######## block 1 ########
Fig. 1: block 1, the clock network
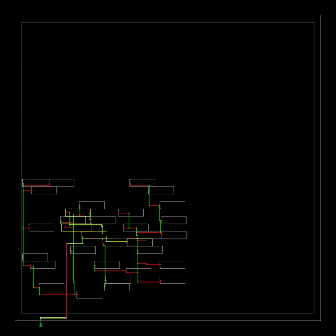

[src/rtl/mac_accumulator_pkg.sv]
// Shared accelerator definitions for the MAC accumulator: default widths,
// FSM encoding and the saturation bounds of the default result width.
package mac_accumulator_pkg;

  localparam int unsigned DATA_W_DEF  = 8;
  localparam int unsigned ACC_W_DEF   = 16;
  localparam int unsigned CNT_W_DEF   = 8;
  // Guard bits on the pre-clamp sum so acc + prod can never wrap.
  localparam int unsigned SAT_GUARD_W = 2;

  localparam logic signed [ACC_W_DEF-1:0] ACC_MAX = 16'sh7FFF;
  localparam logic signed [ACC_W_DEF-1:0] ACC_MIN = 16'sh8000;

  typedef enum logic [0:0] {
    ACCUM = 1'b0,
    HOLD  = 1'b1
  } mac_state_e;

endpackage

[src/rtl/mac_accumulator_if.sv]
// Operand/result stream bundle between an operand source and the MAC accumulator.
interface mac_accumulator_if
  import mac_accumulator_pkg::*;
#(
  parameter int unsigned DATA_W = DATA_W_DEF,
  parameter int unsigned ACC_W  = ACC_W_DEF,
  parameter int unsigned CNT_W  = CNT_W_DEF
);

  logic                     in_valid;
  logic                     in_ready;
  logic signed [DATA_W-1:0] in_a;
  logic signed [DATA_W-1:0] in_b;
  logic                     in_last;
  logic                     out_valid;
  logic                     out_ready;
  logic signed [ACC_W-1:0]  out_data;
  logic                     out_sat;
  logic [CNT_W-1:0]         out_count;

  modport master (
    output in_valid, in_a, in_b, in_last, out_ready,
    input  in_ready, out_valid, out_data, out_sat, out_count
  );

  modport slave (
    input  in_valid, in_a, in_b, in_last, out_ready,
    output in_ready, out_valid, out_data, out_sat, out_count
  );

endinterface

[src/rtl/sat_clamp.sv]
// Signed clamp from IN_W to OUT_W bits; shared by the accumulator and requant stage.
module sat_clamp #(
  parameter int unsigned IN_W  = 18,
  parameter int unsigned OUT_W = 16
) (
  input  logic signed [IN_W-1:0]  din,
  output logic signed [OUT_W-1:0] dout_c,
  output logic                    sat_c
);

  logic [IN_W-OUT_W:0] upper;
  logic                fits;

  // Value fits when every bit above the output MSB equals the output sign bit.
  assign upper = din[IN_W-1:OUT_W-1];
  assign fits  = (&upper) | ~(|upper);
  assign sat_c = ~fits;

  always_comb begin
    dout_c = din[OUT_W-1:0];
    if (!fits) begin
      dout_c = din[IN_W-1] ? {1'b1, {(OUT_W-1){1'b0}}} : {1'b0, {(OUT_W-1){1'b1}}};
    end
  end

endmodule

[src/rtl/mac_accumulator.sv]
// Signed multiply-accumulate with per-beat saturation; holds each dot-product
// result until the downstream handshake, then restarts from zero.
module mac_accumulator
  import mac_accumulator_pkg::*;
#(
  parameter int unsigned DATA_W = DATA_W_DEF,
  parameter int unsigned ACC_W  = ACC_W_DEF,
  parameter int unsigned CNT_W  = CNT_W_DEF
) (
  input  logic             clk,
  input  logic             rst_n,
  input  logic             clr,
  mac_accumulator_if.slave bus
);

  localparam int unsigned PROD_W = 2 * DATA_W;
  localparam int unsigned SUM_W  = ACC_W + SAT_GUARD_W;

  mac_state_e              state;
  logic signed [ACC_W-1:0] acc;
  logic                    sat;
  logic [CNT_W-1:0]        count;
  logic                    in_ready_q;
  logic                    out_valid_q;

  logic signed [PROD_W-1:0] prod_c;
  logic signed [SUM_W-1:0]  sum_c;
  logic signed [ACC_W-1:0]  clamp_c;
  logic                     clamp_sat_c;
  logic                     accept_c;

  assign accept_c = bus.in_valid && in_ready_q;
  assign prod_c   = PROD_W'(bus.in_a) * PROD_W'(bus.in_b);
  assign sum_c    = SUM_W'(acc) + SUM_W'(prod_c);

  sat_clamp #(
    .IN_W  (SUM_W),
    .OUT_W (ACC_W)
  ) u_clamp (
    .din    (sum_c),
    .dout_c (clamp_c),
    .sat_c  (clamp_sat_c)
  );

  // ACCUM/HOLD control with registered handshake outputs; clr beats everything but reset.
  always_ff @(posedge clk or negedge rst_n) begin
    if (!rst_n) begin
      state       <= ACCUM;
      acc         <= '0;
      sat         <= 1'b0;
      count       <= '0;
      in_ready_q  <= 1'b1;
      out_valid_q <= 1'b0;
    end else if (clr) begin
      state       <= ACCUM;
      acc         <= '0;
      sat         <= 1'b0;
      count       <= '0;
      in_ready_q  <= 1'b1;
      out_valid_q <= 1'b0;
    end else begin
      case (state)
        ACCUM: begin
          if (accept_c) begin
            acc <= clamp_c;
            sat <= sat | clamp_sat_c;
            if (count != {CNT_W{1'b1}}) begin
              count <= count + CNT_W'(1);
            end
            if (bus.in_last) begin
              state       <= HOLD;
              in_ready_q  <= 1'b0;
              out_valid_q <= 1'b1;
            end
          end
        end
        HOLD: begin
          if (bus.out_ready) begin
            state       <= ACCUM;
            acc         <= '0;
            sat         <= 1'b0;
            count       <= '0;
            in_ready_q  <= 1'b1;
            out_valid_q <= 1'b0;
          end
        end
        default: begin
          state       <= ACCUM;
          in_ready_q  <= 1'b1;
          out_valid_q <= 1'b0;
        end
      endcase
    end
  end

  assign bus.in_ready  = in_ready_q;
  assign bus.out_valid = out_valid_q;
  assign bus.out_data  = acc;
  assign bus.out_sat   = sat;
  assign bus.out_count = count;

endmodule

[src/flat_wrapper.sv]
// flat-port wrapper written by rule: the top's interface ports become plain ports
module mac_accumulator_flat import mac_accumulator_pkg::*;
#(
  parameter int unsigned DATA_W = DATA_W_DEF,
  parameter int unsigned ACC_W  = ACC_W_DEF,
  parameter int unsigned CNT_W  = CNT_W_DEF
)
  (clk, rst_n, clr, bus_in_valid, bus_in_a, bus_in_b, bus_in_last, bus_out_ready, bus_in_ready, bus_out_valid, bus_out_data, bus_out_sat, bus_out_count);
  mac_accumulator_if #(.DATA_W(DATA_W), .ACC_W(ACC_W), .CNT_W(CNT_W)) bus_i ();
  input  logic clk;
  input  logic rst_n;
  input  logic clr;
  input wire logic [$bits(bus_i.in_valid)-1:0] bus_in_valid;
  input wire logic [$bits(bus_i.in_a)-1:0] bus_in_a;
  input wire logic [$bits(bus_i.in_b)-1:0] bus_in_b;
  input wire logic [$bits(bus_i.in_last)-1:0] bus_in_last;
  input wire logic [$bits(bus_i.out_ready)-1:0] bus_out_ready;
  output wire logic [$bits(bus_i.in_ready)-1:0] bus_in_ready;
  output wire logic [$bits(bus_i.out_valid)-1:0] bus_out_valid;
  output wire logic [$bits(bus_i.out_data)-1:0] bus_out_data;
  output wire logic [$bits(bus_i.out_sat)-1:0] bus_out_sat;
  output wire logic [$bits(bus_i.out_count)-1:0] bus_out_count;
  assign bus_i.in_valid = bus_in_valid;
  assign bus_i.in_a = bus_in_a;
  assign bus_i.in_b = bus_in_b;
  assign bus_i.in_last = bus_in_last;
  assign bus_i.out_ready = bus_out_ready;
  assign bus_in_ready = bus_i.in_ready;
  assign bus_out_valid = bus_i.out_valid;
  assign bus_out_data = bus_i.out_data;
  assign bus_out_sat = bus_i.out_sat;
  assign bus_out_count = bus_i.out_count;
  mac_accumulator #(.DATA_W(DATA_W), .ACC_W(ACC_W), .CNT_W(CNT_W)) u_core (.clk(clk), .rst_n(rst_n), .clr(clr), .bus(bus_i));
endmodule
[config.mk]
export PLATFORM = sky130hd
export DESIGN_NAME = mac_accumulator_flat
export DESIGN_NICKNAME = d
export VERILOG_FILES = /design/src/rtl/mac_accumulator_pkg.sv /design/src/rtl/mac_accumulator_if.sv /design/src/rtl/sat_clamp.sv /design/src/rtl/mac_accumulator.sv /design/src/flat_wrapper.sv
export SDC_FILE = /design/constraint.sdc
export NUM_CORES = 1
export LEC_CHECK = 0
export ABC_AREA = 1
export CORE_MARGIN = 2
export CORE_UTILIZATION = 40
export DETAILED_ROUTE_END_ITERATION = 8
export SYNTH_ARGS = -nofsm -noshare
export SYNTH_HDL_FRONTEND = slang
export SYNTH_SLANG_ARGS = --single-unit
[constraint.sdc]
create_clock -name clk -period 4.7 [get_ports clk]
set_input_delay 0.94 -clock clk [delete_from_list [all_inputs] [get_ports clk]]
set_output_delay 0.94 -clock clk [all_outputs]
set_load 0.01 [all_outputs]
######## block 2 ########
[src/rtl/sdu_uart_rx.sv]
// sdu_uart_rx: 8N1 serial receiver with majority-vote mid-bit sampling and a FWFT byte FIFO.
// Ports:
//   clk       oversample clock (OVS x baud)
//   rst       asynchronous active-high reset
//   rxd       raw serial line, idle high
//   rx_data   FIFO head byte, zero while rx_valid is low
//   rx_valid  FIFO not empty
//   rx_ready  consumer accepts head byte when rx_valid is high
//   frame_err one-cycle pulse when a stop bit is sampled low
//   overrun   one-cycle pulse when a good byte is dropped on a full FIFO
//   fifo_cnt  occupied FIFO entries
module sdu_uart_rx #(
    parameter int OVS         = 16,
    parameter int DATA_BITS   = 8,
    parameter int FIFO_DEPTH  = 4,
    parameter int SYNC_STAGES = 2
) (
    input  logic                              clk,
    input  logic                              rst,
    input  logic                              rxd,
    output logic [DATA_BITS-1:0]              rx_data,
    output logic                              rx_valid,
    input  logic                              rx_ready,
    output logic                              frame_err,
    output logic                              overrun,
    output logic [$clog2(FIFO_DEPTH+1)-1:0]   fifo_cnt
);
    localparam int NW = $clog2(OVS);
    localparam int BW = $clog2(DATA_BITS + 1);
    localparam int AW = (FIFO_DEPTH > 1) ? $clog2(FIFO_DEPTH) : 1;
    localparam int CW = $clog2(FIFO_DEPTH + 1);
    localparam logic [NW-1:0] N_S0   = NW'(OVS / 2 - 1);
    localparam logic [NW-1:0] N_S1   = NW'(OVS / 2);
    localparam logic [NW-1:0] N_DEC  = NW'(OVS / 2 + 1);
    localparam logic [NW-1:0] N_LAST = NW'(OVS - 1);
    localparam logic [BW-1:0] B_LAST = BW'(DATA_BITS - 1);
    localparam logic [AW-1:0] A_LAST = AW'(FIFO_DEPTH - 1);
    localparam logic [CW-1:0] C_FULL = CW'(FIFO_DEPTH);

    typedef enum logic [2:0] {S_IDLE, S_START, S_DATA, S_STOP, S_BREAK} state_t;

    state_t                 r_state, w_nxt;
    logic [SYNC_STAGES-1:0] r_sync;
    logic [NW-1:0]          r_cnt, w_cnt_nxt;
    logic [BW-1:0]          r_bit;
    logic                   r_s0, r_s1;
    logic [DATA_BITS-1:0]   r_shift;
    logic [DATA_BITS-1:0]   r_mem [FIFO_DEPTH];
    logic [AW-1:0]          r_wp, r_rp;
    logic [CW-1:0]          r_fcnt;
    logic                   w_srx, w_maj, w_dec, w_end;
    logic                   w_push_req, w_ferr, w_pop, w_full, w_push;

    assign w_srx = r_sync[SYNC_STAGES-1];
    // third vote is the live sample at the decision cycle
    assign w_maj = (r_s0 & r_s1) | (r_s0 & w_srx) | (r_s1 & w_srx);
    assign w_dec = r_cnt == N_DEC;
    assign w_end = r_cnt == N_LAST;

    // the IDLE cycle that first sees srx low is cnt=0, so START begins at 1
    assign w_cnt_nxt = (w_nxt == S_IDLE || w_nxt == S_BREAK) ? '0 :
                       (r_state == S_IDLE) ? NW'(1) :
                       w_end ? '0 : r_cnt + NW'(1);

    always_ff @(posedge clk or posedge rst) begin
        if (rst) r_state <= S_IDLE;
        else     r_state <= w_nxt;
    end

    always_comb begin
        w_nxt = r_state;
        case (r_state)
            S_IDLE:  if (!w_srx) w_nxt = S_START;
            S_START: if (w_dec && w_maj) w_nxt = S_IDLE;
                     else if (w_end) w_nxt = S_DATA;
            S_DATA:  if (w_end && r_bit == B_LAST) w_nxt = S_STOP;
            S_STOP:  if (w_dec) w_nxt = w_maj ? S_IDLE : S_BREAK;
            S_BREAK: if (w_srx) w_nxt = S_IDLE;
            default: w_nxt = S_IDLE;
        endcase
    end

    always_comb begin
        w_push_req = r_state == S_STOP && w_dec && w_maj;
        w_ferr     = r_state == S_STOP && w_dec && !w_maj;
    end

    assign w_pop    = rx_valid && rx_ready;
    assign w_full   = r_fcnt == C_FULL;
    // a pop in the same cycle frees the slot the push needs
    assign w_push   = w_push_req && (!w_full || w_pop);
    assign rx_valid = r_fcnt != '0;
    assign rx_data  = rx_valid ? r_mem[r_rp] : '0;
    assign fifo_cnt = r_fcnt;

    always_ff @(posedge clk or posedge rst) begin
        if (rst) begin
            r_sync    <= '1;
            r_cnt     <= '0;
            r_bit     <= '0;
            r_s0      <= 1'b1;
            r_s1      <= 1'b1;
            r_shift   <= '0;
            r_wp      <= '0;
            r_rp      <= '0;
            r_fcnt    <= '0;
            frame_err <= 1'b0;
            overrun   <= 1'b0;
        end else begin
            r_sync    <= {r_sync[SYNC_STAGES-2:0], rxd};
            r_cnt     <= w_cnt_nxt;
            if (r_cnt == N_S0) r_s0 <= w_srx;
            if (r_cnt == N_S1) r_s1 <= w_srx;
            if (r_state == S_START && w_end) r_bit <= '0;
            else if (r_state == S_DATA && w_end) r_bit <= r_bit + BW'(1);
            if (r_state == S_DATA && w_dec) r_shift <= {w_maj, r_shift[DATA_BITS-1:1]};
            frame_err <= w_ferr;
            overrun   <= w_push_req && w_full && !w_pop;
            if (w_push) r_wp <= (r_wp == A_LAST) ? '0 : r_wp + AW'(1);
            if (w_pop)  r_rp <= (r_rp == A_LAST) ? '0 : r_rp + AW'(1);
            r_fcnt    <= r_fcnt + CW'(w_push) - CW'(w_pop);
        end
    end

    always_ff @(posedge clk) begin
        if (w_push) r_mem[r_wp] <= r_shift;
    end
endmodule

[config.mk]
export PLATFORM = sky130hd
export DESIGN_NAME = sdu_uart_rx
export DESIGN_NICKNAME = d
export VERILOG_FILES = /design/src/rtl/sdu_uart_rx.sv
export SDC_FILE = /design/constraint.sdc
export NUM_CORES = 1
export LEC_CHECK = 0
export ABC_AREA = 1
export ABC_CLOCK_PERIOD_IN_PS = 4300
export CAP_MARGIN = 20
export CORE_ASPECT_RATIO = 1.75
export CORE_MARGIN = 2
export CORE_UTILIZATION = 55
export CTS_CLUSTER_DIAMETER = 200
export DETAILED_ROUTE_END_ITERATION = 8
export PLACE_DENSITY = 0.76
export SYNTH_ARGS = -nofsm -noshare
export SYNTH_HDL_FRONTEND = slang
export SYNTH_SLANG_ARGS = --single-unit
[constraint.sdc]
create_clock -name clk -period 4.3 [get_ports clk]
set_input_delay 0.43 -clock clk [delete_from_list [all_inputs] [get_ports clk]]
set_output_delay 0.43 -clock clk [all_outputs]
set_load 0.1 [all_outputs]
######## block 3 ########
## src/rtl/wb_tx_framer.sv

```systemverilog
// wb_tx_framer: Wishbone byte slave that builds one Ethernet TX frame (payload, pad, FCS) into the TX FIFO
module wb_tx_framer #(
  parameter int LEN_W      = 11,
  parameter bit PAD_EN     = 1'b1,
  parameter int MIN_LEN    = 60,
  parameter bit IRQ_EN_RST = 1'b0
) (
  input  logic       clk,
  input  logic       rst,
  input  logic       i_wb_cyc,
  input  logic       i_wb_stb,
  input  logic       i_wb_we,
  input  logic [2:0] i_wb_addr,
  input  logic [7:0] i_wb_data,
  output logic       o_wb_ack,
  output logic       o_wb_stall,
  output logic [7:0] o_wb_data,
  input  logic       i_fifo_full,
  output logic       o_fifo_wr,
  output logic [7:0] o_fifo_data,
  output logic       o_fifo_last,
  output logic       o_fifo_abort,
  output logic       o_irq
);
  typedef enum logic [2:0] {S_IDLE, S_PAYLOAD, S_PAD, S_FCS_WAIT, S_FCS} state_t;
  localparam logic [LEN_W-1:0] MIN = LEN_W'(MIN_LEN);
  localparam logic [LEN_W-1:0] ONE = LEN_W'(1);
  state_t           state_q, state_d;
  logic [LEN_W-1:0] len_q, len_d, remain_q, remain_d, cnt_q, cnt_d;
  logic             done_q, done_d, err_q, err_d, irq_en_q, irq_en_d;
  logic             ack_q, ack_d, wr_q, wr_d, last_q, last_d, abort_q, abort_d;
  logic             feed_q, feed_d, clr_q, clr_d;
  logic [7:0]       rdata_q, rdata_d, fdata_q, fdata_d;
  logic [31:0]      fcs;
  logic [15:0]      len_x, rem_x;
  logic             busy, acc, pad;

  assign busy         = state_q != S_IDLE;
  assign o_wb_stall   = i_fifo_full | (state_q inside {S_PAD, S_FCS_WAIT, S_FCS});
  assign acc          = i_wb_cyc & i_wb_stb & !o_wb_stall;
  assign pad          = PAD_EN && (len_q < MIN);
  assign len_x        = 16'(len_q);
  assign rem_x        = 16'(remain_q);
  assign o_wb_ack     = ack_q;
  assign o_wb_data    = rdata_q;
  assign o_fifo_wr    = wr_q;
  assign o_fifo_data  = fdata_q;
  assign o_fifo_last  = last_q;
  assign o_fifo_abort = abort_q;
  assign o_irq        = done_q & irq_en_q;

  // CRC runs one cycle behind the FIFO port, on the bytes actually written
  wb_tx_crc32 u_crc (
    .clk    (clk),
    .rst    (rst),
    .clr_i  (clr_q),
    .en_i   (feed_q),
    .data_i (fdata_q),
    .fcs_o  (fcs)
  );

  // bus decode, frame engine and next-state logic
  always_comb begin
    state_d  = state_q;
    len_d    = len_q;
    remain_d = remain_q;
    cnt_d    = cnt_q;
    done_d   = done_q;
    err_d    = err_q;
    irq_en_d = irq_en_q;
    ack_d    = acc;
    rdata_d  = 8'h00;
    wr_d     = 1'b0;
    fdata_d  = 8'h00;
    last_d   = 1'b0;
    abort_d  = 1'b0;
    feed_d   = 1'b0;
    clr_d    = 1'b0;
    if (acc && !i_wb_we) begin
      case (i_wb_addr)
        3'd1:    rdata_d = len_x[7:0];
        3'd2:    rdata_d = len_x[15:8];
        3'd3:    rdata_d = {4'b0, irq_en_q, err_q, done_q, busy};
        3'd4:    rdata_d = rem_x[7:0];
        3'd5:    rdata_d = rem_x[15:8];
        default: rdata_d = 8'h00;
      endcase
    end
    if (acc && i_wb_we) begin
      if (!busy && i_wb_addr == 3'd1) len_d[7:0] = i_wb_data;
      if (!busy && i_wb_addr == 3'd2) len_d[LEN_W-1:8] = i_wb_data[LEN_W-9:0];
      if (i_wb_addr == 3'd0 && !busy) err_d = 1'b1;
      if (i_wb_addr == 3'd0 && busy) begin
        wr_d     = 1'b1;
        fdata_d  = i_wb_data;
        feed_d   = 1'b1;
        remain_d = remain_q - ONE;
        if (remain_q == ONE) begin
          state_d = pad ? S_PAD : S_FCS_WAIT;
          cnt_d   = pad ? MIN - len_q : '0;
        end
      end
      if (i_wb_addr == 3'd3) begin
        irq_en_d = i_wb_data[2];
        if (i_wb_data[3]) begin
          done_d = 1'b0;
          err_d  = 1'b0;
        end
        if (busy && i_wb_data[1]) begin
          abort_d  = 1'b1;
          err_d    = 1'b1;
          remain_d = '0;
          state_d  = S_IDLE;
        end else if (!busy && i_wb_data[0] && len_q == '0) begin
          err_d = 1'b1;
        end else if (!busy && i_wb_data[0]) begin
          remain_d = len_q;
          done_d   = 1'b0;
          clr_d    = 1'b1;
          state_d  = S_PAYLOAD;
        end
      end
    end
    if (state_q == S_PAD && !i_fifo_full) begin
      wr_d   = 1'b1;
      feed_d = 1'b1;
      cnt_d  = cnt_q - ONE;
      if (cnt_q == ONE) state_d = S_FCS_WAIT;
    end
    if (state_q == S_FCS_WAIT) begin
      cnt_d   = cnt_q[0] ? '0 : cnt_q + ONE;
      state_d = cnt_q[0] ? S_FCS : S_FCS_WAIT;
    end
    if (state_q == S_FCS && !i_fifo_full) begin
      wr_d    = 1'b1;
      fdata_d = 8'(fcs >> {cnt_q[1:0], 3'b000});
      cnt_d   = cnt_q + ONE;
      if (cnt_q[1:0] == 2'd3) begin
        last_d  = 1'b1;
        done_d  = 1'b1;
        cnt_d   = '0;
        state_d = S_IDLE;
      end
    end
  end

  // state and output registers
  always_ff @(posedge clk or posedge rst) begin
    if (rst) begin
      state_q  <= S_IDLE;
      len_q    <= '0;
      remain_q <= '0;
      cnt_q    <= '0;
      done_q   <= 1'b0;
      err_q    <= 1'b0;
      irq_en_q <= IRQ_EN_RST;
      ack_q    <= 1'b0;
      rdata_q  <= 8'h00;
      wr_q     <= 1'b0;
      fdata_q  <= 8'h00;
      last_q   <= 1'b0;
      abort_q  <= 1'b0;
      feed_q   <= 1'b0;
      clr_q    <= 1'b0;
    end else begin
      state_q  <= state_d;
      len_q    <= len_d;
      remain_q <= remain_d;
      cnt_q    <= cnt_d;
      done_q   <= done_d;
      err_q    <= err_d;
      irq_en_q <= irq_en_d;
      ack_q    <= ack_d;
      rdata_q  <= rdata_d;
      wr_q     <= wr_d;
      fdata_q  <= fdata_d;
      last_q   <= last_d;
      abort_q  <= abort_d;
      feed_q   <= feed_d;
      clr_q    <= clr_d;
    end
  end
endmodule

module wb_tx_crc32 (
  input  logic        clk,
  input  logic        rst,
  input  logic        clr_i,
  input  logic        en_i,
  input  logic [7:0]  data_i,
  output logic [31:0] fcs_o
);
  logic [31:0] crc_q, crc_d;

  assign fcs_o = ~crc_q;

  // reflected CRC-32 (poly 0xEDB88320), one byte per enabled cycle
  always_comb begin
    crc_d = crc_q ^ {24'h0, data_i};
    for (int i = 0; i < 8; i++) crc_d = crc_d[0] ? ((crc_d >> 1) ^ 32'hEDB88320) : (crc_d >> 1);
    crc_d = clr_i ? 32'hFFFFFFFF : en_i ? crc_d : crc_q;
  end

  // CRC accumulator
  always_ff @(posedge clk or posedge rst) begin
    if (rst) crc_q <= 32'hFFFFFFFF;
    else crc_q <= crc_d;
  end
endmodule

```

## config.mk

```make
export PLATFORM = sky130hd
export DESIGN_NAME = wb_tx_framer
export DESIGN_NICKNAME = d
export VERILOG_FILES = /design/src/rtl/wb_tx_framer.sv
export SDC_FILE = /design/constraint.sdc
export NUM_CORES = 1
export LEC_CHECK = 0
export CAP_MARGIN = 10
export CORE_UTILIZATION = 65
export DETAILED_ROUTE_END_ITERATION = 8
export PLACE_DENSITY = 0.86
export SLEW_MARGIN = 20
export SYNTH_ARGS = -nofsm -noshare
export SYNTH_HDL_FRONTEND = slang
export SYNTH_HIERARCHICAL = 1
export SYNTH_SLANG_ARGS = --single-unit
```

## constraint.sdc

```tcl
create_clock -name clk -period 6.2 [get_ports clk]
set_input_delay 0.62 -clock clk [delete_from_list [all_inputs] [get_ports clk]]
set_output_delay 0.62 -clock clk [all_outputs]
set_load 0.01 [all_outputs]
```

Fig. 2: block 3, metal 1
Supply wires on this layer in gray.
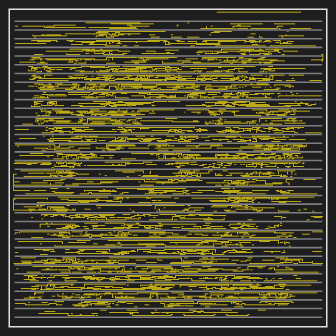
624 nets have wire on it. The wires run mostly horizontal. The layer holds 44% of the routed length. The longest straight run is 37.5 um.
final wirelength: 15,700 um
M1 GR Usage: 0.497
DR vias: 4,997

==> impl_metrics.tcl, block 3 <==
# place-and-route summary
set metrics [dict create \
    slew_viol_final 0 \
    clk_latency_ns 0.37 \
    r2r_slack_ns 3.52 \
    ys_sh_simple 0.151 \
    wire_per_inst_um 20.8 \
    port_buffers 38 \
    n_antenna_cell 0 \
    clk_pin_slew_ns 0.10 \
    tightest_slew_ns 0.963 \
    die_area_um2 9750 \
    grt_max_degree 62 \
    nNonClkInverters 48 \
    critPathKind "in -> reg" \
    edf_count 0 \
    ant_nets 0 \
    syn-instance-count 625 \
    min_from "u_crc/crc_q[13]$_DFFE_PP1P_" \
    instances_no_fill 754 \
    logic_gate_count 447 \
    die_w_um 98.7 \
    top_area_frac 0.251 \
    drt_iter0_drc 389 \
    critPathArrivalTime_ns 3.16 \
    min_period_ns 2.90 \
    critPathBufInv 1 \
    worstPathRequired_ns 6.47 \
    numClockSinks 93 \
    antenna_found_initial 0 \
    status "finished clean" \
    critPathCaptureType "flip-flop" \
    cts.path.max_buffers 2 \
    worstPathCellList "clkdlybuf4s50_1 -> or3_4 -> or4_1 -> o21ai_2 -> o22ai_1 -> a21bo_1" \
    synth-area-yosys_um2 6080 \
    yosysWarnings 6 \
    ys_top_cells_by_area "dfrtp_1 (25%), dfstp_2 (14%), xnor2_1 (8.1%)" \
    cts_hold_buf 0 \
    critPathTopFamily "simple AND/OR/NAND/NOR gates" \
    io_pins 39 \
    final-clk-cell-share 0.0296 \
    n_fill_cell 638 \
    fmax_mhz 345 \
    die_y_um 98.7 \
    holdWs_ns 0.521 \
    fin_area_um2 6690 \
    rsz0062_at_grt "no" \
    seqCellArea_um2 2370 \
    synth-seq-cells 93 \
    rr_startpoint "len_q[0]$_DFFE_PP0P_" \
    core.rowCount 34 \
    utilization 0.752 \
    dp_cells 738 \
    post_cts_resize_count 0 \
    drc 0 \
]
block 3: layer usage:
metal / vias to the layer above / global-route usage / wire length [um]
met5: - / 0 / 0
met4: 0 / 0.114 / 199
met3: 27 / 0.0560 / 1150
met2: 233 / 0.527 / 7370
met1: 2471 / 0.497 / 6980
li1: 2266 / - / -
block 3: worst register-to-register path, cell delays in order (launching register included):
cell and delay [ns]:
dfrtp_1 0.52, inv_1 0.11, ha_1 0.31, nor4b_1 0.17, and4b_1 0.28, o21ai_1 0.55, o21ai_0 0.28, a221o_1 0.35
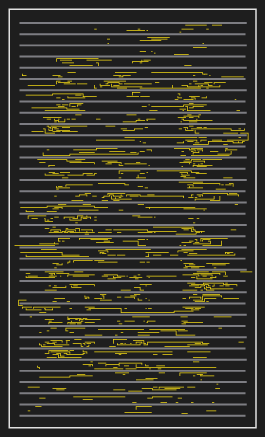
Fig. 3. Metal 1 (block 2).
Supply wires on this layer in gray.
281 nets have wire on it. The longest straight run is 19.3 um.
final wirelength: 4780 um
DR vias: 1,834
M1 GR Usage: 0.171

==> impl_metrics.tcl, block 2 <==
# place-and-route summary
set metrics [dict create \
    status "finished clean" \
    cts.path.max_buffers 2 \
    cts_root_buffer "clkbuf_8" \
    worstPathCellList "clkinv_1 -> nor2_1 -> o21ai_0 -> a21oi_1 -> clkdlybuf4s50_1" \
    synth.top_cells.by_count "nor2_1 (43), edfxtp_1 (32), dfrtp_1 (28), inv_1 (28), o21ai_0 (27)" \
    ant_nets 0 \
    die_y_um 101 \
    reg_top3 "r_mem x32, r_shift x8" \
    drc 0 \
    r2r_end "fifo_cnt[2]$_DFF_PP0_" \
    tightest_slew_ns 0.974 \
    fin_area_um2 3400 \
    dp_cells 335 \
    syn_nets 283 \
    yosysCellCount 267 \
]
block 2: per-layer routing:
layer / track usage / part of all wire
met5: 0 / 0
met4: 0.114 / 0.021
met3: 0.0501 / 0.019
met2: 0.322 / 0.57
met1: 0.171 / 0.39
block 2: final cells by class:
| cell class | instances | area share |
|---|---|---|
| Sequential cell | 64 | 0.520 |
| Tap cell | 55 | 0.0203 |
| Inverter | 33 | 0.0368 |
| Timing Repair Buffer | 18 | 0.0523 |
| Multi-Input combinational cell | 165 | 0.306 |
| Clock inverter | 7 | 0.0284 |
| Clock buffer | 9 | 0.0365 |
block 2: logic make-up (layout without fill, tap and decap cells):
kind of cell    after synthesis  in the layout  synth area share
fa+ha+maj                    12             12            0.0533
compound gates               45             45            0.0799
mux                           2              2           0.00761
simple gates                103            103             0.201
flops                        64             64             0.597
buf+inv                      38             67            0.0524
xor+xnor                      3              3           0.00888
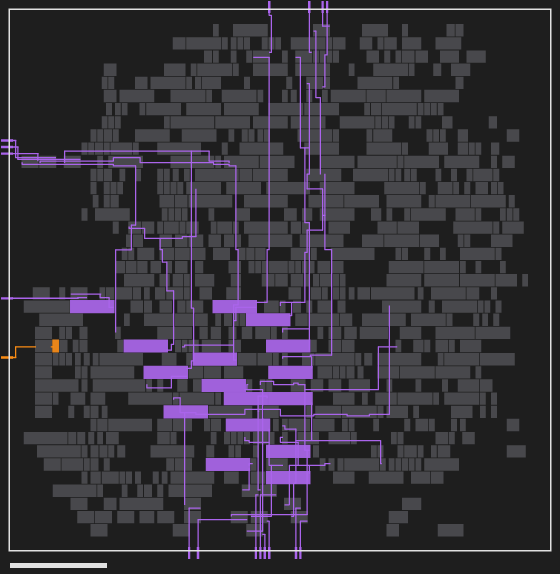
Fig. 4. Nets reached from selected ports (block 1).
Bar = 20 um.
Orange marks bus_in_valid, direction input, edge left, end cells 1, buffers 1, wire 7.50 um. Purple marks bus_out_data, direction output, edge 8 bottom, 4 top, 4 left, end cells 16, buffers 17, wire 1,130 um.
IO Port Bufs: 48
I/O pins: 49

## Picture notes: Fig. 1
Sink Count: 28
Insertion Delay late pin: 0.26 ns
clock buf count: 3
Worst Skew: 0.00494 ns

==> impl_metrics.tcl, block 1 <==
# place-and-route summary
set metrics [dict create \
    edf_count 0 \
    critPathCaptureType "flip-flop" \
    path_max_fanout 8 \
    routed_wl_um 10900 \
    die_area_um2 12500 \
    cts.path.max_buffers 2 \
    wl_met1_um 4850 \
    cp.depth 19 \
    max_stage_delay_ns 0.56 \
    n_fill_cell 1042 \
    violations "setup timing" \
    gp_congestion 0.841 \
    grtUsageMet2 0.331 \
    post_cts_resize_count 130 \
    route.met2.wl_um 5720 \
    finalSetupViolCount 17 \
    yosys.area.top_type "fa_1" \
    status "finished, violations left" \
    worst_slack_ns -0.302 \
    fin_crit_sh 1.06 \
    worstPathCellList "clkdlybuf4s15_2 -> nand2_1 -> fa_1 -> fa_1 -> inv_2 -> fa_1 -> fa_1 -> fa_2 -> ha_4 -> a21oi_4 -> nand2_4 -> nand3_2 -> nand3_2 -> nand3_2 -> nand3_4 -> nand2_8 -> inv_8 -> nand2_1 -> o21ai_1" \
    syn_nets 716 \
    dr.max_layer_used "met4" \
    ys_top_cells_by_area "fa_1 (33%), dfrtp_1 (15%), nand2_1 (13%)" \
    drive_above_1_share 0.251 \
]
## block 1: sequential cells by signal, indices dropped and copies added, names as in the netlist
signal,count
u_core.bus.in_ready,1
u_core.bus.out_count,8
u_core.bus.out_data,16
u_core.bus.out_sat,1
u_core.bus.out_valid,1
u_core.state,1
## block 1: kinds of logic (layout without fill, tap and decap cells)
family	Yosys count	count (layout)
AND-OR/OR-AND	41	41
XOR/XNOR	11	11
adder cells (fa/ha/maj)	116	116
buffers and inverters	167	265
flip-flops	28	28
AND/OR/NAND/NOR	215	215
## block 1: tightest hold or removal path, cell delays in order (launching register included)
cell	delay (ns)
dfstp_2	0.38
nand2_1	0.06
nand2_1	0.05
## block 1: cell type report
class,count,area (um^2),area share
Multi-Input combinational cell,383,3670,0.589
Clock inverter,1,30.0,0.00482
Clock buffer,3,75.1,0.0120
Sequential cell,28,702,0.113
Timing Repair Buffer,111,981,0.157
Inverter,149,582,0.0934
Tap cell,143,179,0.0287
Timing Repair inverter,1,11.3,0.00181
## block 1: through the flow
step,setup TNS (ns),utilization
after global placement,-17.11,0.502
after CTS,-4.90,0.537
after detailed placement,-17.93,0.502
final,-4.63,0.548
after global routing,-7.21,0.548
after floorplan,-5.48,-

==> gallery <==
A small window of the routed layout.
picture 1
Bar = 10 um. Region (41, 41) to (71, 71) um. Cells in gray, sequential cells in the stronger gray; small squares are vias.
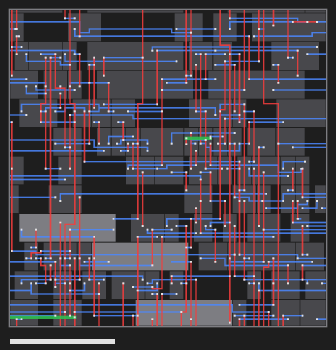
picture 2
Bar = 10 um. Region (34, 34) to (64, 64) um. Cells in gray, sequential cells in the stronger gray; small squares are vias.
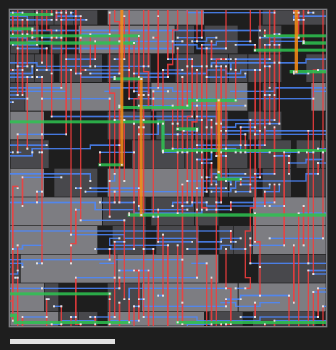
picture 3
Bar = 10 um. Region (15, 36) to (45, 66) um. Cells in gray, sequential cells in the stronger gray; small squares are vias.
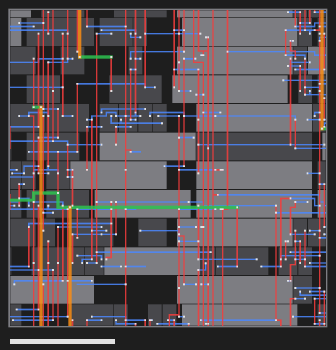
Of these, smallest die: picture 3
Of these, largest die: picture 1
Picture 1 comes from block 1.
Picture 2 comes from block 3.
Picture 3 comes from block 2.

Key to picture 3:
Blue marks M1. Green marks M3. Red marks M2. Orange marks M4.
Netlist names of flops here include r_mem (9), r_shift (4). 62 logic cells have their middle in the window. Most frequent: nor2_1 (12), edfxtp_1 (9). Sequential cells in the window: 14.


######## block 4 ########
--- config.mk ---
export PLATFORM = sky130hd
export DESIGN_NAME = if_fetch_stage
export DESIGN_NICKNAME = d
export VERILOG_FILES = /design/src/rtl/if_fetch_stage.sv
export SDC_FILE = /design/constraint.sdc
export NUM_CORES = 1
export LEC_CHECK = 0
export ABC_AREA = 0
export CORE_ASPECT_RATIO = 2
export CORE_MARGIN = 2
export CORE_UTILIZATION = 42
export DETAILED_ROUTE_END_ITERATION = 8
export GPL_TIMING_DRIVEN = 0
export PLACE_DENSITY = 0.71
export SLEW_MARGIN = 20
export SYNTH_ARGS = -nofsm -noshare
export SYNTH_HDL_FRONTEND = slang
export SYNTH_SLANG_ARGS = --single-unit
--- constraint.sdc ---
create_clock -name clk -period 2.25 [get_ports clk]
set_clock_uncertainty 0.15 [all_clocks]
set_input_delay 0.3375 -clock clk [delete_from_list [all_inputs] [get_ports clk]]
set_output_delay 0.3375 -clock clk [all_outputs]
set_load 0.05 [all_outputs]
--- src/rtl/if_fetch_stage.sv ---
// Instruction fetch: owns the PC, runs a req/ack handshake to imem, holds one instruction for IF/ID (2 cycles/inst at zero wait).
// Defining FETCH_ALIGN_CHK_EN traps misaligned redirects into a sticky HALT; otherwise redirect_pc[1:0] are cleared.
module if_fetch_stage #(
  parameter logic [31:0] RESET_PC = 32'h0040_0000
) (
  input  logic        clk,
  input  logic        rst,
  input  logic        nostall,
  input  logic        redirect,
  input  logic [31:0] redirect_pc,
  output logic        imem_req,
  output logic [31:0] imem_addr,
  input  logic        imem_ack,
  input  logic [31:0] imem_rdata,
  output logic [31:0] pc4,
  output logic [31:0] inst,
  output logic        inst_valid,
  output logic        fetch_busy,
  output logic        fetch_err
);

  localparam logic [1:0] S_FETCH = 2'd0;
  localparam logic [1:0] S_READY = 2'd1;
  localparam logic [1:0] S_KILL  = 2'd2;
  localparam logic [1:0] S_HALT  = 2'd3;

  logic [1:0]  state_q, state_d;
  logic [31:0] pc_q, pc_d;
  logic [31:0] inst_buf_q, inst_buf_d;
  logic [31:0] pc4_buf_q, pc4_buf_d;
  logic [31:0] tgt_q, tgt_d;
  logic [31:0] rpc;
  logic        bad_rd;
  logic        halt_pend;

`ifdef FETCH_ALIGN_CHK_EN
  logic err_q, err_d;

  assign rpc       = redirect_pc;
  assign bad_rd    = redirect && (redirect_pc[1:0] != 2'b00);
  assign halt_pend = err_q;
  assign fetch_err = err_q;
  assign err_d     = err_q | (bad_rd && (state_q != S_HALT));

  always_ff @(posedge clk) begin
    if (!rst) err_q <= 1'b0;
    else      err_q <= err_d;
  end
`else
  assign rpc       = redirect_pc & 32'hFFFF_FFFC;
  assign bad_rd    = 1'b0;
  assign halt_pend = 1'b0;
  assign fetch_err = 1'b0;
`endif

  always_comb begin
    state_d    = state_q;
    pc_d       = pc_q;
    inst_buf_d = inst_buf_q;
    pc4_buf_d  = pc4_buf_q;
    tgt_d      = tgt_q;
    case (state_q)
      S_FETCH: begin
        if (imem_ack) begin
          if (bad_rd) begin
            state_d = S_HALT;
          end else if (redirect) begin
            pc_d = rpc;
          end else begin
            inst_buf_d = imem_rdata;
            pc4_buf_d  = pc_q + 32'd4;
            state_d    = S_READY;
          end
        end else if (redirect) begin
          tgt_d   = rpc;
          state_d = S_KILL;
        end
      end
      // The in-flight result belongs to a squashed path; wait it out, then refetch at the target.
      S_KILL: begin
        if (imem_ack) begin
          if (halt_pend || bad_rd) begin
            state_d = S_HALT;
          end else begin
            pc_d    = redirect ? rpc : tgt_q;
            state_d = S_FETCH;
          end
        end else if (redirect && !halt_pend) begin
          tgt_d = rpc;
        end
      end
      S_READY: begin
        if (bad_rd) begin
          state_d = S_HALT;
        end else if (redirect) begin
          pc_d    = rpc;
          state_d = S_FETCH;
        end else if (nostall) begin
          pc_d    = pc_q + 32'd4;
          state_d = S_FETCH;
        end
      end
      default: state_d = state_q;
    endcase
  end

  always_ff @(posedge clk) begin
    if (!rst) begin
      state_q    <= S_FETCH;
      pc_q       <= RESET_PC;
      inst_buf_q <= 32'h0;
      pc4_buf_q  <= RESET_PC + 32'd4;
      tgt_q      <= 32'h0;
    end else begin
      state_q    <= state_d;
      pc_q       <= pc_d;
      inst_buf_q <= inst_buf_d;
      pc4_buf_q  <= pc4_buf_d;
      tgt_q      <= tgt_d;
    end
  end

  assign inst_valid = (state_q == S_READY);
  assign imem_req   = (state_q == S_FETCH) || (state_q == S_KILL);
  assign fetch_busy = imem_req;
  assign imem_addr  = pc_q;
  assign pc4        = pc4_buf_q;
  assign inst       = inst_valid ? inst_buf_q : 32'h0;

endmodule

######## block 5 ########
<file path="src/rtl/pc_sequencer_if.sv">
// Instruction-memory request/ack channel between the PC sequencer (master)
// and the instruction memory (slave).
interface pc_sequencer_if #(
  parameter int WORDSIZE         = 64,
  parameter int INSTRUCTION_SIZE = 32
);
  logic                        imem_req;
  logic [WORDSIZE-1:0]         imem_addr;
  logic                        imem_ack;
  logic [INSTRUCTION_SIZE-1:0] imem_data;

  modport master (output imem_req, imem_addr, input  imem_ack, imem_data);
  modport slave  (input  imem_req, imem_addr, output imem_ack, imem_data);
endinterface

</file>
<file path="src/rtl/pc_sequencer.sv">
// Fetch/execute PC sequencer: IDLE -> FETCH -> EXEC loop with retire counter.
// Optional PC bounds check with a sticky FAULT state under `PC_BOUNDS_CHECK_EN.
module pc_sequencer #(
  parameter int                  WORDSIZE         = 64,
  parameter int                  INSTRUCTION_SIZE = 32,
  parameter logic [WORDSIZE-1:0] RESET_PC         = '0,
  parameter logic [WORDSIZE-1:0] PC_LIMIT         = WORDSIZE'(64'h0000_0000_0000_0FFF)
) (
  input  logic                        clk,
  input  logic                        rst_n,
  input  logic                        start,
  input  logic                        halt,
  pc_sequencer_if.master              imem,
  output logic [INSTRUCTION_SIZE-1:0] instr,
  output logic                        instr_valid,
  input  logic                        exec_done,
  input  logic [WORDSIZE-1:0]         pc_inc,
  output logic [WORDSIZE-1:0]         pc,
  output logic                        busy,
  output logic [31:0]                 retired,
  output logic                        fault
);

`ifdef PC_BOUNDS_CHECK_EN
  typedef enum logic [1:0] {S_IDLE, S_FETCH, S_EXEC, S_FAULT} state_e;
`else
  typedef enum logic [1:0] {S_IDLE, S_FETCH, S_EXEC} state_e;
`endif

  state_e                      state_q, state_d;
  logic [WORDSIZE-1:0]         pc_q, pc_d;
  logic [INSTRUCTION_SIZE-1:0] instr_q, instr_d;
  logic [31:0]                 retired_q, retired_d;
  logic [WORDSIZE-1:0]         pc_nxt;

  // Two's-complement add gives the signed wrap for negative branch offsets.
  assign pc_nxt = pc_q + pc_inc;

  always_ff @(posedge clk or negedge rst_n) begin
    if (!rst_n) begin
      state_q   <= S_IDLE;
      pc_q      <= RESET_PC;
      instr_q   <= '0;
      retired_q <= '0;
    end else begin
      state_q   <= state_d;
      pc_q      <= pc_d;
      instr_q   <= instr_d;
      retired_q <= retired_d;
    end
  end

  always_comb begin
    state_d   = state_q;
    pc_d      = pc_q;
    instr_d   = instr_q;
    retired_d = retired_q;
    case (state_q)
      S_IDLE:  if (start) state_d = S_FETCH;
      S_FETCH: if (imem.imem_ack) begin
        instr_d = imem.imem_data;
        state_d = S_EXEC;
      end
      S_EXEC:  if (exec_done) begin
        pc_d      = pc_nxt;
        retired_d = retired_q + 32'd1;
        state_d   = halt ? S_IDLE : S_FETCH;
`ifdef PC_BOUNDS_CHECK_EN
        // Out-of-range target wins over halt; only reset leaves FAULT.
        if (pc_nxt > PC_LIMIT) state_d = S_FAULT;
`endif
      end
`ifdef PC_BOUNDS_CHECK_EN
      S_FAULT: state_d = S_FAULT;
`endif
      default: state_d = S_IDLE;
    endcase
  end

  assign imem.imem_req  = (state_q == S_FETCH);
  assign imem.imem_addr = pc_q;
  assign instr          = instr_q;
  assign instr_valid    = (state_q == S_EXEC);
  assign pc             = pc_q;
  assign busy           = (state_q != S_IDLE);
  assign retired        = retired_q;

`ifdef PC_BOUNDS_CHECK_EN
  assign fault = (state_q == S_FAULT);
`else
  logic unused_limit;
  assign unused_limit = ^PC_LIMIT;
  assign fault        = 1'b0;
`endif

endmodule
</file>
<file path="src/flat_wrapper.sv">
// flat-port wrapper written by rule: the top's interface ports become plain ports
module pc_sequencer_flat 
#(
  parameter int                  WORDSIZE         = 64,
  parameter int                  INSTRUCTION_SIZE = 32,
  parameter logic [WORDSIZE-1:0] RESET_PC         = '0,
  parameter logic [WORDSIZE-1:0] PC_LIMIT         = WORDSIZE'(64'h0000_0000_0000_0FFF)
)
  (clk, rst_n, start, halt, instr, instr_valid, exec_done, pc_inc, pc, busy, retired, fault, imem_imem_req, imem_imem_addr, imem_imem_ack, imem_imem_data);
  pc_sequencer_if #(.WORDSIZE(WORDSIZE), .INSTRUCTION_SIZE(INSTRUCTION_SIZE)) imem_i ();
  input  logic clk;
  input  logic rst_n;
  input  logic start;
  input  logic halt;
  output logic [INSTRUCTION_SIZE-1:0] instr;
  output logic instr_valid;
  input  logic exec_done;
  input  logic [WORDSIZE-1:0] pc_inc;
  output logic [WORDSIZE-1:0] pc;
  output logic busy;
  output logic [31:0] retired;
  output logic fault;
  output wire logic [$bits(imem_i.imem_req)-1:0] imem_imem_req;
  output wire logic [$bits(imem_i.imem_addr)-1:0] imem_imem_addr;
  input wire logic [$bits(imem_i.imem_ack)-1:0] imem_imem_ack;
  input wire logic [$bits(imem_i.imem_data)-1:0] imem_imem_data;
  assign imem_imem_req = imem_i.imem_req;
  assign imem_imem_addr = imem_i.imem_addr;
  assign imem_i.imem_ack = imem_imem_ack;
  assign imem_i.imem_data = imem_imem_data;
  pc_sequencer #(.WORDSIZE(WORDSIZE), .INSTRUCTION_SIZE(INSTRUCTION_SIZE), .RESET_PC(RESET_PC), .PC_LIMIT(PC_LIMIT)) u_core (.clk(clk), .rst_n(rst_n), .start(start), .halt(halt), .imem(imem_i), .instr(instr), .instr_valid(instr_valid), .exec_done(exec_done), .pc_inc(pc_inc), .pc(pc), .busy(busy), .retired(retired), .fault(fault));
endmodule
</file>
<file path="config.mk">
export PLATFORM = sky130hd
export DESIGN_NAME = pc_sequencer_flat
export DESIGN_NICKNAME = d
export VERILOG_FILES = /design/src/rtl/pc_sequencer_if.sv /design/src/rtl/pc_sequencer.sv /design/src/flat_wrapper.sv
export SDC_FILE = /design/constraint.sdc
export NUM_CORES = 1
export LEC_CHECK = 0
export ABC_AREA = 0
export CORE_MARGIN = 5
export CORE_UTILIZATION = 51
export DETAILED_ROUTE_END_ITERATION = 8
export GPL_TIMING_DRIVEN = 0
export PLACE_DENSITY = 0.88
export SKIP_CTS_REPAIR_TIMING = 1
export SLEW_MARGIN = 20
export SYNTH_ARGS = -nofsm -noshare
export SYNTH_HDL_FRONTEND = slang
export SYNTH_SLANG_ARGS = --single-unit
</file>
<file path="constraint.sdc">
create_clock -name clk -period 9 [get_ports clk]
set_clock_uncertainty 0.15 [all_clocks]
set_input_delay 1.8 -clock clk [delete_from_list [all_inputs] [get_ports clk]]
set_output_delay 1.8 -clock clk [all_outputs]
set_load 0.1 [all_outputs]
</file>
######## block 6 ########
### src/rtl/downsampler2_pkg.sv
// Shared sampling constants and helpers used by both the downsampler and the upsampler.
package downsampler2_pkg;

  localparam int DEF_NUMCOL = 800;
  localparam int DEF_NUMROW = 600;
  localparam int CNT_W      = 10;

  typedef logic [CNT_W-1:0] cnt_t;

  // Counter step that wraps to zero after reaching the given terminal value.
  function automatic cnt_t wrap_inc(input cnt_t value, input int unsigned last);
    return (value == cnt_t'(last)) ? '0 : value + cnt_t'(1);
  endfunction

endpackage

### src/rtl/downsampler2_line_buffer.sv
// Simple dual-port RAM holding one row of horizontal pair sums; synchronous read
// with read-enable, so read data stays put between reads.
module line_buffer #(
  parameter int DEPTH = 400,
  parameter int WIDTH = 9,
  parameter int AW    = $clog2(DEPTH)
) (
  input  logic             clock,
  input  logic             wr_en,
  input  logic [AW-1:0]    wr_addr,
  input  logic [WIDTH-1:0] wr_data,
  input  logic             rd_en,
  input  logic [AW-1:0]    rd_addr,
  output logic [WIDTH-1:0] rd_data
);

  logic [WIDTH-1:0] mem_reg [DEPTH];
  logic [WIDTH-1:0] rd_data_reg;

  always_ff @(posedge clock) begin
    if (wr_en) begin
      mem_reg[wr_addr] <= wr_data;
    end
    if (rd_en) begin
      rd_data_reg <= mem_reg[rd_addr];
    end
  end

  assign rd_data = rd_data_reg;

endmodule

### src/rtl/downsampler2.sv
// 2x2 box-average downsampler: raster pixels in, one rounded average per 2x2 block out.
module downsampler2
  import downsampler2_pkg::*;
#(
  parameter int NUMCOL = DEF_NUMCOL,
  parameter int NUMROW = DEF_NUMROW
) (
  input  logic             clock,
  input  logic             reset,
  input  logic             valid,
  input  logic [7:0]       data,
  output logic [CNT_W-1:0] current_rowcount,
  output logic [CNT_W-1:0] current_colcount,
  output logic [7:0]       dataout,
  output logic             validout,
  output logic             frame_done
);

  localparam int HALF = NUMCOL / 2;
  localparam int AW   = $clog2(HALF);

  cnt_t       col_reg, col_next;
  cnt_t       row_reg, row_next;
  logic [7:0] hold_reg;
  logic [7:0] dataout_reg;
  logic       validout_reg;
  logic       frame_done_reg;

  logic          odd_col, odd_row, last_col, last_row;
  logic          lb_wr_en, lb_rd_en, out_beat;
  logic [AW-1:0] lb_addr;
  logic [8:0]    hsum;
  logic [8:0]    lb_rd_data;
  logic [9:0]    total;
  logic [7:0]    avg;

  always_comb begin
    odd_col  = col_reg[0];
    odd_row  = row_reg[0];
    last_col = (col_reg == cnt_t'(NUMCOL - 1));
    last_row = (row_reg == cnt_t'(NUMROW - 1));

    col_next = col_reg;
    row_next = row_reg;
    if (valid) begin
      col_next = wrap_inc(col_reg, NUMCOL - 1);
      if (last_col) begin
        row_next = wrap_inc(row_reg, NUMROW - 1);
      end
    end

    lb_addr  = col_reg[AW:1];
    lb_wr_en = valid & ~odd_row & odd_col;
    lb_rd_en = valid & odd_row & ~odd_col;
    out_beat = valid & odd_row & odd_col;

    hsum  = {1'b0, hold_reg} + {1'b0, data};
    // +2 before the divide-by-4 gives round-half-up; the 10-bit sum cannot exceed 1022.
    total = {1'b0, lb_rd_data} + {1'b0, hsum} + 10'd2;
    avg   = 8'(total >> 2);
  end

  line_buffer #(
    .DEPTH (HALF),
    .WIDTH (9),
    .AW    (AW)
  ) u_line_buffer (
    .clock   (clock),
    .wr_en   (lb_wr_en),
    .wr_addr (lb_addr),
    .wr_data (hsum),
    .rd_en   (lb_rd_en),
    .rd_addr (lb_addr),
    .rd_data (lb_rd_data)
  );

  always_ff @(posedge clock or negedge reset) begin
    if (!reset) begin
      col_reg        <= '0;
      row_reg        <= '0;
      hold_reg       <= '0;
      dataout_reg    <= '0;
      validout_reg   <= 1'b0;
      frame_done_reg <= 1'b0;
    end else begin
      col_reg        <= col_next;
      row_reg        <= row_next;
      validout_reg   <= out_beat;
      frame_done_reg <= out_beat & last_row & last_col;
      if (valid && !odd_col) begin
        hold_reg <= data;
      end
      if (out_beat) begin
        dataout_reg <= avg;
      end
    end
  end

  assign current_rowcount = row_reg;
  assign current_colcount = col_reg;
  assign dataout          = dataout_reg;
  assign validout         = validout_reg;
  assign frame_done       = frame_done_reg;

endmodule

### config.mk
export PLATFORM = sky130hd
export DESIGN_NAME = downsampler2
export DESIGN_NICKNAME = d
export VERILOG_FILES = /design/src/rtl/downsampler2_pkg.sv /design/src/rtl/downsampler2_line_buffer.sv /design/src/rtl/downsampler2.sv
export SDC_FILE = /design/constraint.sdc
export NUM_CORES = 2
export LEC_CHECK = 0
export CORE_MARGIN = 5
export CORE_UTILIZATION = 39
export CTS_BUF_LIST = sky130_fd_sc_hd__clkbuf_8
export DETAILED_ROUTE_END_ITERATION = 8
export GPL_TIMING_DRIVEN = 0
export PLACE_DENSITY = 0.5
export SYNTH_ARGS = -nofsm -noshare
export SYNTH_HDL_FRONTEND = slang
export SYNTH_SLANG_ARGS = --single-unit
### constraint.sdc
create_clock -name clock -period 16.7 [get_ports clock]
set_input_delay 2.505 -clock clock [delete_from_list [all_inputs] [get_ports clock]]
set_output_delay 2.505 -clock clock [all_outputs]
set_load 0.05 [all_outputs]

==> screenshots <==
Metal 1.
Supply wires on this layer in gray.
image #1
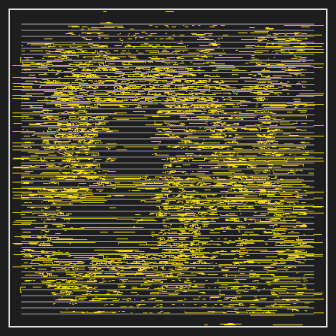
image #2
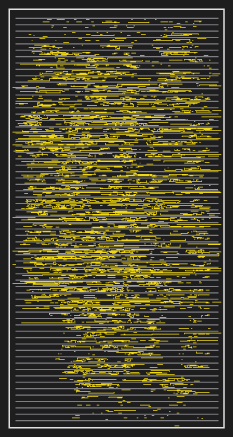
image #3
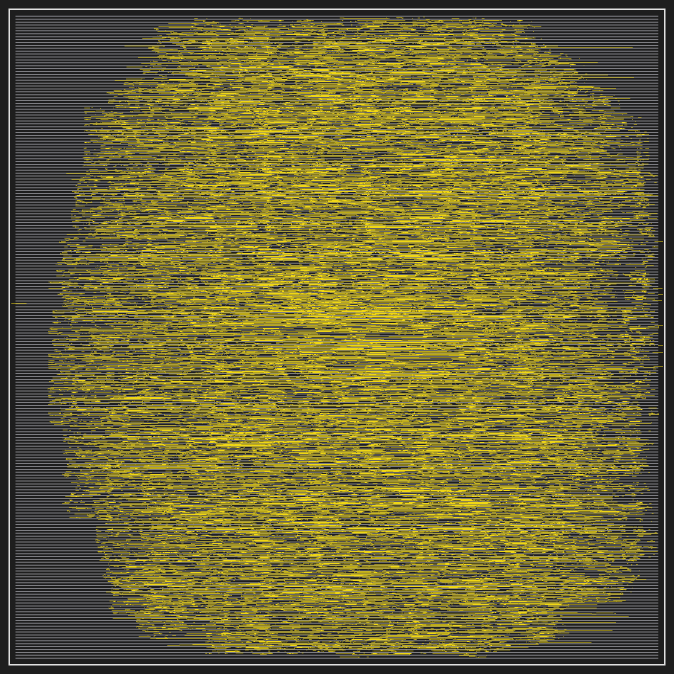
image #1: block 5
image #2: block 4
image #3: block 6

Key to image #3:
The wires run mostly horizontal. 7,297 nets have wire on it. The layer carries 248 mm of wire.

Fig. 5: block 4, the clock network
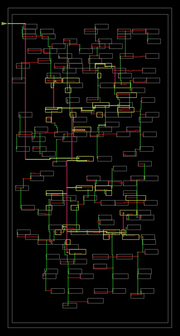
TritonCTS buffer count: 17
clock buf count: 18

==> impl_metrics.tcl, block 4 <==
# place-and-route summary
set metrics [dict create \
    clk_latency_ns 0.42 \
    min_from "inst_buf_q[18]$_SDFFE_PN0P_" \
    r2r_slack_ns 0.02 \
    grt_first_pass_wirelength_um 36700 \
    post_cts_resize_count 253 \
    gp_congestion 0.969 \
    crit_start "state_q[1]$_SDFFE_PN0P_" \
    via_per_inst 5.84 \
    ys_sh_adder 0.00988 \
    synth-main-ff-cell "dfxtp_1" \
    slew_viol_final 0 \
    htreeDepth 4 \
    critPathArrivalTime_ns 2.36 \
    area_delta_synth_final_pct 44.8 \
    logic_family "simple AND/OR/NAND/NOR gates" \
    worst_slack_ns 0.0158 \
    n_antenna_cell 0 \
    status "finished clean" \
    max_stage_delay_ns 0.38 \
    ys_sh_simple 0.252 \
    fin_area_um2 9170 \
    ant_nets 0 \
    wire_per_inst_um 20.6 \
    ys_top_cells_by_area "dfxtp_1 (41%), nand2_1 (10%), a21oi_1 (6.9%)" \
    avgSynthCellArea_um2 7.83 \
    cap_violations 0 \
    holdWs_ns 0.299 \
    grt.total_usage 0.298 \
    lay_top_cells "nand2_1 (167), clkdlybuf4s50_1 (118), dfxtp_1 (113), a21oi_1 (87), o21ai_0 (56)" \
    cp.depth 8 \
    grt-ovfl-total 0 \
    antenna_found_initial 0 \
    post-cts-setup-buffers 9 \
    cp_slowest_cell "dfxtp_4" \
    core.rowCount 63 \
    critPathKind "reg -> reg" \
    dp_cells 1169 \
    ys_sh_mux 0.00316 \
]
block 4: per-layer routing:
| metal | vias to the layer above | wire length [um] | track usage |
|---|---|---|---|
| li1 | 3218 | - | - |
| met1 | 3293 | 8250 | 0.293 |
| met2 | 403 | 12900 | 0.549 |
| met3 | 115 | 1720 | 0.0607 |
| met4 | 0 | 1840 | 0.211 |
| met5 | - | 0 | 0 |
block 4: worst min path at each step:
stage,to,cells past startpoint
floorplan,inst_buf_q[0]$_SDFFE_PN0P_,2
global placement,inst_buf_q[4]$_SDFFE_PN0P_,2
detailed placement,inst_buf_q[18]$_SDFFE_PN0P_,2
CTS,inst_buf_q[18]$_SDFFE_PN0P_,2
global route,inst_buf_q[20]$_SDFFE_PN0P_,3
finish,inst_buf_q[18]$_SDFFE_PN0P_,2
block 4: state kept, by name, indices dropped and copies added (netlist names):
register    cells
inst_buf_q     32
pc4            32
imem_addr      32
state_q         2
tgt_q          32
block 4: final cells by class:
class                           instances  area [um^2]
Buffer                                 57          339
Clock buffer                           18          429
Clock inverter                         14          156
Fill cell                            1412         5650
Inverter                                8         31.3
Multi-Input combinational cell        604         3620
Sequential cell                       130         2640
Tap cell                              195          244
Timing Repair Buffer                  178         1700
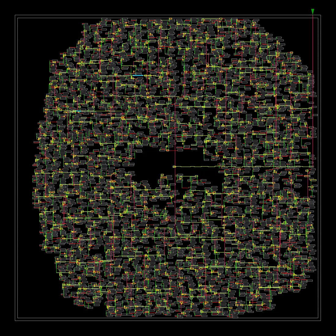
Fig. 6. The clock network (block 6).
Insertion Delay late pin: 1.30 ns
Sink Count: 3,647

==> impl_metrics.tcl, block 6 <==
# place-and-route summary
set metrics [dict create \
    status "finished, violations left" \
    violations "capacitance limit, slew limit" \
    dominant_cells "flip-flops and latches" \
    crit_start "current_colcount[2]$_DFFE_PN0P_" \
    ys_sh_mux 0.163 \
    cap_violations 17 \
    final-clk-cell-share 0.0663 \
    layout.nets 7400 \
    initCoreUtil 0.391 \
    finalSetupViolCount 0 \
    slew_viol_final 105 \
    r2r_slack_ns 7.35 \
    r2r_end "u_line_buffer.mem_reg[305][3]$_DFFE_PP_" \
    clk_pin_slew_ns 0.06 \
    r2r_cells 11 \
    rsz0062_at_grt "no" \
    wire_per_inst_um 55.0 \
    avgSynthCellArea_um2 21.7 \
    synth-async-reset-ratio 0.0104 \
    synthAoiAreaFrac 0.0218 \
    ff_count 3647 \
    critPathBufInv 8 \
    critPathCaptureType "flip-flop" \
    ys_sh_adder 0.00249 \
    path_common_cell "buf_2" \
]
## block 6: synth_stat cells, types with 10 or more instances
cell      count  area [um^2]
o211ai_1     15          113
a31oi_1      10         62.6
mux4_2      917        20700
a211oi_1     10         75.1
ha_1         25          313
o221ai_1     14          123
clkbuf_1    174          653
a22oi_1     112          841
nand4_1      24          150
mux2_2       24          270
nor2b_1      19          119
buf_2        98          490
nand2_1     152          571
mux2i_1     218         2180
a22o_1       22          193
dfrtp_1      38          951
buf_6        31          349
o21ai_0      61          305
xnor2_1      15          131
nor4_1       10         62.6
edfxtp_1   3609       108000
nor2_1      461         1730
o22ai_1      38          238
nand3_1      53          265
inv_1        18         67.6
buf_1        35          131
nor3_1       27          135
a221oi_1     30          263
a32oi_1      14          123
buf_4        49          368
nand2b_1     13         81.3
and3_1       16          100
a21oi_1      74          370
## block 6: tightest hold or removal path: stages, from the launching register on
cell	delay, ns
dfrtp_1	0.34
nand2_1	0.05
o31ai_1	0.05
## block 6: metrics by stage
stage           util  cells  cell area [um^2]
2_1_floorplan      -   6512            142000
3_3_place_gp   0.409  11346            148000
3_5_place_dp   0.421  11538            152000
4_1_cts        0.451  12595            163000
5_1_grt        0.451  12614            163000
6_report       0.452  12697            164000
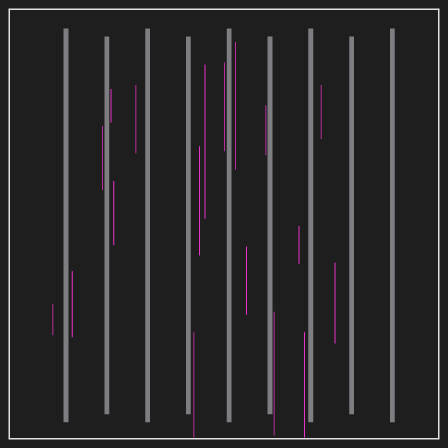
Fig. 7. The metal 4 layer (block 5).
Supply wires on this layer in gray.
The layer carries 471 um of wire. 15 nets have wire on it.
DR vias: 8,535
final wirelength: 27,500 um

==> impl_metrics.tcl, block 5 <==
# place-and-route summary
set metrics [dict create \
    logic_family "AND-OR/OR-AND gates" \
    nWellTaps 225 \
    seq_share 0.254 \
    nNonClkInverters 17 \
    yosysWarnings 0 \
    critPathTopFamily "AND-OR/OR-AND gates" \
    die_y_um 142 \
    syn_nets 1148 \
    final-clk-cell-share 0.0453 \
    logic_gate_count 738 \
    hold_viol 0 \
    fin_area_um2 12800 \
    via_per_inst 5.56 \
    cts.path.max_buffers 2 \
    finalSetupViolCount 0 \
    seqCellArea_um2 3250 \
    dp_slack_ns 3.28 \
    wire_per_inst_um 17.9 \
    critPathCaptureType "flip-flop" \
    ys_top_cells_by_area "dfrtp_1 (36%), ha_1 (9.0%), xnor2_1 (5.8%)" \
    cts_tree "built" \
    area_delta_synth_final_pct 43.2 \
    critPathBufInv 1 \
    synth-main-ff-cell "dfrtp_1" \
    dominant_cells "combinational gates" \
    synth_area_um2 8940 \
    synth-async-reset-ratio 1.00 \
    cap_violations 0 \
    ys_sh_mux 0.0440 \
    layout.nets 1464 \
    dr.pass1.iters 5 \
    status "finished clean" \
    path_common_cell "o21ai_1" \
    lay_top_cells "clkdlybuf4s50_1 (295), nand2_1 (134), dfrtp_1 (130), o21ai_0 (79), a21oi_1 (75)" \
    grt.total_usage 0.267 \
    drive_above_1_share 0.117 \
    holdWs_ns 0.347 \
    r2r_end "u_core.imem.imem_addr[58]$_DFFE_PN0P_" \
]
block 5: state kept, by name (all words and copies together) (netlist names):
name and count:
u_core.imem.imem_addr 64, u_core.instr 32, u_core.retired 32, u_core.state_q 2
block 5: cells in the mapped netlist (26+ instances only):
| library cell | count |
|---|---|
| dfrtp_1 | 130 |
| clkbuf_1 | 26 |
| mux2_2 | 34 |
| o21ai_0 | 79 |
| a21o_1 | 39 |
| a21oi_1 | 75 |
| nand2_1 | 134 |
| xor2_1 | 35 |
| xnor2_1 | 59 |
| buf_4 | 65 |
| ha_1 | 64 |
| nor2_1 | 43 |
block 5: worst reg2reg max path: stages, from the launching register on:
cell and delay [ns]:
dfrtp_1 0.43, ha_1 0.26, fa_1 0.41, a21oi_1 0.20
o21ai_0 0.21, o21ai_1 0.32, nand3_2 0.20, a31oi_1 0.60
o41ai_4 0.23, o21ai_2 0.26, o31a_1 0.22, nor2b_1 0.17
xnor2_1 0.13, o21ai_1 0.07
block 5: per-layer routing:
metal,wire [um],share of wire,global-route usage,vias up
met4,471,0.017,0.0740,0
met2,14000,0.51,0.480,348
met1,11000,0.40,0.327,4081
li1,-,-,-,4068
met5,0,0,0,-
met3,2070,0.075,0.0541,38

######## block 7 ########
===== config.mk =====
export PLATFORM = sky130hd
export DESIGN_NAME = decade_timer_sched
export DESIGN_NICKNAME = d
export VERILOG_FILES = /design/src/rtl/ctr_pkg.sv /design/src/rtl/decade_cnt.sv /design/src/rtl/decade_timer_sched.sv
export SDC_FILE = /design/constraint.sdc
export NUM_CORES = 1
export LEC_CHECK = 0
export CORE_MARGIN = 1
export CORE_UTILIZATION = 40
export DETAILED_ROUTE_END_ITERATION = 7
export MAX_ROUTING_LAYER = met4
export PLACE_DENSITY = 0.68
export SYNTH_ARGS = -nofsm -noshare
export SYNTH_HDL_FRONTEND = slang
export SYNTH_HIERARCHICAL = 1
export SYNTH_SLANG_ARGS = --single-unit

===== constraint.sdc =====
create_clock -name clk -period 5.26 [get_ports clk]
set_input_delay 0.789 -clock clk [delete_from_list [all_inputs] [get_ports clk]]
set_output_delay 0.789 -clock clk [all_outputs]
set_load 0.02 [all_outputs]

===== src/rtl/ctr_pkg.sv =====
// Shared types for the decade interval-timer scheduler.
// Holds the FSM state encoding and the terminal count of the mod-10 counter.
package ctr_pkg;

   typedef enum logic [1:0] {
      IDLE = 2'd0,
      RUN  = 2'd1,
      DONE = 2'd2
   } state_t;

   localparam logic [3:0] DEC_MAX = 4'd9;

endpackage


===== src/rtl/decade_cnt.sv =====
// Mod-10 counter with enable and synchronous clear.
// cout flags the terminal count while counting is enabled.
module decade_cnt
   import ctr_pkg::*;
(
   input  logic       clk,
   input  logic       rstn,
   input  logic       en,
   input  logic       clr,
   output logic [3:0] cnt,
   output logic       cout
);

   always_ff @(posedge clk or negedge rstn) begin
      if (!rstn) begin
         cnt <= 4'd0;
      end else if (clr) begin
         cnt <= 4'd0;
      end else if (en) begin
         cnt <= (cnt == DEC_MAX) ? 4'd0 : cnt + 4'd1;
      end
   end

   assign cout = en && (cnt == DEC_MAX);

endmodule


===== src/rtl/decade_timer_sched.sv =====
// Round-robin scheduler lending one decade counter to NREQ requesters as an
// interval timer of len[i]*10 cycles.
//
//   state | meaning
//   IDLE  | arbitration cycle; winner's len latched into rem
//   RUN   | counter owned by grant; rem counts remaining decade periods
//   DONE  | one-cycle done pulse; pointer moves past the finished requester
module decade_timer_sched
   import ctr_pkg::*;
#(
   parameter int NREQ  = 4,
   parameter int LEN_W = 8
)
(
   input  logic                  clk,
   input  logic                  rstn,
   input  logic [NREQ-1:0]       req,
   input  logic [NREQ*LEN_W-1:0] len,
   output logic [NREQ-1:0]       grant,
   output logic                  busy,
   output logic [3:0]            cnt,
   output logic                  cout,
   output logic [NREQ-1:0]       done
);

   localparam int IW = (NREQ > 1) ? $clog2(NREQ) : 1;

   state_t             state;
   logic [IW-1:0]      gidx;
   logic [IW-1:0]      ptr;
   logic [IW-1:0]      win;
   logic [IW-1:0]      gidx_nxt;
   logic [LEN_W-1:0]   rem;
   logic [LEN_W-1:0]   len_win;
   logic               run;
   logic               abort;

   function automatic logic [IW-1:0] rr_pick(input logic [NREQ-1:0] r,
                                             input logic [IW-1:0]   p);
      logic [IW-1:0] w;
      logic          found;
      int            idx;
      w     = '0;
      found = 1'b0;
      for (int k = 0; k < NREQ; k++) begin
         idx = (int'(p) + k) % NREQ;
         if (!found && r[idx]) begin
            w     = IW'(idx);
            found = 1'b1;
         end
      end
      return w;
   endfunction

   assign win      = rr_pick(req, ptr);
   assign len_win  = len[int'(win)*LEN_W +: LEN_W];
   assign gidx_nxt = (int'(gidx) == NREQ-1) ? '0 : gidx + IW'(1);
   assign run      = (state == RUN);
   // Dropping the owner's request abandons the interval; the counter restarts from zero.
   assign abort    = run && !req[gidx];

   decade_cnt u_cnt (
      .clk  (clk),
      .rstn (rstn),
      .en   (run),
      .clr  (abort),
      .cnt  (cnt),
      .cout (cout)
   );

   always_ff @(posedge clk or negedge rstn) begin
      if (!rstn) begin
         state <= IDLE;
         grant <= '0;
         busy  <= 1'b0;
         done  <= '0;
         gidx  <= '0;
         ptr   <= '0;
         rem   <= '0;
      end else begin
         done <= '0;
         case (state)
            IDLE: begin
               if (|req) begin
                  gidx <= win;
                  rem  <= len_win;
                  busy <= 1'b1;
                  if (len_win != '0) begin
                     state <= RUN;
                     grant <= NREQ'(1) << win;
                  end else begin
                     state <= DONE;
                     done  <= NREQ'(1) << win;
                  end
               end
            end
            RUN: begin
               if (abort) begin
                  state <= IDLE;
                  grant <= '0;
                  busy  <= 1'b0;
                  ptr   <= gidx_nxt;
               end else if (cnt == DEC_MAX && rem != '0) begin
                  rem <= rem - LEN_W'(1);
                  if (rem == LEN_W'(1)) begin
                     state       <= DONE;
                     grant       <= '0;
                     done[gidx]  <= 1'b1;
                  end
               end
            end
            DONE: begin
               state <= IDLE;
               busy  <= 1'b0;
               ptr   <= gidx_nxt;
            end
            default: state <= IDLE;
         endcase
      end
   end

endmodule


######## block 8 ########
## config.mk

```make
export PLATFORM = sky130hd
export DESIGN_NAME = seq_alu_w
export DESIGN_NICKNAME = d
export VERILOG_FILES = /design/src/rtl/seq_alu_pkg.sv /design/src/rtl/iter_counter.sv /design/src/rtl/seq_alu_w.sv
export SDC_FILE = /design/constraint.sdc
export NUM_CORES = 1
export LEC_CHECK = 0
export CAP_MARGIN = 20
export CORE_UTILIZATION = 63
export DETAILED_ROUTE_END_ITERATION = 7
export PLACE_DENSITY = 0.86
export REMOVE_ABC_BUFFERS = 1
export SYNTH_ARGS = -nofsm -noshare
export SYNTH_HDL_FRONTEND = slang
export SYNTH_SLANG_ARGS = --single-unit
```

## constraint.sdc

```tcl
create_clock -name clk -period 9 [get_ports clk]
set_clock_uncertainty 0.05 [all_clocks]
set_input_delay 1.8 -clock clk [delete_from_list [all_inputs] [get_ports clk]]
set_output_delay 1.8 -clock clk [all_outputs]
set_load 0.02 [all_outputs]
```

## src/rtl/seq_alu_pkg.sv

```systemverilog
// Shared encodings for the sequential ALU: operation codes, FSM states and
// result beat indices.
package seq_alu_pkg;

  typedef enum logic [1:0] {
    OP_ADD = 2'b00,
    OP_SUB = 2'b01,
    OP_MUL = 2'b10,
    OP_DIV = 2'b11
  } op_t;

  typedef enum logic [2:0] {
    S_IDLE,
    S_LOAD_Y,
    S_EXEC,
    S_OUT0,
    S_OUT1
  } state_t;

  localparam logic BEAT0 = 1'b0;
  localparam logic BEAT1 = 1'b1;

endpackage

```

## src/rtl/iter_counter.sv

```systemverilog
// Iteration counter for the multi-cycle ops: synchronous clear, count enable,
// and a terminal flag when the count equals LAST.
module iter_counter #(
  parameter int CNT_W = 3,
  parameter int LAST  = 7
) (
  input  logic clk,
  input  logic rst,
  input  logic clr,
  input  logic en,
  output logic term
);

  logic [CNT_W-1:0] count_reg;

  always_ff @(posedge clk or negedge rst) begin
    if (!rst) begin
      count_reg <= '0;
    end else if (clr) begin
      count_reg <= '0;
    end else if (en) begin
      count_reg <= count_reg + CNT_W'(1);
    end
  end

  assign term = (count_reg == CNT_W'(LAST));

endmodule

```

## src/rtl/seq_alu_w.sv

```systemverilog
// Multi-cycle integer ALU (add/sub/Booth multiply/restoring divide) with
// operands and results streamed over a shared valid/ready beat bus.
module seq_alu_w
  import seq_alu_pkg::*;
#(
  parameter int WIDTH = 8
) (
  input  logic             clk,
  input  logic             rst,
  input  logic [WIDTH-1:0] in_data,
  input  logic             in_valid,
  input  logic [1:0]       op,
  output logic             in_ready,
  output logic             busy,
  output logic [WIDTH-1:0] out_data,
  output logic             out_valid,
  input  logic             out_ready,
  output logic             out_last,
  output logic             ovf,
  output logic             dbz
);

  localparam int CNT_W = $clog2(WIDTH);

  state_t           state_reg, state_next;
  op_t              op_reg;
  logic [WIDTH-1:0] a_reg, q_reg, m_reg;
  logic             qm1_reg, ovf_reg, dbz_reg, out_valid_reg;

  logic             out_fire, iterative, y_zero_div;
  logic             cnt_clr, cnt_en, cnt_term;
  logic [WIDTH:0]   add_a, add_b, add_sum;
  logic             add_sub;
  logic [WIDTH-1:0] div_a, div_q, beat_data;
  logic             beat;

  assign out_fire   = out_valid_reg & out_ready;
  assign iterative  = (op_reg == OP_MUL) || (op_reg == OP_DIV);
  assign y_zero_div = (op_reg == OP_DIV) && (in_data == '0);
  assign cnt_clr    = (state_reg == S_LOAD_Y) && in_valid;
  assign cnt_en     = (state_reg == S_EXEC) && iterative;

  iter_counter #(
    .CNT_W (CNT_W),
    .LAST  (WIDTH - 1)
  ) u_iter (
    .clk  (clk),
    .rst  (rst),
    .clr  (cnt_clr),
    .en   (cnt_en),
    .term (cnt_term)
  );

  // One extra bit so Booth's A-M with M = most-negative and the divider's
  // shifted partial remainder never wrap.
  always_comb begin
    add_a   = {a_reg[WIDTH-1], a_reg};
    add_b   = '0;
    add_sub = 1'b0;
    case (op_reg)
      OP_ADD, OP_SUB: begin
        add_a   = {q_reg[WIDTH-1], q_reg};
        add_b   = {m_reg[WIDTH-1], m_reg};
        add_sub = (op_reg == OP_SUB);
      end
      OP_MUL: begin
        case ({q_reg[0], qm1_reg})
          2'b01:   add_b = {m_reg[WIDTH-1], m_reg};
          2'b10: begin
            add_b   = {m_reg[WIDTH-1], m_reg};
            add_sub = 1'b1;
          end
          default: add_b = '0;
        endcase
      end
      default: begin
        add_a   = {a_reg, q_reg[WIDTH-1]};
        add_b   = {1'b0, m_reg};
        add_sub = 1'b1;
      end
    endcase
    add_sum = add_a + (add_sub ? ~add_b : add_b) + {{WIDTH{1'b0}}, add_sub};
  end

  assign div_q = {q_reg[WIDTH-2:0], ~add_sum[WIDTH]};
  assign div_a = add_sum[WIDTH] ? add_a[WIDTH-1:0] : add_sum[WIDTH-1:0];

  always_ff @(posedge clk or negedge rst) begin
    if (!rst) begin
      state_reg <= S_IDLE;
    end else begin
      state_reg <= state_next;
    end
  end

  always_comb begin
    state_next = state_reg;
    case (state_reg)
      S_IDLE:   if (in_valid) state_next = S_LOAD_Y;
      S_LOAD_Y: if (in_valid) state_next = y_zero_div ? S_OUT0 : S_EXEC;
      S_EXEC:   if (!iterative || cnt_term) state_next = S_OUT0;
      S_OUT0:   if (out_fire) state_next = iterative ? S_OUT1 : S_IDLE;
      S_OUT1:   if (out_fire) state_next = S_IDLE;
      default:  state_next = S_IDLE;
    endcase
  end

  always_ff @(posedge clk or negedge rst) begin
    if (!rst) begin
      op_reg        <= OP_ADD;
      a_reg         <= '0;
      q_reg         <= '0;
      m_reg         <= '0;
      qm1_reg       <= 1'b0;
      ovf_reg       <= 1'b0;
      dbz_reg       <= 1'b0;
      out_valid_reg <= 1'b0;
    end else begin
      case (state_reg)
        S_IDLE: begin
          if (in_valid) begin
            q_reg   <= in_data;
            op_reg  <= op_t'(op);
            a_reg   <= '0;
            qm1_reg <= 1'b0;
            ovf_reg <= 1'b0;
            dbz_reg <= 1'b0;
          end
        end
        S_LOAD_Y: begin
          if (in_valid) begin
            m_reg <= in_data;
            if (y_zero_div) dbz_reg <= 1'b1;
          end
        end
        S_EXEC: begin
          case (op_reg)
            OP_ADD, OP_SUB: begin
              a_reg   <= add_sum[WIDTH-1:0];
              ovf_reg <= add_sum[WIDTH] ^ add_sum[WIDTH-1];
            end
            OP_MUL: begin
              a_reg   <= add_sum[WIDTH:1];
              q_reg   <= {add_sum[0], q_reg[WIDTH-1:1]};
              qm1_reg <= q_reg[0];
              if (cnt_term) ovf_reg <= (add_sum[WIDTH:1] != {WIDTH{add_sum[0]}});
            end
            default: begin
              a_reg <= div_a;
              q_reg <= div_q;
            end
          endcase
        end
        default: ;
      endcase

      // out_valid trails the entry into OUT0 by a cycle; beat 1 follows beat 0 directly.
      case (state_reg)
        S_OUT0:  out_valid_reg <= !out_fire || iterative;
        S_OUT1:  out_valid_reg <= !out_fire;
        default: out_valid_reg <= 1'b0;
      endcase
    end
  end

  always_comb begin
    in_ready  = (state_reg == S_IDLE) || (state_reg == S_LOAD_Y);
    busy      = (state_reg != S_IDLE);
    beat      = (state_reg == S_OUT1) ? BEAT1 : BEAT0;
    beat_data = a_reg;
    case (op_reg)
      OP_MUL: beat_data = (beat == BEAT0) ? a_reg : q_reg;
      OP_DIV: begin
        if (beat == BEAT0) beat_data = dbz_reg ? '1 : q_reg;
        else               beat_data = dbz_reg ? q_reg : a_reg;
      end
      default: beat_data = a_reg;
    endcase
    out_data = out_valid_reg ? beat_data : '0;
    out_last = out_valid_reg && ((beat == BEAT1) || !iterative);
  end

  assign out_valid = out_valid_reg;
  assign ovf       = ovf_reg;
  assign dbz       = dbz_reg;

endmodule

```

Fig. 8: block 8, a small window of the routed layout
Bar = 10 um. Region (21, 21) to (51, 51) um. Cells in gray, sequential cells in the stronger gray; small squares are vias.
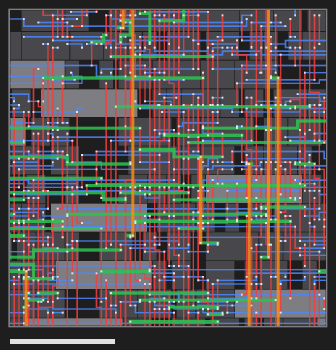
Orange marks M4. Red marks M2. Green marks M3. Blue marks M1.
Most frequent: nand2_1 (10), o21ai_0 (8), nor2_1 (7). 88 logic cells have their middle in the window. Netlist names of flops here include a_reg (2), q_reg (2). Sequential cells in the window: 6.

==> impl_metrics.tcl, block 8 <==
# place-and-route summary
set metrics [dict create \
    status "finished clean" \
    grt.total_usage 0.340 \
    min_period_ns 4.63 \
    routed_wl_um 8470 \
    critPathCaptureType "output port" \
    grt_max_degree 59 \
    cts.path.max_buffers 2 \
    die_w_um 72.9 \
    relSlewSlack 0.417 \
    drive_above_1_share 0.0980 \
    numClockSinks 36 \
    ant_nets 0 \
    cts_hold_buf 0 \
    synth_area_um2 3160 \
    wire_per_inst_um 18.2 \
    dominant_cells "combinational gates" \
    drt_iter0_drc 383 \
    xor_share 0.0384 \
    synth-area-yosys_um2 3160 \
    ys_sh_simple 0.162 \
    synthAoiAreaFrac 0.345 \
    port_buffers 27 \
    die_area_um2 5310 \
    tool_warnings 26 \
    synth-main-ff-cell "dfrtp_1" \
    met1_usage 0.487 \
    vias 3196 \
    route.met2.wl_um 3970 \
    setup_tns_ns 0 \
    ff_count 36 \
    htreeDepth 2 \
    synth-async-reset-ratio 1.00 \
    r2r_slack_ns 4.90 \
    synth-seq-cells 36 \
    core-area_um2 4790 \
    cts_root_buffer "clkbuf_8" \
    min_from "u_iter.count_reg[2]$_DFFE_PN0P_" \
    clk_latency_ns 0.29 \
]
block 8: critical path, stage by stage (launching register included):
cell and delay [ns]:
dfrtp_1 0.50, nor3b_1 0.26, buf_4 0.24, xor2_1 0.47, o22ai_1 0.18, a31oi_1 0.21
clkdlybuf4s50_1 0.62
block 8: synth_stat cells (all sizes together) (7+ instances only):
cell type | n | area share
o21a | 9 | 0.021
nand3 | 11 | 0.017
o221ai | 7 | 0.019
nor2b | 7 | 0.014
dfrtp | 36 | 0.28
a31oi | 15 | 0.032
inv | 9 | 0.011
o21ai | 29 | 0.051
nand2 | 28 | 0.033
mux2 | 10 | 0.037
o22a | 7 | 0.019
o22ai | 16 | 0.032
xnor2 | 8 | 0.022
nor2 | 35 | 0.042
mux2i | 11 | 0.036
buf | 15 | 0.022
clkbuf | 16 | 0.019
ha | 10 | 0.040
a21oi | 42 | 0.069
block 8: through the flow:
stage	std cells	hold slack, ns	area [um^2]	util
final	465	0.489	3530	0.737
after global routing	465	0.510	3530	0.737
after CTS	465	0.491	3530	0.737
after global placement	457	0.466	3440	0.718
after floorplan	357	0.456	3030	-
after detailed placement	457	0.479	3440	0.718
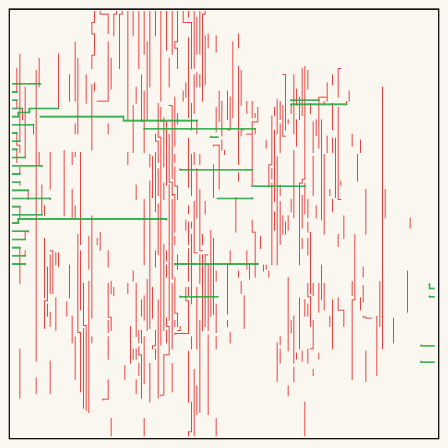
Fig. 9. Metal layers overlaid (block 7).
Only two layers are drawn.
Green marks M3, wire length 195 um. Red marks M2, wire length 2,090 um.
final wirelength: 4460 um
DR vias: 1,630

==> impl_metrics.tcl, block 7 <==
# place-and-route summary
set metrics [dict create \
    dr.max_layer_used "met4" \
    critPathTopFamily "simple AND/OR/NAND/NOR gates" \
    fin_crit_sh 0.689 \
    dp_slack_ns 1.31 \
    io_pins 52 \
    grtUsageMet2 0.303 \
    synth-main-ff-cell "dfrtp_1" \
    drc 2 \
    most_common_cell "dfrtp_1" \
    critPathBufInv 1 \
    ys_seq_share 0.354 \
    worst_slack_ns 1.63 \
    yosysWarnings 6 \
    rsz0062_at_grt "no" \
    status "finished, violations left" \
    xor_share 0 \
    ys_top_cells_by_area "dfrtp_1 (35%), ha_1 (7.2%), mux4_1 (6.9%)" \
    port_buffers 51 \
    violations "DRC" \
    ant_nets 0 \
    gp_congestion 0.804 \
]
block 7: cell usage in the layout (no fill, tap or decap), types with 4 or more instances in the layout:
master           synthesis  final
clkdlybuf4s50_1          0     51
dfrtp_1                 27     27
nand2_1                 19     19
a21oi_1                 17     17
o21ai_0                 11     11
ha_1                    11     11
inv_1                   10     10
nor2_1                   9      9
nor3_1                   8      8
o22ai_1                  7      7
mux4_1                   5      5
nand3_1                  5      5
mux4_2                   4      4
o41ai_1                  4      4
mux2_4                   4      4
block 7: worst reg2reg max path: cells and delay by family, from the launching register on:
family / cells / cell delay, ns
simple gates: 3 / 1.14
compound gates: 1 / 0.18
flops: 1 / 0.48
mux: 3 / 1.17
block 7: flip-flops by register name, summed over array words and instances (netlist names):
signal and cells:
state 2, busy 1, grant 4, done 4, gidx 2, rem 8
ptr 2, u_cnt/cnt 4
block 7: final cells by class:
class                           instances  share of cell area
Clock inverter                          1             0.00301
Clock buffer                            3              0.0166
Sequential cell                        27               0.271
Inverter                               10              0.0151
Tap cell                               52              0.0261
Timing Repair Buffer                   53               0.211
Multi-Input combinational cell        143               0.457

==> screenshots <==
The clock network.
panel A
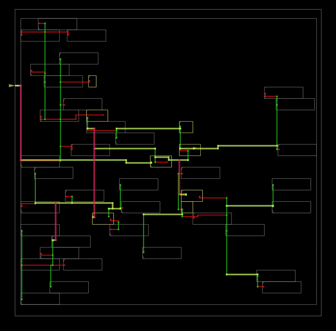
panel B
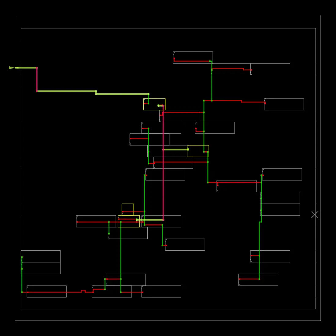
Block 8 is panel A.
Block 7 is panel B.


######## block 9 ########
Fig. 10: block 9, the metal 4 layer
Supply wires on this layer in gray.
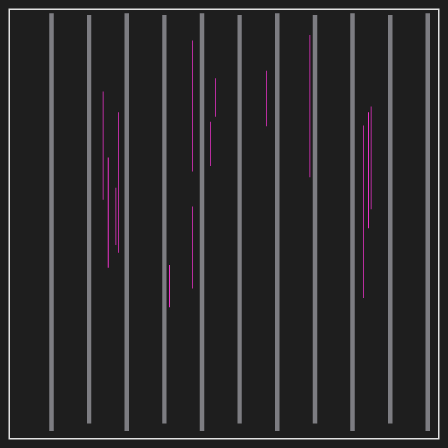

File: src/rtl/regfile_scoreboard_pkg.sv
// Shared constants for the register file with pending-write scoreboard.
package regfile_scoreboard_pkg;
  localparam int DEFAULT_WIDTH = 8;
  localparam int DEFAULT_DEPTH = 8;
endpackage

File: src/rtl/regfile_scoreboard_if.sv
// Register-file bundle: two write ports, two read ports, issue/flush and hazard status.
interface regfile_scoreboard_if
  import regfile_scoreboard_pkg::*;
#(
  parameter int WIDTH = DEFAULT_WIDTH,
  parameter int DEPTH = DEFAULT_DEPTH
);
  localparam int AW = $clog2(DEPTH);
  localparam int CW = $clog2(DEPTH + 1);

  logic             we3;
  logic [AW-1:0]    wa3;
  logic [WIDTH-1:0] wd3;
  logic             we4;
  logic [AW-1:0]    wa4;
  logic [WIDTH-1:0] wd4;
  logic [AW-1:0]    ra1;
  logic [AW-1:0]    ra2;
  logic [WIDTH-1:0] rd1;
  logic [WIDTH-1:0] rd2;
  logic             iss_en;
  logic [AW-1:0]    iss_addr;
  logic             flush;
  logic             busy1;
  logic             busy2;
  logic [CW-1:0]    pend_cnt;

  modport master (
    output we3, wa3, wd3, we4, wa4, wd4, ra1, ra2, iss_en, iss_addr, flush,
    input  rd1, rd2, busy1, busy2, pend_cnt
  );

  modport slave (
    input  we3, wa3, wd3, we4, wa4, wd4, ra1, ra2, iss_en, iss_addr, flush,
    output rd1, rd2, busy1, busy2, pend_cnt
  );
endinterface

File: src/rtl/regfile_scoreboard_rf_scoreboard.sv
// Pending-destination scoreboard: pending vector, registered pending count, busy lookups.
module rf_scoreboard
  import regfile_scoreboard_pkg::*;
#(
  parameter int DEPTH    = DEFAULT_DEPTH,
  parameter bit ZERO_REG = 1'b0,
  localparam int AW = $clog2(DEPTH),
  localparam int CW = $clog2(DEPTH + 1)
) (
  input  logic          clk,
  input  logic          reset,
  input  logic          we3,
  input  logic [AW-1:0] wa3,
  input  logic          we4,
  input  logic [AW-1:0] wa4,
  input  logic          iss_en,
  input  logic [AW-1:0] iss_addr,
  input  logic          flush,
  input  logic [AW-1:0] ra1,
  input  logic [AW-1:0] ra2,
  output logic          busy1,
  output logic          busy2,
  output logic [CW-1:0] pend_cnt
);
  logic [DEPTH-1:0] pending;
  logic [DEPTH-1:0] pending_nxt;
  logic             iss_ok;
  logic             inc;
  logic             clr3;
  logic             clr4;

  always_comb begin
    iss_ok = iss_en && !(ZERO_REG && iss_addr == '0);
    inc    = iss_ok && !pending[iss_addr];
    // A re-issued destination stays pending, so a writeback to it is not a clear.
    clr3   = we3 && pending[wa3] && !(iss_ok && iss_addr == wa3);
    // Dual write to one address is counted once, via port 3.
    clr4   = we4 && !(we3 && wa3 == wa4) && pending[wa4] && !(iss_ok && iss_addr == wa4);

    pending_nxt = pending;
    if (we3)    pending_nxt[wa3]      = 1'b0;
    if (we4)    pending_nxt[wa4]      = 1'b0;
    if (iss_ok) pending_nxt[iss_addr] = 1'b1;
  end

  always_ff @(posedge clk) begin
    if (reset || flush) begin
      pending  <= '0;
      pend_cnt <= '0;
    end else begin
      pending  <= pending_nxt;
      pend_cnt <= pend_cnt + CW'(inc) - CW'(clr3) - CW'(clr4);
    end
  end

  always_comb begin
    busy1 = !reset && pending[ra1] && !(we3 && wa3 == ra1) && !(we4 && wa4 == ra1)
            && !(ZERO_REG && ra1 == '0);
    busy2 = !reset && pending[ra2] && !(we3 && wa3 == ra2) && !(we4 && wa4 == ra2)
            && !(ZERO_REG && ra2 == '0);
  end
endmodule

File: src/rtl/regfile_scoreboard.sv
// 2-read/2-write register file with write-through bypass and a pending scoreboard.
module regfile_scoreboard
  import regfile_scoreboard_pkg::*;
#(
  parameter int WIDTH    = DEFAULT_WIDTH,
  parameter int DEPTH    = DEFAULT_DEPTH,
  parameter bit ZERO_REG = 1'b0
) (
  input logic                 clk,
  input logic                 reset,
  regfile_scoreboard_if.slave bus
);
  localparam int AW = $clog2(DEPTH);

  logic [WIDTH-1:0] mem [DEPTH];
  logic             w3_ok;
  logic             w4_ok;

  function automatic logic [WIDTH-1:0] read_port(
    input logic [AW-1:0]    ra,
    input logic             rst,
    input logic             we3,
    input logic [AW-1:0]    wa3,
    input logic [WIDTH-1:0] wd3,
    input logic             we4,
    input logic [AW-1:0]    wa4,
    input logic [WIDTH-1:0] wd4,
    input logic [WIDTH-1:0] stored
  );
    if (rst || (ZERO_REG && ra == '0)) return '0;
    if (we3 && wa3 == ra)              return wd3;
    if (we4 && wa4 == ra)              return wd4;
    return stored;
  endfunction

  always_comb begin
    w3_ok = bus.we3 && !(ZERO_REG && bus.wa3 == '0);
    w4_ok = bus.we4 && !(ZERO_REG && bus.wa4 == '0);
  end

  // Port 3 is written last so it wins a same-address collision.
  always_ff @(posedge clk) begin
    if (reset) begin
      for (int unsigned i = 0; i < DEPTH; i++) mem[i] <= '0;
    end else begin
      if (w4_ok) mem[bus.wa4] <= bus.wd4;
      if (w3_ok) mem[bus.wa3] <= bus.wd3;
    end
  end

  always_comb begin
    bus.rd1 = read_port(bus.ra1, reset, bus.we3, bus.wa3, bus.wd3,
                        bus.we4, bus.wa4, bus.wd4, mem[bus.ra1]);
    bus.rd2 = read_port(bus.ra2, reset, bus.we3, bus.wa3, bus.wd3,
                        bus.we4, bus.wa4, bus.wd4, mem[bus.ra2]);
  end

  rf_scoreboard #(
    .DEPTH    (DEPTH),
    .ZERO_REG (ZERO_REG)
  ) u_sb (
    .clk      (clk),
    .reset    (reset),
    .we3      (bus.we3),
    .wa3      (bus.wa3),
    .we4      (bus.we4),
    .wa4      (bus.wa4),
    .iss_en   (bus.iss_en),
    .iss_addr (bus.iss_addr),
    .flush    (bus.flush),
    .ra1      (bus.ra1),
    .ra2      (bus.ra2),
    .busy1    (bus.busy1),
    .busy2    (bus.busy2),
    .pend_cnt (bus.pend_cnt)
  );
endmodule

File: src/flat_wrapper.sv
// flat-port wrapper written by rule: the top's interface ports become plain ports
module regfile_scoreboard_flat import regfile_scoreboard_pkg::*;
#(
  parameter int WIDTH    = DEFAULT_WIDTH,
  parameter int DEPTH    = DEFAULT_DEPTH,
  parameter bit ZERO_REG = 1'b0
)
  (clk, reset, bus_we3, bus_wa3, bus_wd3, bus_we4, bus_wa4, bus_wd4, bus_ra1, bus_ra2, bus_iss_en, bus_iss_addr, bus_flush, bus_rd1, bus_rd2, bus_busy1, bus_busy2, bus_pend_cnt);
  regfile_scoreboard_if #(.WIDTH(WIDTH), .DEPTH(DEPTH)) bus_i ();
  input logic clk;
  input logic reset;
  input wire logic [$bits(bus_i.we3)-1:0] bus_we3;
  input wire logic [$bits(bus_i.wa3)-1:0] bus_wa3;
  input wire logic [$bits(bus_i.wd3)-1:0] bus_wd3;
  input wire logic [$bits(bus_i.we4)-1:0] bus_we4;
  input wire logic [$bits(bus_i.wa4)-1:0] bus_wa4;
  input wire logic [$bits(bus_i.wd4)-1:0] bus_wd4;
  input wire logic [$bits(bus_i.ra1)-1:0] bus_ra1;
  input wire logic [$bits(bus_i.ra2)-1:0] bus_ra2;
  input wire logic [$bits(bus_i.iss_en)-1:0] bus_iss_en;
  input wire logic [$bits(bus_i.iss_addr)-1:0] bus_iss_addr;
  input wire logic [$bits(bus_i.flush)-1:0] bus_flush;
  output wire logic [$bits(bus_i.rd1)-1:0] bus_rd1;
  output wire logic [$bits(bus_i.rd2)-1:0] bus_rd2;
  output wire logic [$bits(bus_i.busy1)-1:0] bus_busy1;
  output wire logic [$bits(bus_i.busy2)-1:0] bus_busy2;
  output wire logic [$bits(bus_i.pend_cnt)-1:0] bus_pend_cnt;
  assign bus_i.we3 = bus_we3;
  assign bus_i.wa3 = bus_wa3;
  assign bus_i.wd3 = bus_wd3;
  assign bus_i.we4 = bus_we4;
  assign bus_i.wa4 = bus_wa4;
  assign bus_i.wd4 = bus_wd4;
  assign bus_i.ra1 = bus_ra1;
  assign bus_i.ra2 = bus_ra2;
  assign bus_i.iss_en = bus_iss_en;
  assign bus_i.iss_addr = bus_iss_addr;
  assign bus_i.flush = bus_flush;
  assign bus_rd1 = bus_i.rd1;
  assign bus_rd2 = bus_i.rd2;
  assign bus_busy1 = bus_i.busy1;
  assign bus_busy2 = bus_i.busy2;
  assign bus_pend_cnt = bus_i.pend_cnt;
  regfile_scoreboard #(.WIDTH(WIDTH), .DEPTH(DEPTH), .ZERO_REG(ZERO_REG)) u_core (.clk(clk), .reset(reset), .bus(bus_i));
endmodule
File: config.mk
export PLATFORM = sky130hd
export DESIGN_NAME = regfile_scoreboard_flat
export DESIGN_NICKNAME = d
export VERILOG_FILES = /design/src/rtl/regfile_scoreboard_pkg.sv /design/src/rtl/regfile_scoreboard_if.sv /design/src/rtl/regfile_scoreboard_rf_scoreboard.sv /design/src/rtl/regfile_scoreboard.sv /design/src/flat_wrapper.sv
export SDC_FILE = /design/constraint.sdc
export NUM_CORES = 1
export LEC_CHECK = 0
export ABC_AREA = 0
export CAP_MARGIN = 40
export CORE_UTILIZATION = 25
export DETAILED_ROUTE_END_ITERATION = 10
export PLACE_DENSITY = 0.44
export SKIP_CTS_REPAIR_TIMING = 1
export SYNTH_ARGS = -nofsm -noshare
export SYNTH_HDL_FRONTEND = slang
export SYNTH_SLANG_ARGS = --single-unit
export TNS_END_PERCENT = 20
File: constraint.sdc
create_clock -name clk -period 3.1 [get_ports clk]
set_input_delay 0.62 -clock clk [delete_from_list [all_inputs] [get_ports clk]]
set_output_delay 0.62 -clock clk [all_outputs]
set_load 0.01 [all_outputs]
######## block 10 ########
[src/rtl/quad_decoder_pkg.sv]
// quad_pkg: Gray-code state constants, decode result type and transition decoder
package quad_pkg;
  localparam logic [1:0] S00 = 2'b00;
  localparam logic [1:0] S01 = 2'b01;
  localparam logic [1:0] S11 = 2'b11;
  localparam logic [1:0] S10 = 2'b10;
  typedef enum logic [1:0] {NONE, UP, DOWN, ILLEGAL} step_e;
  function automatic step_e decode(input logic [1:0] prev, input logic [1:0] cur);
    logic [1:0] nxt_up;
    nxt_up = prev == S00 ? S01 : prev == S01 ? S11 : prev == S11 ? S10 : S00;
    return cur == prev ? NONE : (cur ^ prev) == 2'b11 ? ILLEGAL : cur == nxt_up ? UP : DOWN;
  endfunction
endpackage

[src/rtl/quad_decoder_if.sv]
// quad_decoder_if: encoder phases, counter controls and position/status outputs
interface quad_decoder_if #(parameter int WIDTH = 8);
  logic             a_in;
  logic             b_in;
  logic             en;
  logic             ld;
  logic             clr;
  logic [WIDTH-1:0] d_in;
  logic             err_clr;
  logic [WIDTH-1:0] count;
  logic             dir;
  logic             step;
  logic             err;
  modport master (output a_in, b_in, en, ld, clr, d_in, err_clr, input count, dir, step, err);
  modport slave  (input a_in, b_in, en, ld, clr, d_in, err_clr, output count, dir, step, err);
endinterface

[src/rtl/quad_decoder_sync_ff.sv]
// sync_ff: multi-stage synchroniser for one asynchronous bit
module sync_ff #(parameter int STAGES = 2) (
  input  logic clk,
  input  logic rst,
  input  logic d_i,
  output logic q_o
);
  logic [STAGES-1:0] sh_q;
  // shift the input through the flop chain
  always_ff @(posedge clk or posedge rst)
    if (rst) sh_q <= '0;
    else     sh_q <= {sh_q[STAGES-2:0], d_i};
  assign q_o = sh_q[STAGES-1];
endmodule

[src/rtl/quad_decoder.sv]
// quad_decoder: quadrature decode into a loadable, clearable up/down position counter
module quad_decoder
  import quad_pkg::*;
#(
  parameter int WIDTH       = 8,
  parameter int SYNC_STAGES = 2
) (
  input logic          clk,
  input logic          rst,
  quad_decoder_if.slave bus
);
  localparam int PW = $clog2(SYNC_STAGES + 2);
  localparam logic [PW-1:0] PRIME_END = PW'(SYNC_STAGES + 1);
  logic             a_s, b_s;
  logic [1:0]       s, prev_q, prev_d;
  logic [PW-1:0]    prime_q, prime_d;
  logic [WIDTH-1:0] count_q, count_d;
  logic             dir_q, dir_d, step_q, step_d, err_q, err_d;
  logic             priming, legal;
  step_e            ev;
  sync_ff #(.STAGES(SYNC_STAGES)) u_sync_a (.clk(clk), .rst(rst), .d_i(bus.a_in), .q_o(a_s));
  sync_ff #(.STAGES(SYNC_STAGES)) u_sync_b (.clk(clk), .rst(rst), .d_i(bus.b_in), .q_o(b_s));
  assign s = {a_s, b_s};
  // the synchroniser needs SYNC_STAGES edges to fill and one more to load prev with a real sample
  assign priming = prime_q != PRIME_END;
  // decode the transition and compute next counter/flag state
  always_comb begin
    ev      = priming ? NONE : decode(prev_q, s);
    legal   = ev == UP || ev == DOWN;
    prev_d  = s;
    prime_d = priming ? prime_q + PW'(1) : prime_q;
    count_d = bus.ld ? bus.d_in :
              bus.clr ? '0 :
              (bus.en && ev == UP) ? count_q + WIDTH'(1) :
              (bus.en && ev == DOWN) ? count_q - WIDTH'(1) : count_q;
    step_d  = bus.en && !bus.ld && !bus.clr && legal;
    dir_d   = ev == UP ? 1'b1 : ev == DOWN ? 1'b0 : dir_q;
    err_d   = ev == ILLEGAL ? 1'b1 : bus.err_clr ? 1'b0 : err_q;
  end
  // state registers; reset discards any transition still in the synchroniser
  always_ff @(posedge clk or posedge rst)
    if (rst) begin
      prev_q  <= S00;
      prime_q <= '0;
      count_q <= '0;
      dir_q   <= 1'b1;
      step_q  <= 1'b0;
      err_q   <= 1'b0;
    end else begin
      prev_q  <= prev_d;
      prime_q <= prime_d;
      count_q <= count_d;
      dir_q   <= dir_d;
      step_q  <= step_d;
      err_q   <= err_d;
    end
  assign bus.count = count_q;
  assign bus.dir   = dir_q;
  assign bus.step  = step_q;
  assign bus.err   = err_q;
endmodule
[src/flat_wrapper.sv]
// flat-port wrapper written by rule: the top's interface ports become plain ports
module quad_decoder_flat import quad_pkg::*;
#(
  parameter int WIDTH       = 8,
  parameter int SYNC_STAGES = 2
)
  (clk, rst, bus_a_in, bus_b_in, bus_en, bus_ld, bus_clr, bus_d_in, bus_err_clr, bus_count, bus_dir, bus_step, bus_err);
  quad_decoder_if #(.WIDTH(WIDTH)) bus_i ();
  input logic clk;
  input logic rst;
  input wire logic [$bits(bus_i.a_in)-1:0] bus_a_in;
  input wire logic [$bits(bus_i.b_in)-1:0] bus_b_in;
  input wire logic [$bits(bus_i.en)-1:0] bus_en;
  input wire logic [$bits(bus_i.ld)-1:0] bus_ld;
  input wire logic [$bits(bus_i.clr)-1:0] bus_clr;
  input wire logic [$bits(bus_i.d_in)-1:0] bus_d_in;
  input wire logic [$bits(bus_i.err_clr)-1:0] bus_err_clr;
  output wire logic [$bits(bus_i.count)-1:0] bus_count;
  output wire logic [$bits(bus_i.dir)-1:0] bus_dir;
  output wire logic [$bits(bus_i.step)-1:0] bus_step;
  output wire logic [$bits(bus_i.err)-1:0] bus_err;
  assign bus_i.a_in = bus_a_in;
  assign bus_i.b_in = bus_b_in;
  assign bus_i.en = bus_en;
  assign bus_i.ld = bus_ld;
  assign bus_i.clr = bus_clr;
  assign bus_i.d_in = bus_d_in;
  assign bus_i.err_clr = bus_err_clr;
  assign bus_count = bus_i.count;
  assign bus_dir = bus_i.dir;
  assign bus_step = bus_i.step;
  assign bus_err = bus_i.err;
  quad_decoder #(.WIDTH(WIDTH), .SYNC_STAGES(SYNC_STAGES)) u_core (.clk(clk), .rst(rst), .bus(bus_i));
endmodule
[config.mk]
export PLATFORM = sky130hd
export DESIGN_NAME = quad_decoder_flat
export DESIGN_NICKNAME = d
export VERILOG_FILES = /design/src/rtl/quad_decoder_pkg.sv /design/src/rtl/quad_decoder_if.sv /design/src/rtl/quad_decoder_sync_ff.sv /design/src/rtl/quad_decoder.sv /design/src/flat_wrapper.sv
export SDC_FILE = /design/constraint.sdc
export NUM_CORES = 1
export LEC_CHECK = 0
export CAP_MARGIN = 0
export CORE_ASPECT_RATIO = 1.25
export CORE_MARGIN = 3
export CORE_UTILIZATION = 44
export DETAILED_ROUTE_END_ITERATION = 10
export GPL_TIMING_DRIVEN = 0
export PLACE_DENSITY = 0.8
export SLEW_MARGIN = 20
export SYNTH_ARGS = -nofsm -noshare
export SYNTH_HDL_FRONTEND = slang
export SYNTH_SLANG_ARGS = --single-unit
[constraint.sdc]
create_clock -name clk -period 3 [get_ports clk]
set_input_delay 0.6 -clock clk [delete_from_list [all_inputs] [get_ports clk]]
set_output_delay 0.6 -clock clk [all_outputs]
set_load 0.005 [all_outputs]
######## block 11 ########
**config.mk**
```make
export PLATFORM = sky130hd
export DESIGN_NAME = washer_ctrl
export DESIGN_NICKNAME = d
export VERILOG_FILES = /design/src/rtl/washer_ctrl.sv
export SDC_FILE = /design/constraint.sdc
export NUM_CORES = 1
export LEC_CHECK = 0
export ABC_CLOCK_PERIOD_IN_PS = 5000
export CAP_MARGIN = 20
export CORE_ASPECT_RATIO = 1.75
export CORE_MARGIN = 10
export CORE_UTILIZATION = 25
export CTS_CLUSTER_DIAMETER = 80
export CTS_CLUSTER_SIZE = 10
export DETAILED_ROUTE_END_ITERATION = 16
export GPL_ROUTABILITY_DRIVEN = 0
export PLACE_DENSITY = 0.47
export RECOVER_POWER = 100
export SKIP_LAST_GASP = 1
export SYNTH_ARGS = -nofsm -noshare
export SYNTH_HDL_FRONTEND = slang
export SYNTH_SLANG_ARGS = --single-unit
```
**constraint.sdc**
```tcl
create_clock -name clk -period 5 [get_ports clk]
set_input_delay 0.5 -clock clk [delete_from_list [all_inputs] [get_ports clk]]
set_output_delay 0.5 -clock clk [all_outputs]
set_load 0.01 [all_outputs]
```
**src/rtl/washer_ctrl.sv**
```systemverilog
// Washing-machine sequencer: IDLE-FILL-WASH-DRAIN-FILL2-RINSE-SPIN with load-scaled phase timing.
// Optional WASHER_EXTRA_RINSE_EN inserts DRAIN2/FILL3/RINSE2 between RINSE and SPIN.
module washer_ctrl #(
  parameter int FILL_BASE  = 4,
  parameter int WASH_BASE  = 6,
  parameter int DRAIN_T    = 3,
  parameter int RINSE_BASE = 4,
  parameter int SPIN_T     = 5,
  parameter int CNT_W      = 5
) (
  input  logic       clk,
  input  logic       reset,
  input  logic       Start,
  input  logic       Door,
  input  logic [1:0] load,
  output logic       Agitator,
  output logic       Motor,
  output logic       Pump,
  output logic       Speed,
  output logic       Water,
  output logic [3:0] state_dbg
);

  typedef enum logic [3:0] {
    S_IDLE   = 4'd0,
    S_FILL   = 4'd1,
    S_WASH   = 4'd2,
    S_DRAIN  = 4'd3,
    S_FILL2  = 4'd4,
    S_RINSE  = 4'd5,
    S_DRAIN2 = 4'd6,
    S_FILL3  = 4'd7,
    S_RINSE2 = 4'd8,
    S_SPIN   = 4'd9
  } state_t;

  state_t           state, state_n;
  logic [CNT_W-1:0] cnt, cnt_n;
  logic [1:0]       lat, lat_n;
  logic             legal_run;

  // Timer reload value (phase length minus one) for a phase at latched load l.
  function automatic logic [CNT_W-1:0] phase_last(input state_t s, input logic [1:0] l);
    logic [CNT_W-1:0] lx;
    lx = CNT_W'(l);
    case (s)
      S_FILL, S_FILL2, S_FILL3: phase_last = CNT_W'(FILL_BASE) + lx - CNT_W'(1);
      S_WASH:                   phase_last = CNT_W'(WASH_BASE) + lx - CNT_W'(1);
      S_RINSE, S_RINSE2:        phase_last = CNT_W'(RINSE_BASE) + lx - CNT_W'(1);
      S_DRAIN, S_DRAIN2:        phase_last = CNT_W'(DRAIN_T - 1);
      S_SPIN:                   phase_last = CNT_W'(SPIN_T - 1);
      default:                  phase_last = '0;
    endcase
  endfunction

  function automatic state_t next_phase(input state_t s);
    case (s)
      S_FILL:   next_phase = S_WASH;
      S_WASH:   next_phase = S_DRAIN;
      S_DRAIN:  next_phase = S_FILL2;
      S_FILL2:  next_phase = S_RINSE;
`ifdef WASHER_EXTRA_RINSE_EN
      S_RINSE:  next_phase = S_DRAIN2;
      S_DRAIN2: next_phase = S_FILL3;
      S_FILL3:  next_phase = S_RINSE2;
      S_RINSE2: next_phase = S_SPIN;
`else
      S_RINSE:  next_phase = S_SPIN;
`endif
      default:  next_phase = S_IDLE;
    endcase
  endfunction

  always_ff @(posedge clk or negedge reset) begin
    if (!reset) begin
      state <= S_IDLE;
      cnt   <= '0;
      lat   <= '0;
    end else begin
      state <= state_n;
      cnt   <= cnt_n;
      lat   <= lat_n;
    end
  end

  always_comb begin
    legal_run = 1'b0;
    case (state)
      S_FILL, S_WASH, S_DRAIN, S_FILL2, S_RINSE, S_SPIN: legal_run = 1'b1;
`ifdef WASHER_EXTRA_RINSE_EN
      S_DRAIN2, S_FILL3, S_RINSE2:                       legal_run = 1'b1;
`endif
      default:                                           legal_run = 1'b0;
    endcase
  end

  // An open door freezes both state and timer so the phase resumes where it stopped.
  always_comb begin
    state_n = state;
    cnt_n   = cnt;
    lat_n   = lat;
    if (state == S_IDLE) begin
      if (Start && !Door) begin
        lat_n   = (load == 2'b11) ? 2'b10 : load;
        state_n = S_FILL;
        cnt_n   = phase_last(S_FILL, lat_n);
      end
    end else if (legal_run) begin
      if (!Door) begin
        if (cnt == '0) begin
          state_n = next_phase(state);
          cnt_n   = phase_last(state_n, lat);
        end else begin
          cnt_n = cnt - CNT_W'(1);
        end
      end
    end else begin
      state_n = S_IDLE;
      cnt_n   = '0;
      lat_n   = '0;
    end
  end

  always_comb begin
    Agitator = 1'b0;
    Motor    = 1'b0;
    Pump     = 1'b0;
    Speed    = 1'b0;
    Water    = 1'b0;
    if (!Door) begin
      case (state)
        S_FILL, S_FILL2, S_FILL3: Water = 1'b1;
        S_WASH, S_RINSE, S_RINSE2: begin
          Agitator = 1'b1;
          Motor    = 1'b1;
        end
        S_DRAIN, S_DRAIN2: Pump = 1'b1;
        S_SPIN: begin
          Pump  = 1'b1;
          Motor = 1'b1;
          Speed = 1'b1;
        end
        default: ;
      endcase
    end
  end

  assign state_dbg = state;

endmodule

```

## Gallery

Metal layers overlaid.
Only two layers are drawn.
Plate I
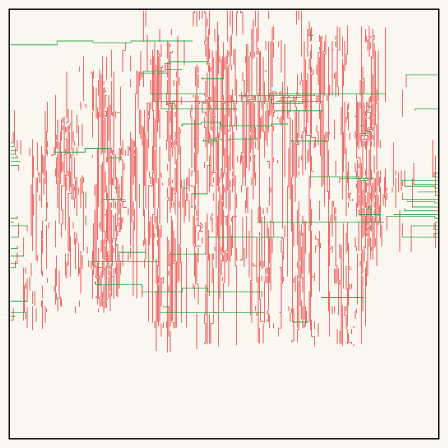
Plate II
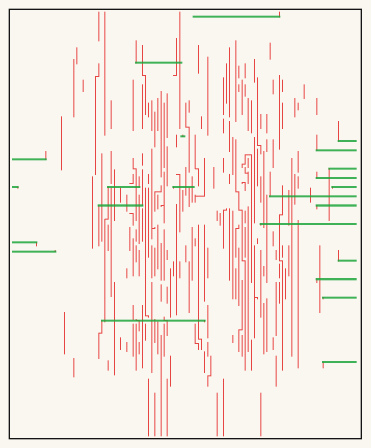
Plate III
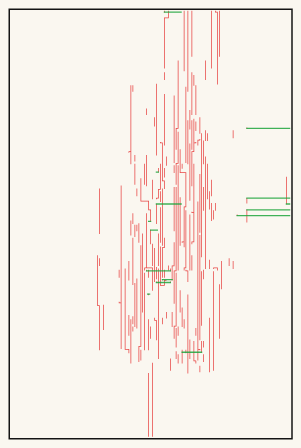
block 11: Plate III
block 9: Plate I
block 10: Plate II
- most wire: Plate I

Fig. 11: block 10, the clock network
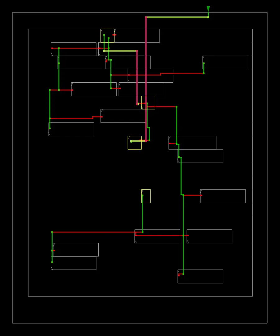
clock-net power: 0.000131 W
Seq cells: 19

==> impl_metrics.tcl, block 10 <==
# place-and-route summary
set metrics [dict create \
    die_y_um 63.2 \
    synthAoiAreaFrac 0.186 \
    tightest_slew_ns 0.728 \
    clk_pin_slew_ns 0.10 \
    p_comb_frac 0.359 \
    hp-class "reg -> reg" \
    power.internal_w 0.000461 \
    logic_family "AND-OR/OR-AND gates" \
    fmax_mhz 343 \
    synth.distinct_cells 32 \
    nClkBuffers 3 \
    initCoreUtil 0.465 \
    start_kind "flip-flop" \
    n_antenna_cell 0 \
    yosysWarnings 0 \
    layout.nets 181 \
    relSlewSlack 0.514 \
    antenna_found_initial 0 \
    cts_made_buffers 3 \
    ys_top_cells_by_area "dfrtp_1 (39%), ha_1 (11%), o21ai_0 (5.2%)" \
    dp_hpwl_um 1890 \
    status "finished clean" \
    finalSetupViolCount 0 \
]
## block 10: flip-flops by register name (all words and copies together) (netlist names)
name and count:
u_core.bus.count 8, u_core.bus.dir 1, u_core.bus.err 1, u_core.bus.step 1, u_core.prev_q 2, u_core.prime_q 2, u_core.u_sync_a.sh_q 2, u_core.u_sync_b.sh_q 2
## block 10: metrics by stage
step                      area, um^2  cells
after floorplan                 1150    119
after global placement          1450    178
after detailed placement        1450    178
after CTS                       1500    182
after global routing            1550    186
final                           1550    186
## block 10: final timing paths
check	to	slack, ns	cells after the start
min in group asynchronous	u_core.bus.count[4]$_DFFE_PP0P_	0.71	2
max in group asynchronous	u_core.u_sync_a.sh_q[1]$_DFF_PP0_	1.79	2
worst min-delay path	u_core.u_sync_a.sh_q[1]$_DFF_PP0_	0.36	0
worst max-delay path	u_core.bus.count[6]$_DFFE_PP0P_	0.09	12
worst max register to register	u_core.bus.count[6]$_DFFE_PP0P_	0.09	12
worst min register to register	u_core.u_sync_a.sh_q[1]$_DFF_PP0_	0.36	0
## block 10: per-layer routing
metal  vias to the layer above  wire, um
li1                        494         -
met1                       478      1190
met2                        26      1260
met3                         4       135
met4                         0        36
met5                         -         0
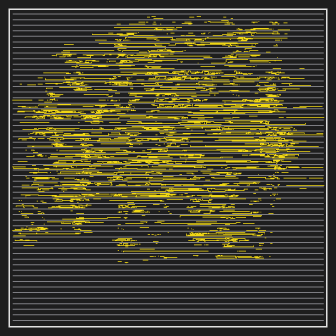
Fig. 12. Metal 1 (block 9).
Supply wires on this layer in gray.
595 nets have wire on it. The layer holds 41% of the routed length. The longest straight run is 42.8 um. The layer carries 8,340 um of wire. The wires run mostly horizontal.
M1 GR Usage: 0.204
DR vias: 4,799
final wirelength: 20,400 um

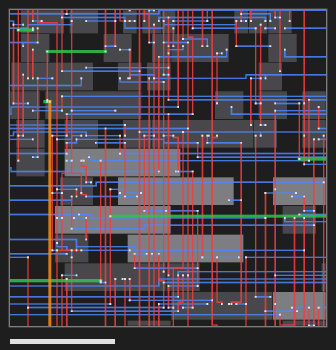
Fig. 13. A small window of the routed layout (block 9).
Bar = 10 um. Region (62, 62) to (92, 92) um. Cells in gray, sequential cells in the stronger gray; small squares are vias.
Blue marks M1. Green marks M3. Red marks M2. Orange marks M4.
Sequential cells in the window: 4. Most frequent: buf_4 (10), a22o_1 (6). Netlist names of flops here include u_core.mem (4). 38 logic cells have their middle in the window.

About Fig. 10:
The layer holds 2.4% of the routed length. The longest straight run is 61.9 um. The layer carries 480 um of wire.

==> impl_metrics.tcl, block 9 <==
# place-and-route summary
set metrics [dict create \
    status "finished, violations left" \
    first_global_vias 5036 \
    holdPathStages 2 \
    synth-seq-cells 76 \
    final-clk-cell-share 0.0398 \
    r2r_end "u_core.u_sb.pend_cnt[3]$_SDFF_PP0_" \
    cap_violations 0 \
    n_fill_cell 2305 \
    avgSynthCellArea_um2 11.5 \
    ys_sh_simple 0.153 \
    cp-endpoint "u_core.u_sb.pend_cnt[3]$_SDFF_PP0_" \
    p_leak_nw 3.12 \
    setup_tns_ns -0.162 \
    critPathTopFamily "adder cells" \
    tool_warnings 27 \
    finalSetupViolCount 3 \
    critPathKind "in -> reg" \
    numClockSinks 76 \
    synth-area-yosys_um2 5800 \
    violations "setup timing" \
    ff_count 76 \
    rsz0062_at_grt "yes" \
    clk_pin_slew_ns 0.06 \
    core.rowCount 55 \
    n_antenna_cell 0 \
    dominant_cells "combinational gates" \
    power.internal_w 0.00219 \
    critPathBufInv 4 \
    gp_congestion 0.863 \
    worst_slack_ns -0.120 \
    holdWs_ns 0.533 \
    nClkBuffers 9 \
    layout.cells.most_common "buf_4" \
    die_area_um2 23800 \
    ys_sh_adder 0.0134 \
    syn-instance-count 505 \
    drt_iter0_drc 236 \
    seq_share 0.285 \
    grt.total_usage 0.174 \
    hold_viol 0 \
    ant_nets 0 \
    nNonClkInverters 10 \
    dpl_cell_area_um2 7180 \
    cp.depth 15 \
    fin_crit_sh 1.04 \
    cts_made_buffers 9 \
    crit_start "bus_wa4[0]" \
    area_delta_synth_final_pct 30.6 \
    cp_slowest_cell "clkdlybuf4s50_1" \
]
==> block 9: cells in the mapped netlist (7+ instances only) <==
master	count	area, um^2
buf_6	8	90.1
nor2_1	23	86.3
mux4_1	20	526
o21ai_0	14	70.1
nand2_1	28	105
buf_4	8	60.1
buf_1	15	56.3
nand2b_1	18	113
a31oi_1	15	93.8
xnor2_1	18	158
mux2i_1	39	390
clkbuf_1	7	26.3
a22oi_1	19	143
nand3_1	19	95.1
inv_1	9	33.8
buf_2	13	65.1
edfxtp_1	64	1920
dfxtp_1	12	240
a22o_1	64	561
==> block 9: routing by layer <==
metal | up-vias | part of all wire | global-route usage
li1 | 2209 | - | -
met1 | 2413 | 0.41 | 0.204
met2 | 149 | 0.52 | 0.316
met3 | 28 | 0.047 | 0.0308
met4 | 0 | 0.024 | 0.0651
met5 | - | 0 | 0
==> block 9: cells by family (layout without fill, tap and decap cells) <==
group,count (synthesis),in the layout
buffers and inverters,66,179
AOI/OAI and AO/OA,135,135
DFF,76,76
muxes,62,62
xor gates and xnor gates,23,23
and+or+nand+nor,138,138
adders and majority gates,5,5
==> block 9: registers in the layout (all words and copies together) (netlist names) <==
signal,cells
u_core.u_sb.pending,8
u_core.mem,64
u_core.u_sb.pend_cnt,4
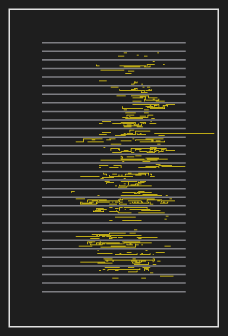
Fig. 14. Metal 1 (block 11).
Supply wires on this layer in gray.
The layer carries 880 um of wire. 118 nets have wire on it.
M1 GR Usage: 0.0797
DR vias: 842

==> impl_metrics.tcl, block 11 <==
# place-and-route summary
set metrics [dict create \
    logic_family "simple AND/OR/NAND/NOR gates" \
    p_switching_w 0.000248 \
    rsz0062_at_grt "no" \
    ys_sh_simple 0.276 \
    status "finished clean" \
    finalSetupViolCount 0 \
    dp_hpwl_um 1860 \
    holdWs_ns 0.513 \
    routed_wl_um 2310 \
    edf_count 0 \
    r2r_slack_ns 2.89 \
    met3_usage 0.00892 \
    layout.nets 133 \
    drive_above_1_share 0.0569 \
    switching_share 0.431 \
    drc 0 \
    wire_per_inst_um 13.7 \
    pg_clk_w 0.0000893 \
    n_antenna_cell 0 \
    clk_pin_slew_ns 0.05 \
    cts_made_buffers 3 \
    synth-async-reset-ratio 1.00 \
    cts_root_buffer "clkbuf_8" \
    syn_nets 120 \
    cts.path.max_buffers 2 \
    cp_slowest_cell "dfrtp_1" \
    syn-instance-count 111 \
    r2r_cells 7 \
    grt_max_degree 19 \
    core-area_um2 3590 \
    antenna_found_initial 0 \
    via_per_inst 4.98 \
    die_w_um 65.8 \
    ir_drop_uv 116 \
    core.rowCount 29 \
    utilization 0.311 \
]
-- block 11: sequential cells by signal, summed over array words and instances, names as in the netlist --
signal / cells
lat: 2
state_dbg: 4
cnt: 5
-- block 11: routing by layer --
layer  share of wire  routed length (um)  vias to the layer above
li1                -                   -                      423
met1            0.38                 880                      394
met2            0.56                1280                       19
met3           0.030                  70                        6
met4           0.032                  75                        0
met5               0                   0                        -
-- block 11: layout by cell type, fill, tap and decap left out, drive strengths merged, types with 4 or more instances in the layout --
cell / Yosys / final
dfrtp: 11 / 11
dlygate4sd3: 0 / 11
o21ai: 8 / 8
nor3: 7 / 7
a21oi: 7 / 7
inv: 7 / 7
nand2: 5 / 5
nand2b: 9 / 9
clkbuf: 2 / 4
nor2: 10 / 10
-- block 11: critical path, delay by kind of cell, from the launching register on --
family                 cells  cell delay (ns)
AND-OR/OR-AND              1             0.17
buffers and inverters      1             0.60
flip-flops                 1             0.69
AND/OR/NAND/NOR            3             0.54
-- block 11: layout make-up --
class,count,share of cell area
inverters,7,0.0235
flip-flops and latches,11,0.246
multi-input cells,87,0.513
repair buffers,14,0.125
well taps,46,0.0515
clock buffers,4,0.0403


==> gallery <==
A small window of the routed layout.
shot_01.png
Bar = 10 um. Region (56, 56) to (86, 86) um. Cells in gray, sequential cells in the stronger gray; small squares are vias.
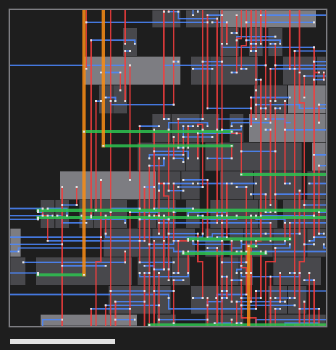
shot_02.png
Bar = 10 um. Region (11, 17) to (41, 47) um. Cells in gray, sequential cells in the stronger gray; small squares are vias.
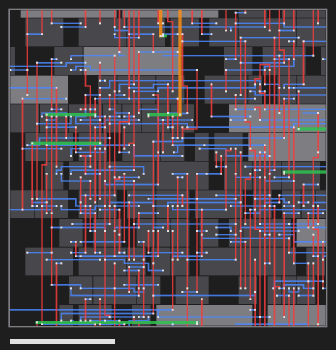
shot_03.png
Bar = 10 um. Region (21, 21) to (51, 51) um. Cells in gray, sequential cells in the stronger gray; small squares are vias.
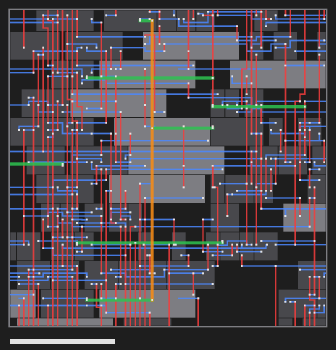
shot_04.png
Bar = 10 um. Region (18, 35) to (48, 65) um. Cells in gray, sequential cells in the stronger gray; small squares are vias.
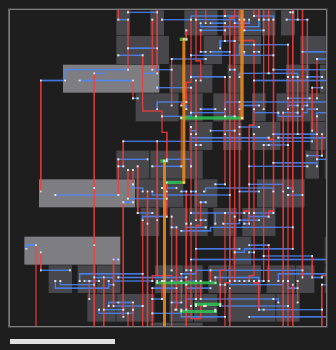
shot_05.png
Bar = 10 um. Region (30, 74) to (60, 104) um. Cells in gray, sequential cells in the stronger gray; small squares are vias.
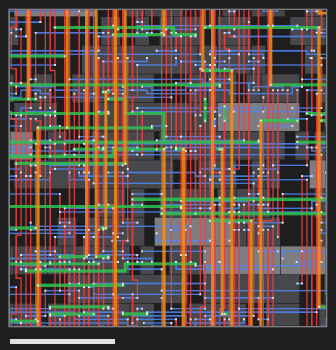
shot_06.png
Bar = 10 um. Region (291, 291) to (321, 321) um. Cells in gray, sequential cells in the stronger gray; small squares are vias.
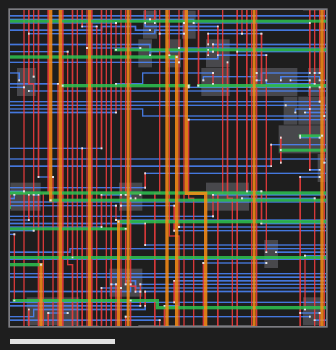
- block 6 = shot_06.png
- block 10 = shot_02.png
- block 4 = shot_05.png
- block 5 = shot_01.png
- block 11 = shot_04.png
- block 7 = shot_03.png
The one with the largest die is shot_06.png.

Key to shot_01.png:
Blue marks M1. Red marks M2. Green marks M3. Orange marks M4.
Most frequent: nand2_1 (12), a21oi_1 (6), o21ai_0 (6). 59 logic cells have their middle in the window. Sequential cells in the window: 4. Netlist names of flops here include u_core.imem.imem_addr (4).


==> notes/layouts.md <==
Pictures saved along the way, in no particular order.

The clock network.
(a)
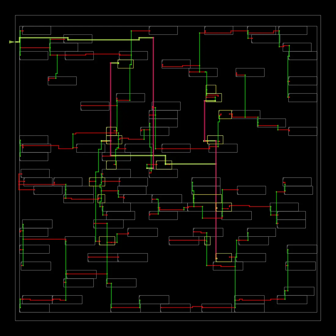
(b)
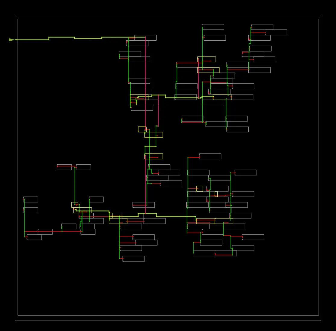
(c)
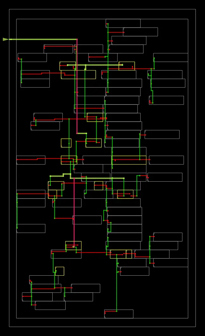
(d)
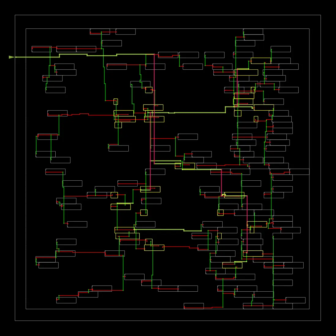
(a) is block 3.
(b) is block 9.
(d) is block 5.
(c) is block 2.
The one with the most sequential cells is (d).
The one with the most clock buffers is (d).

Power and IR drop assume default switching activity.
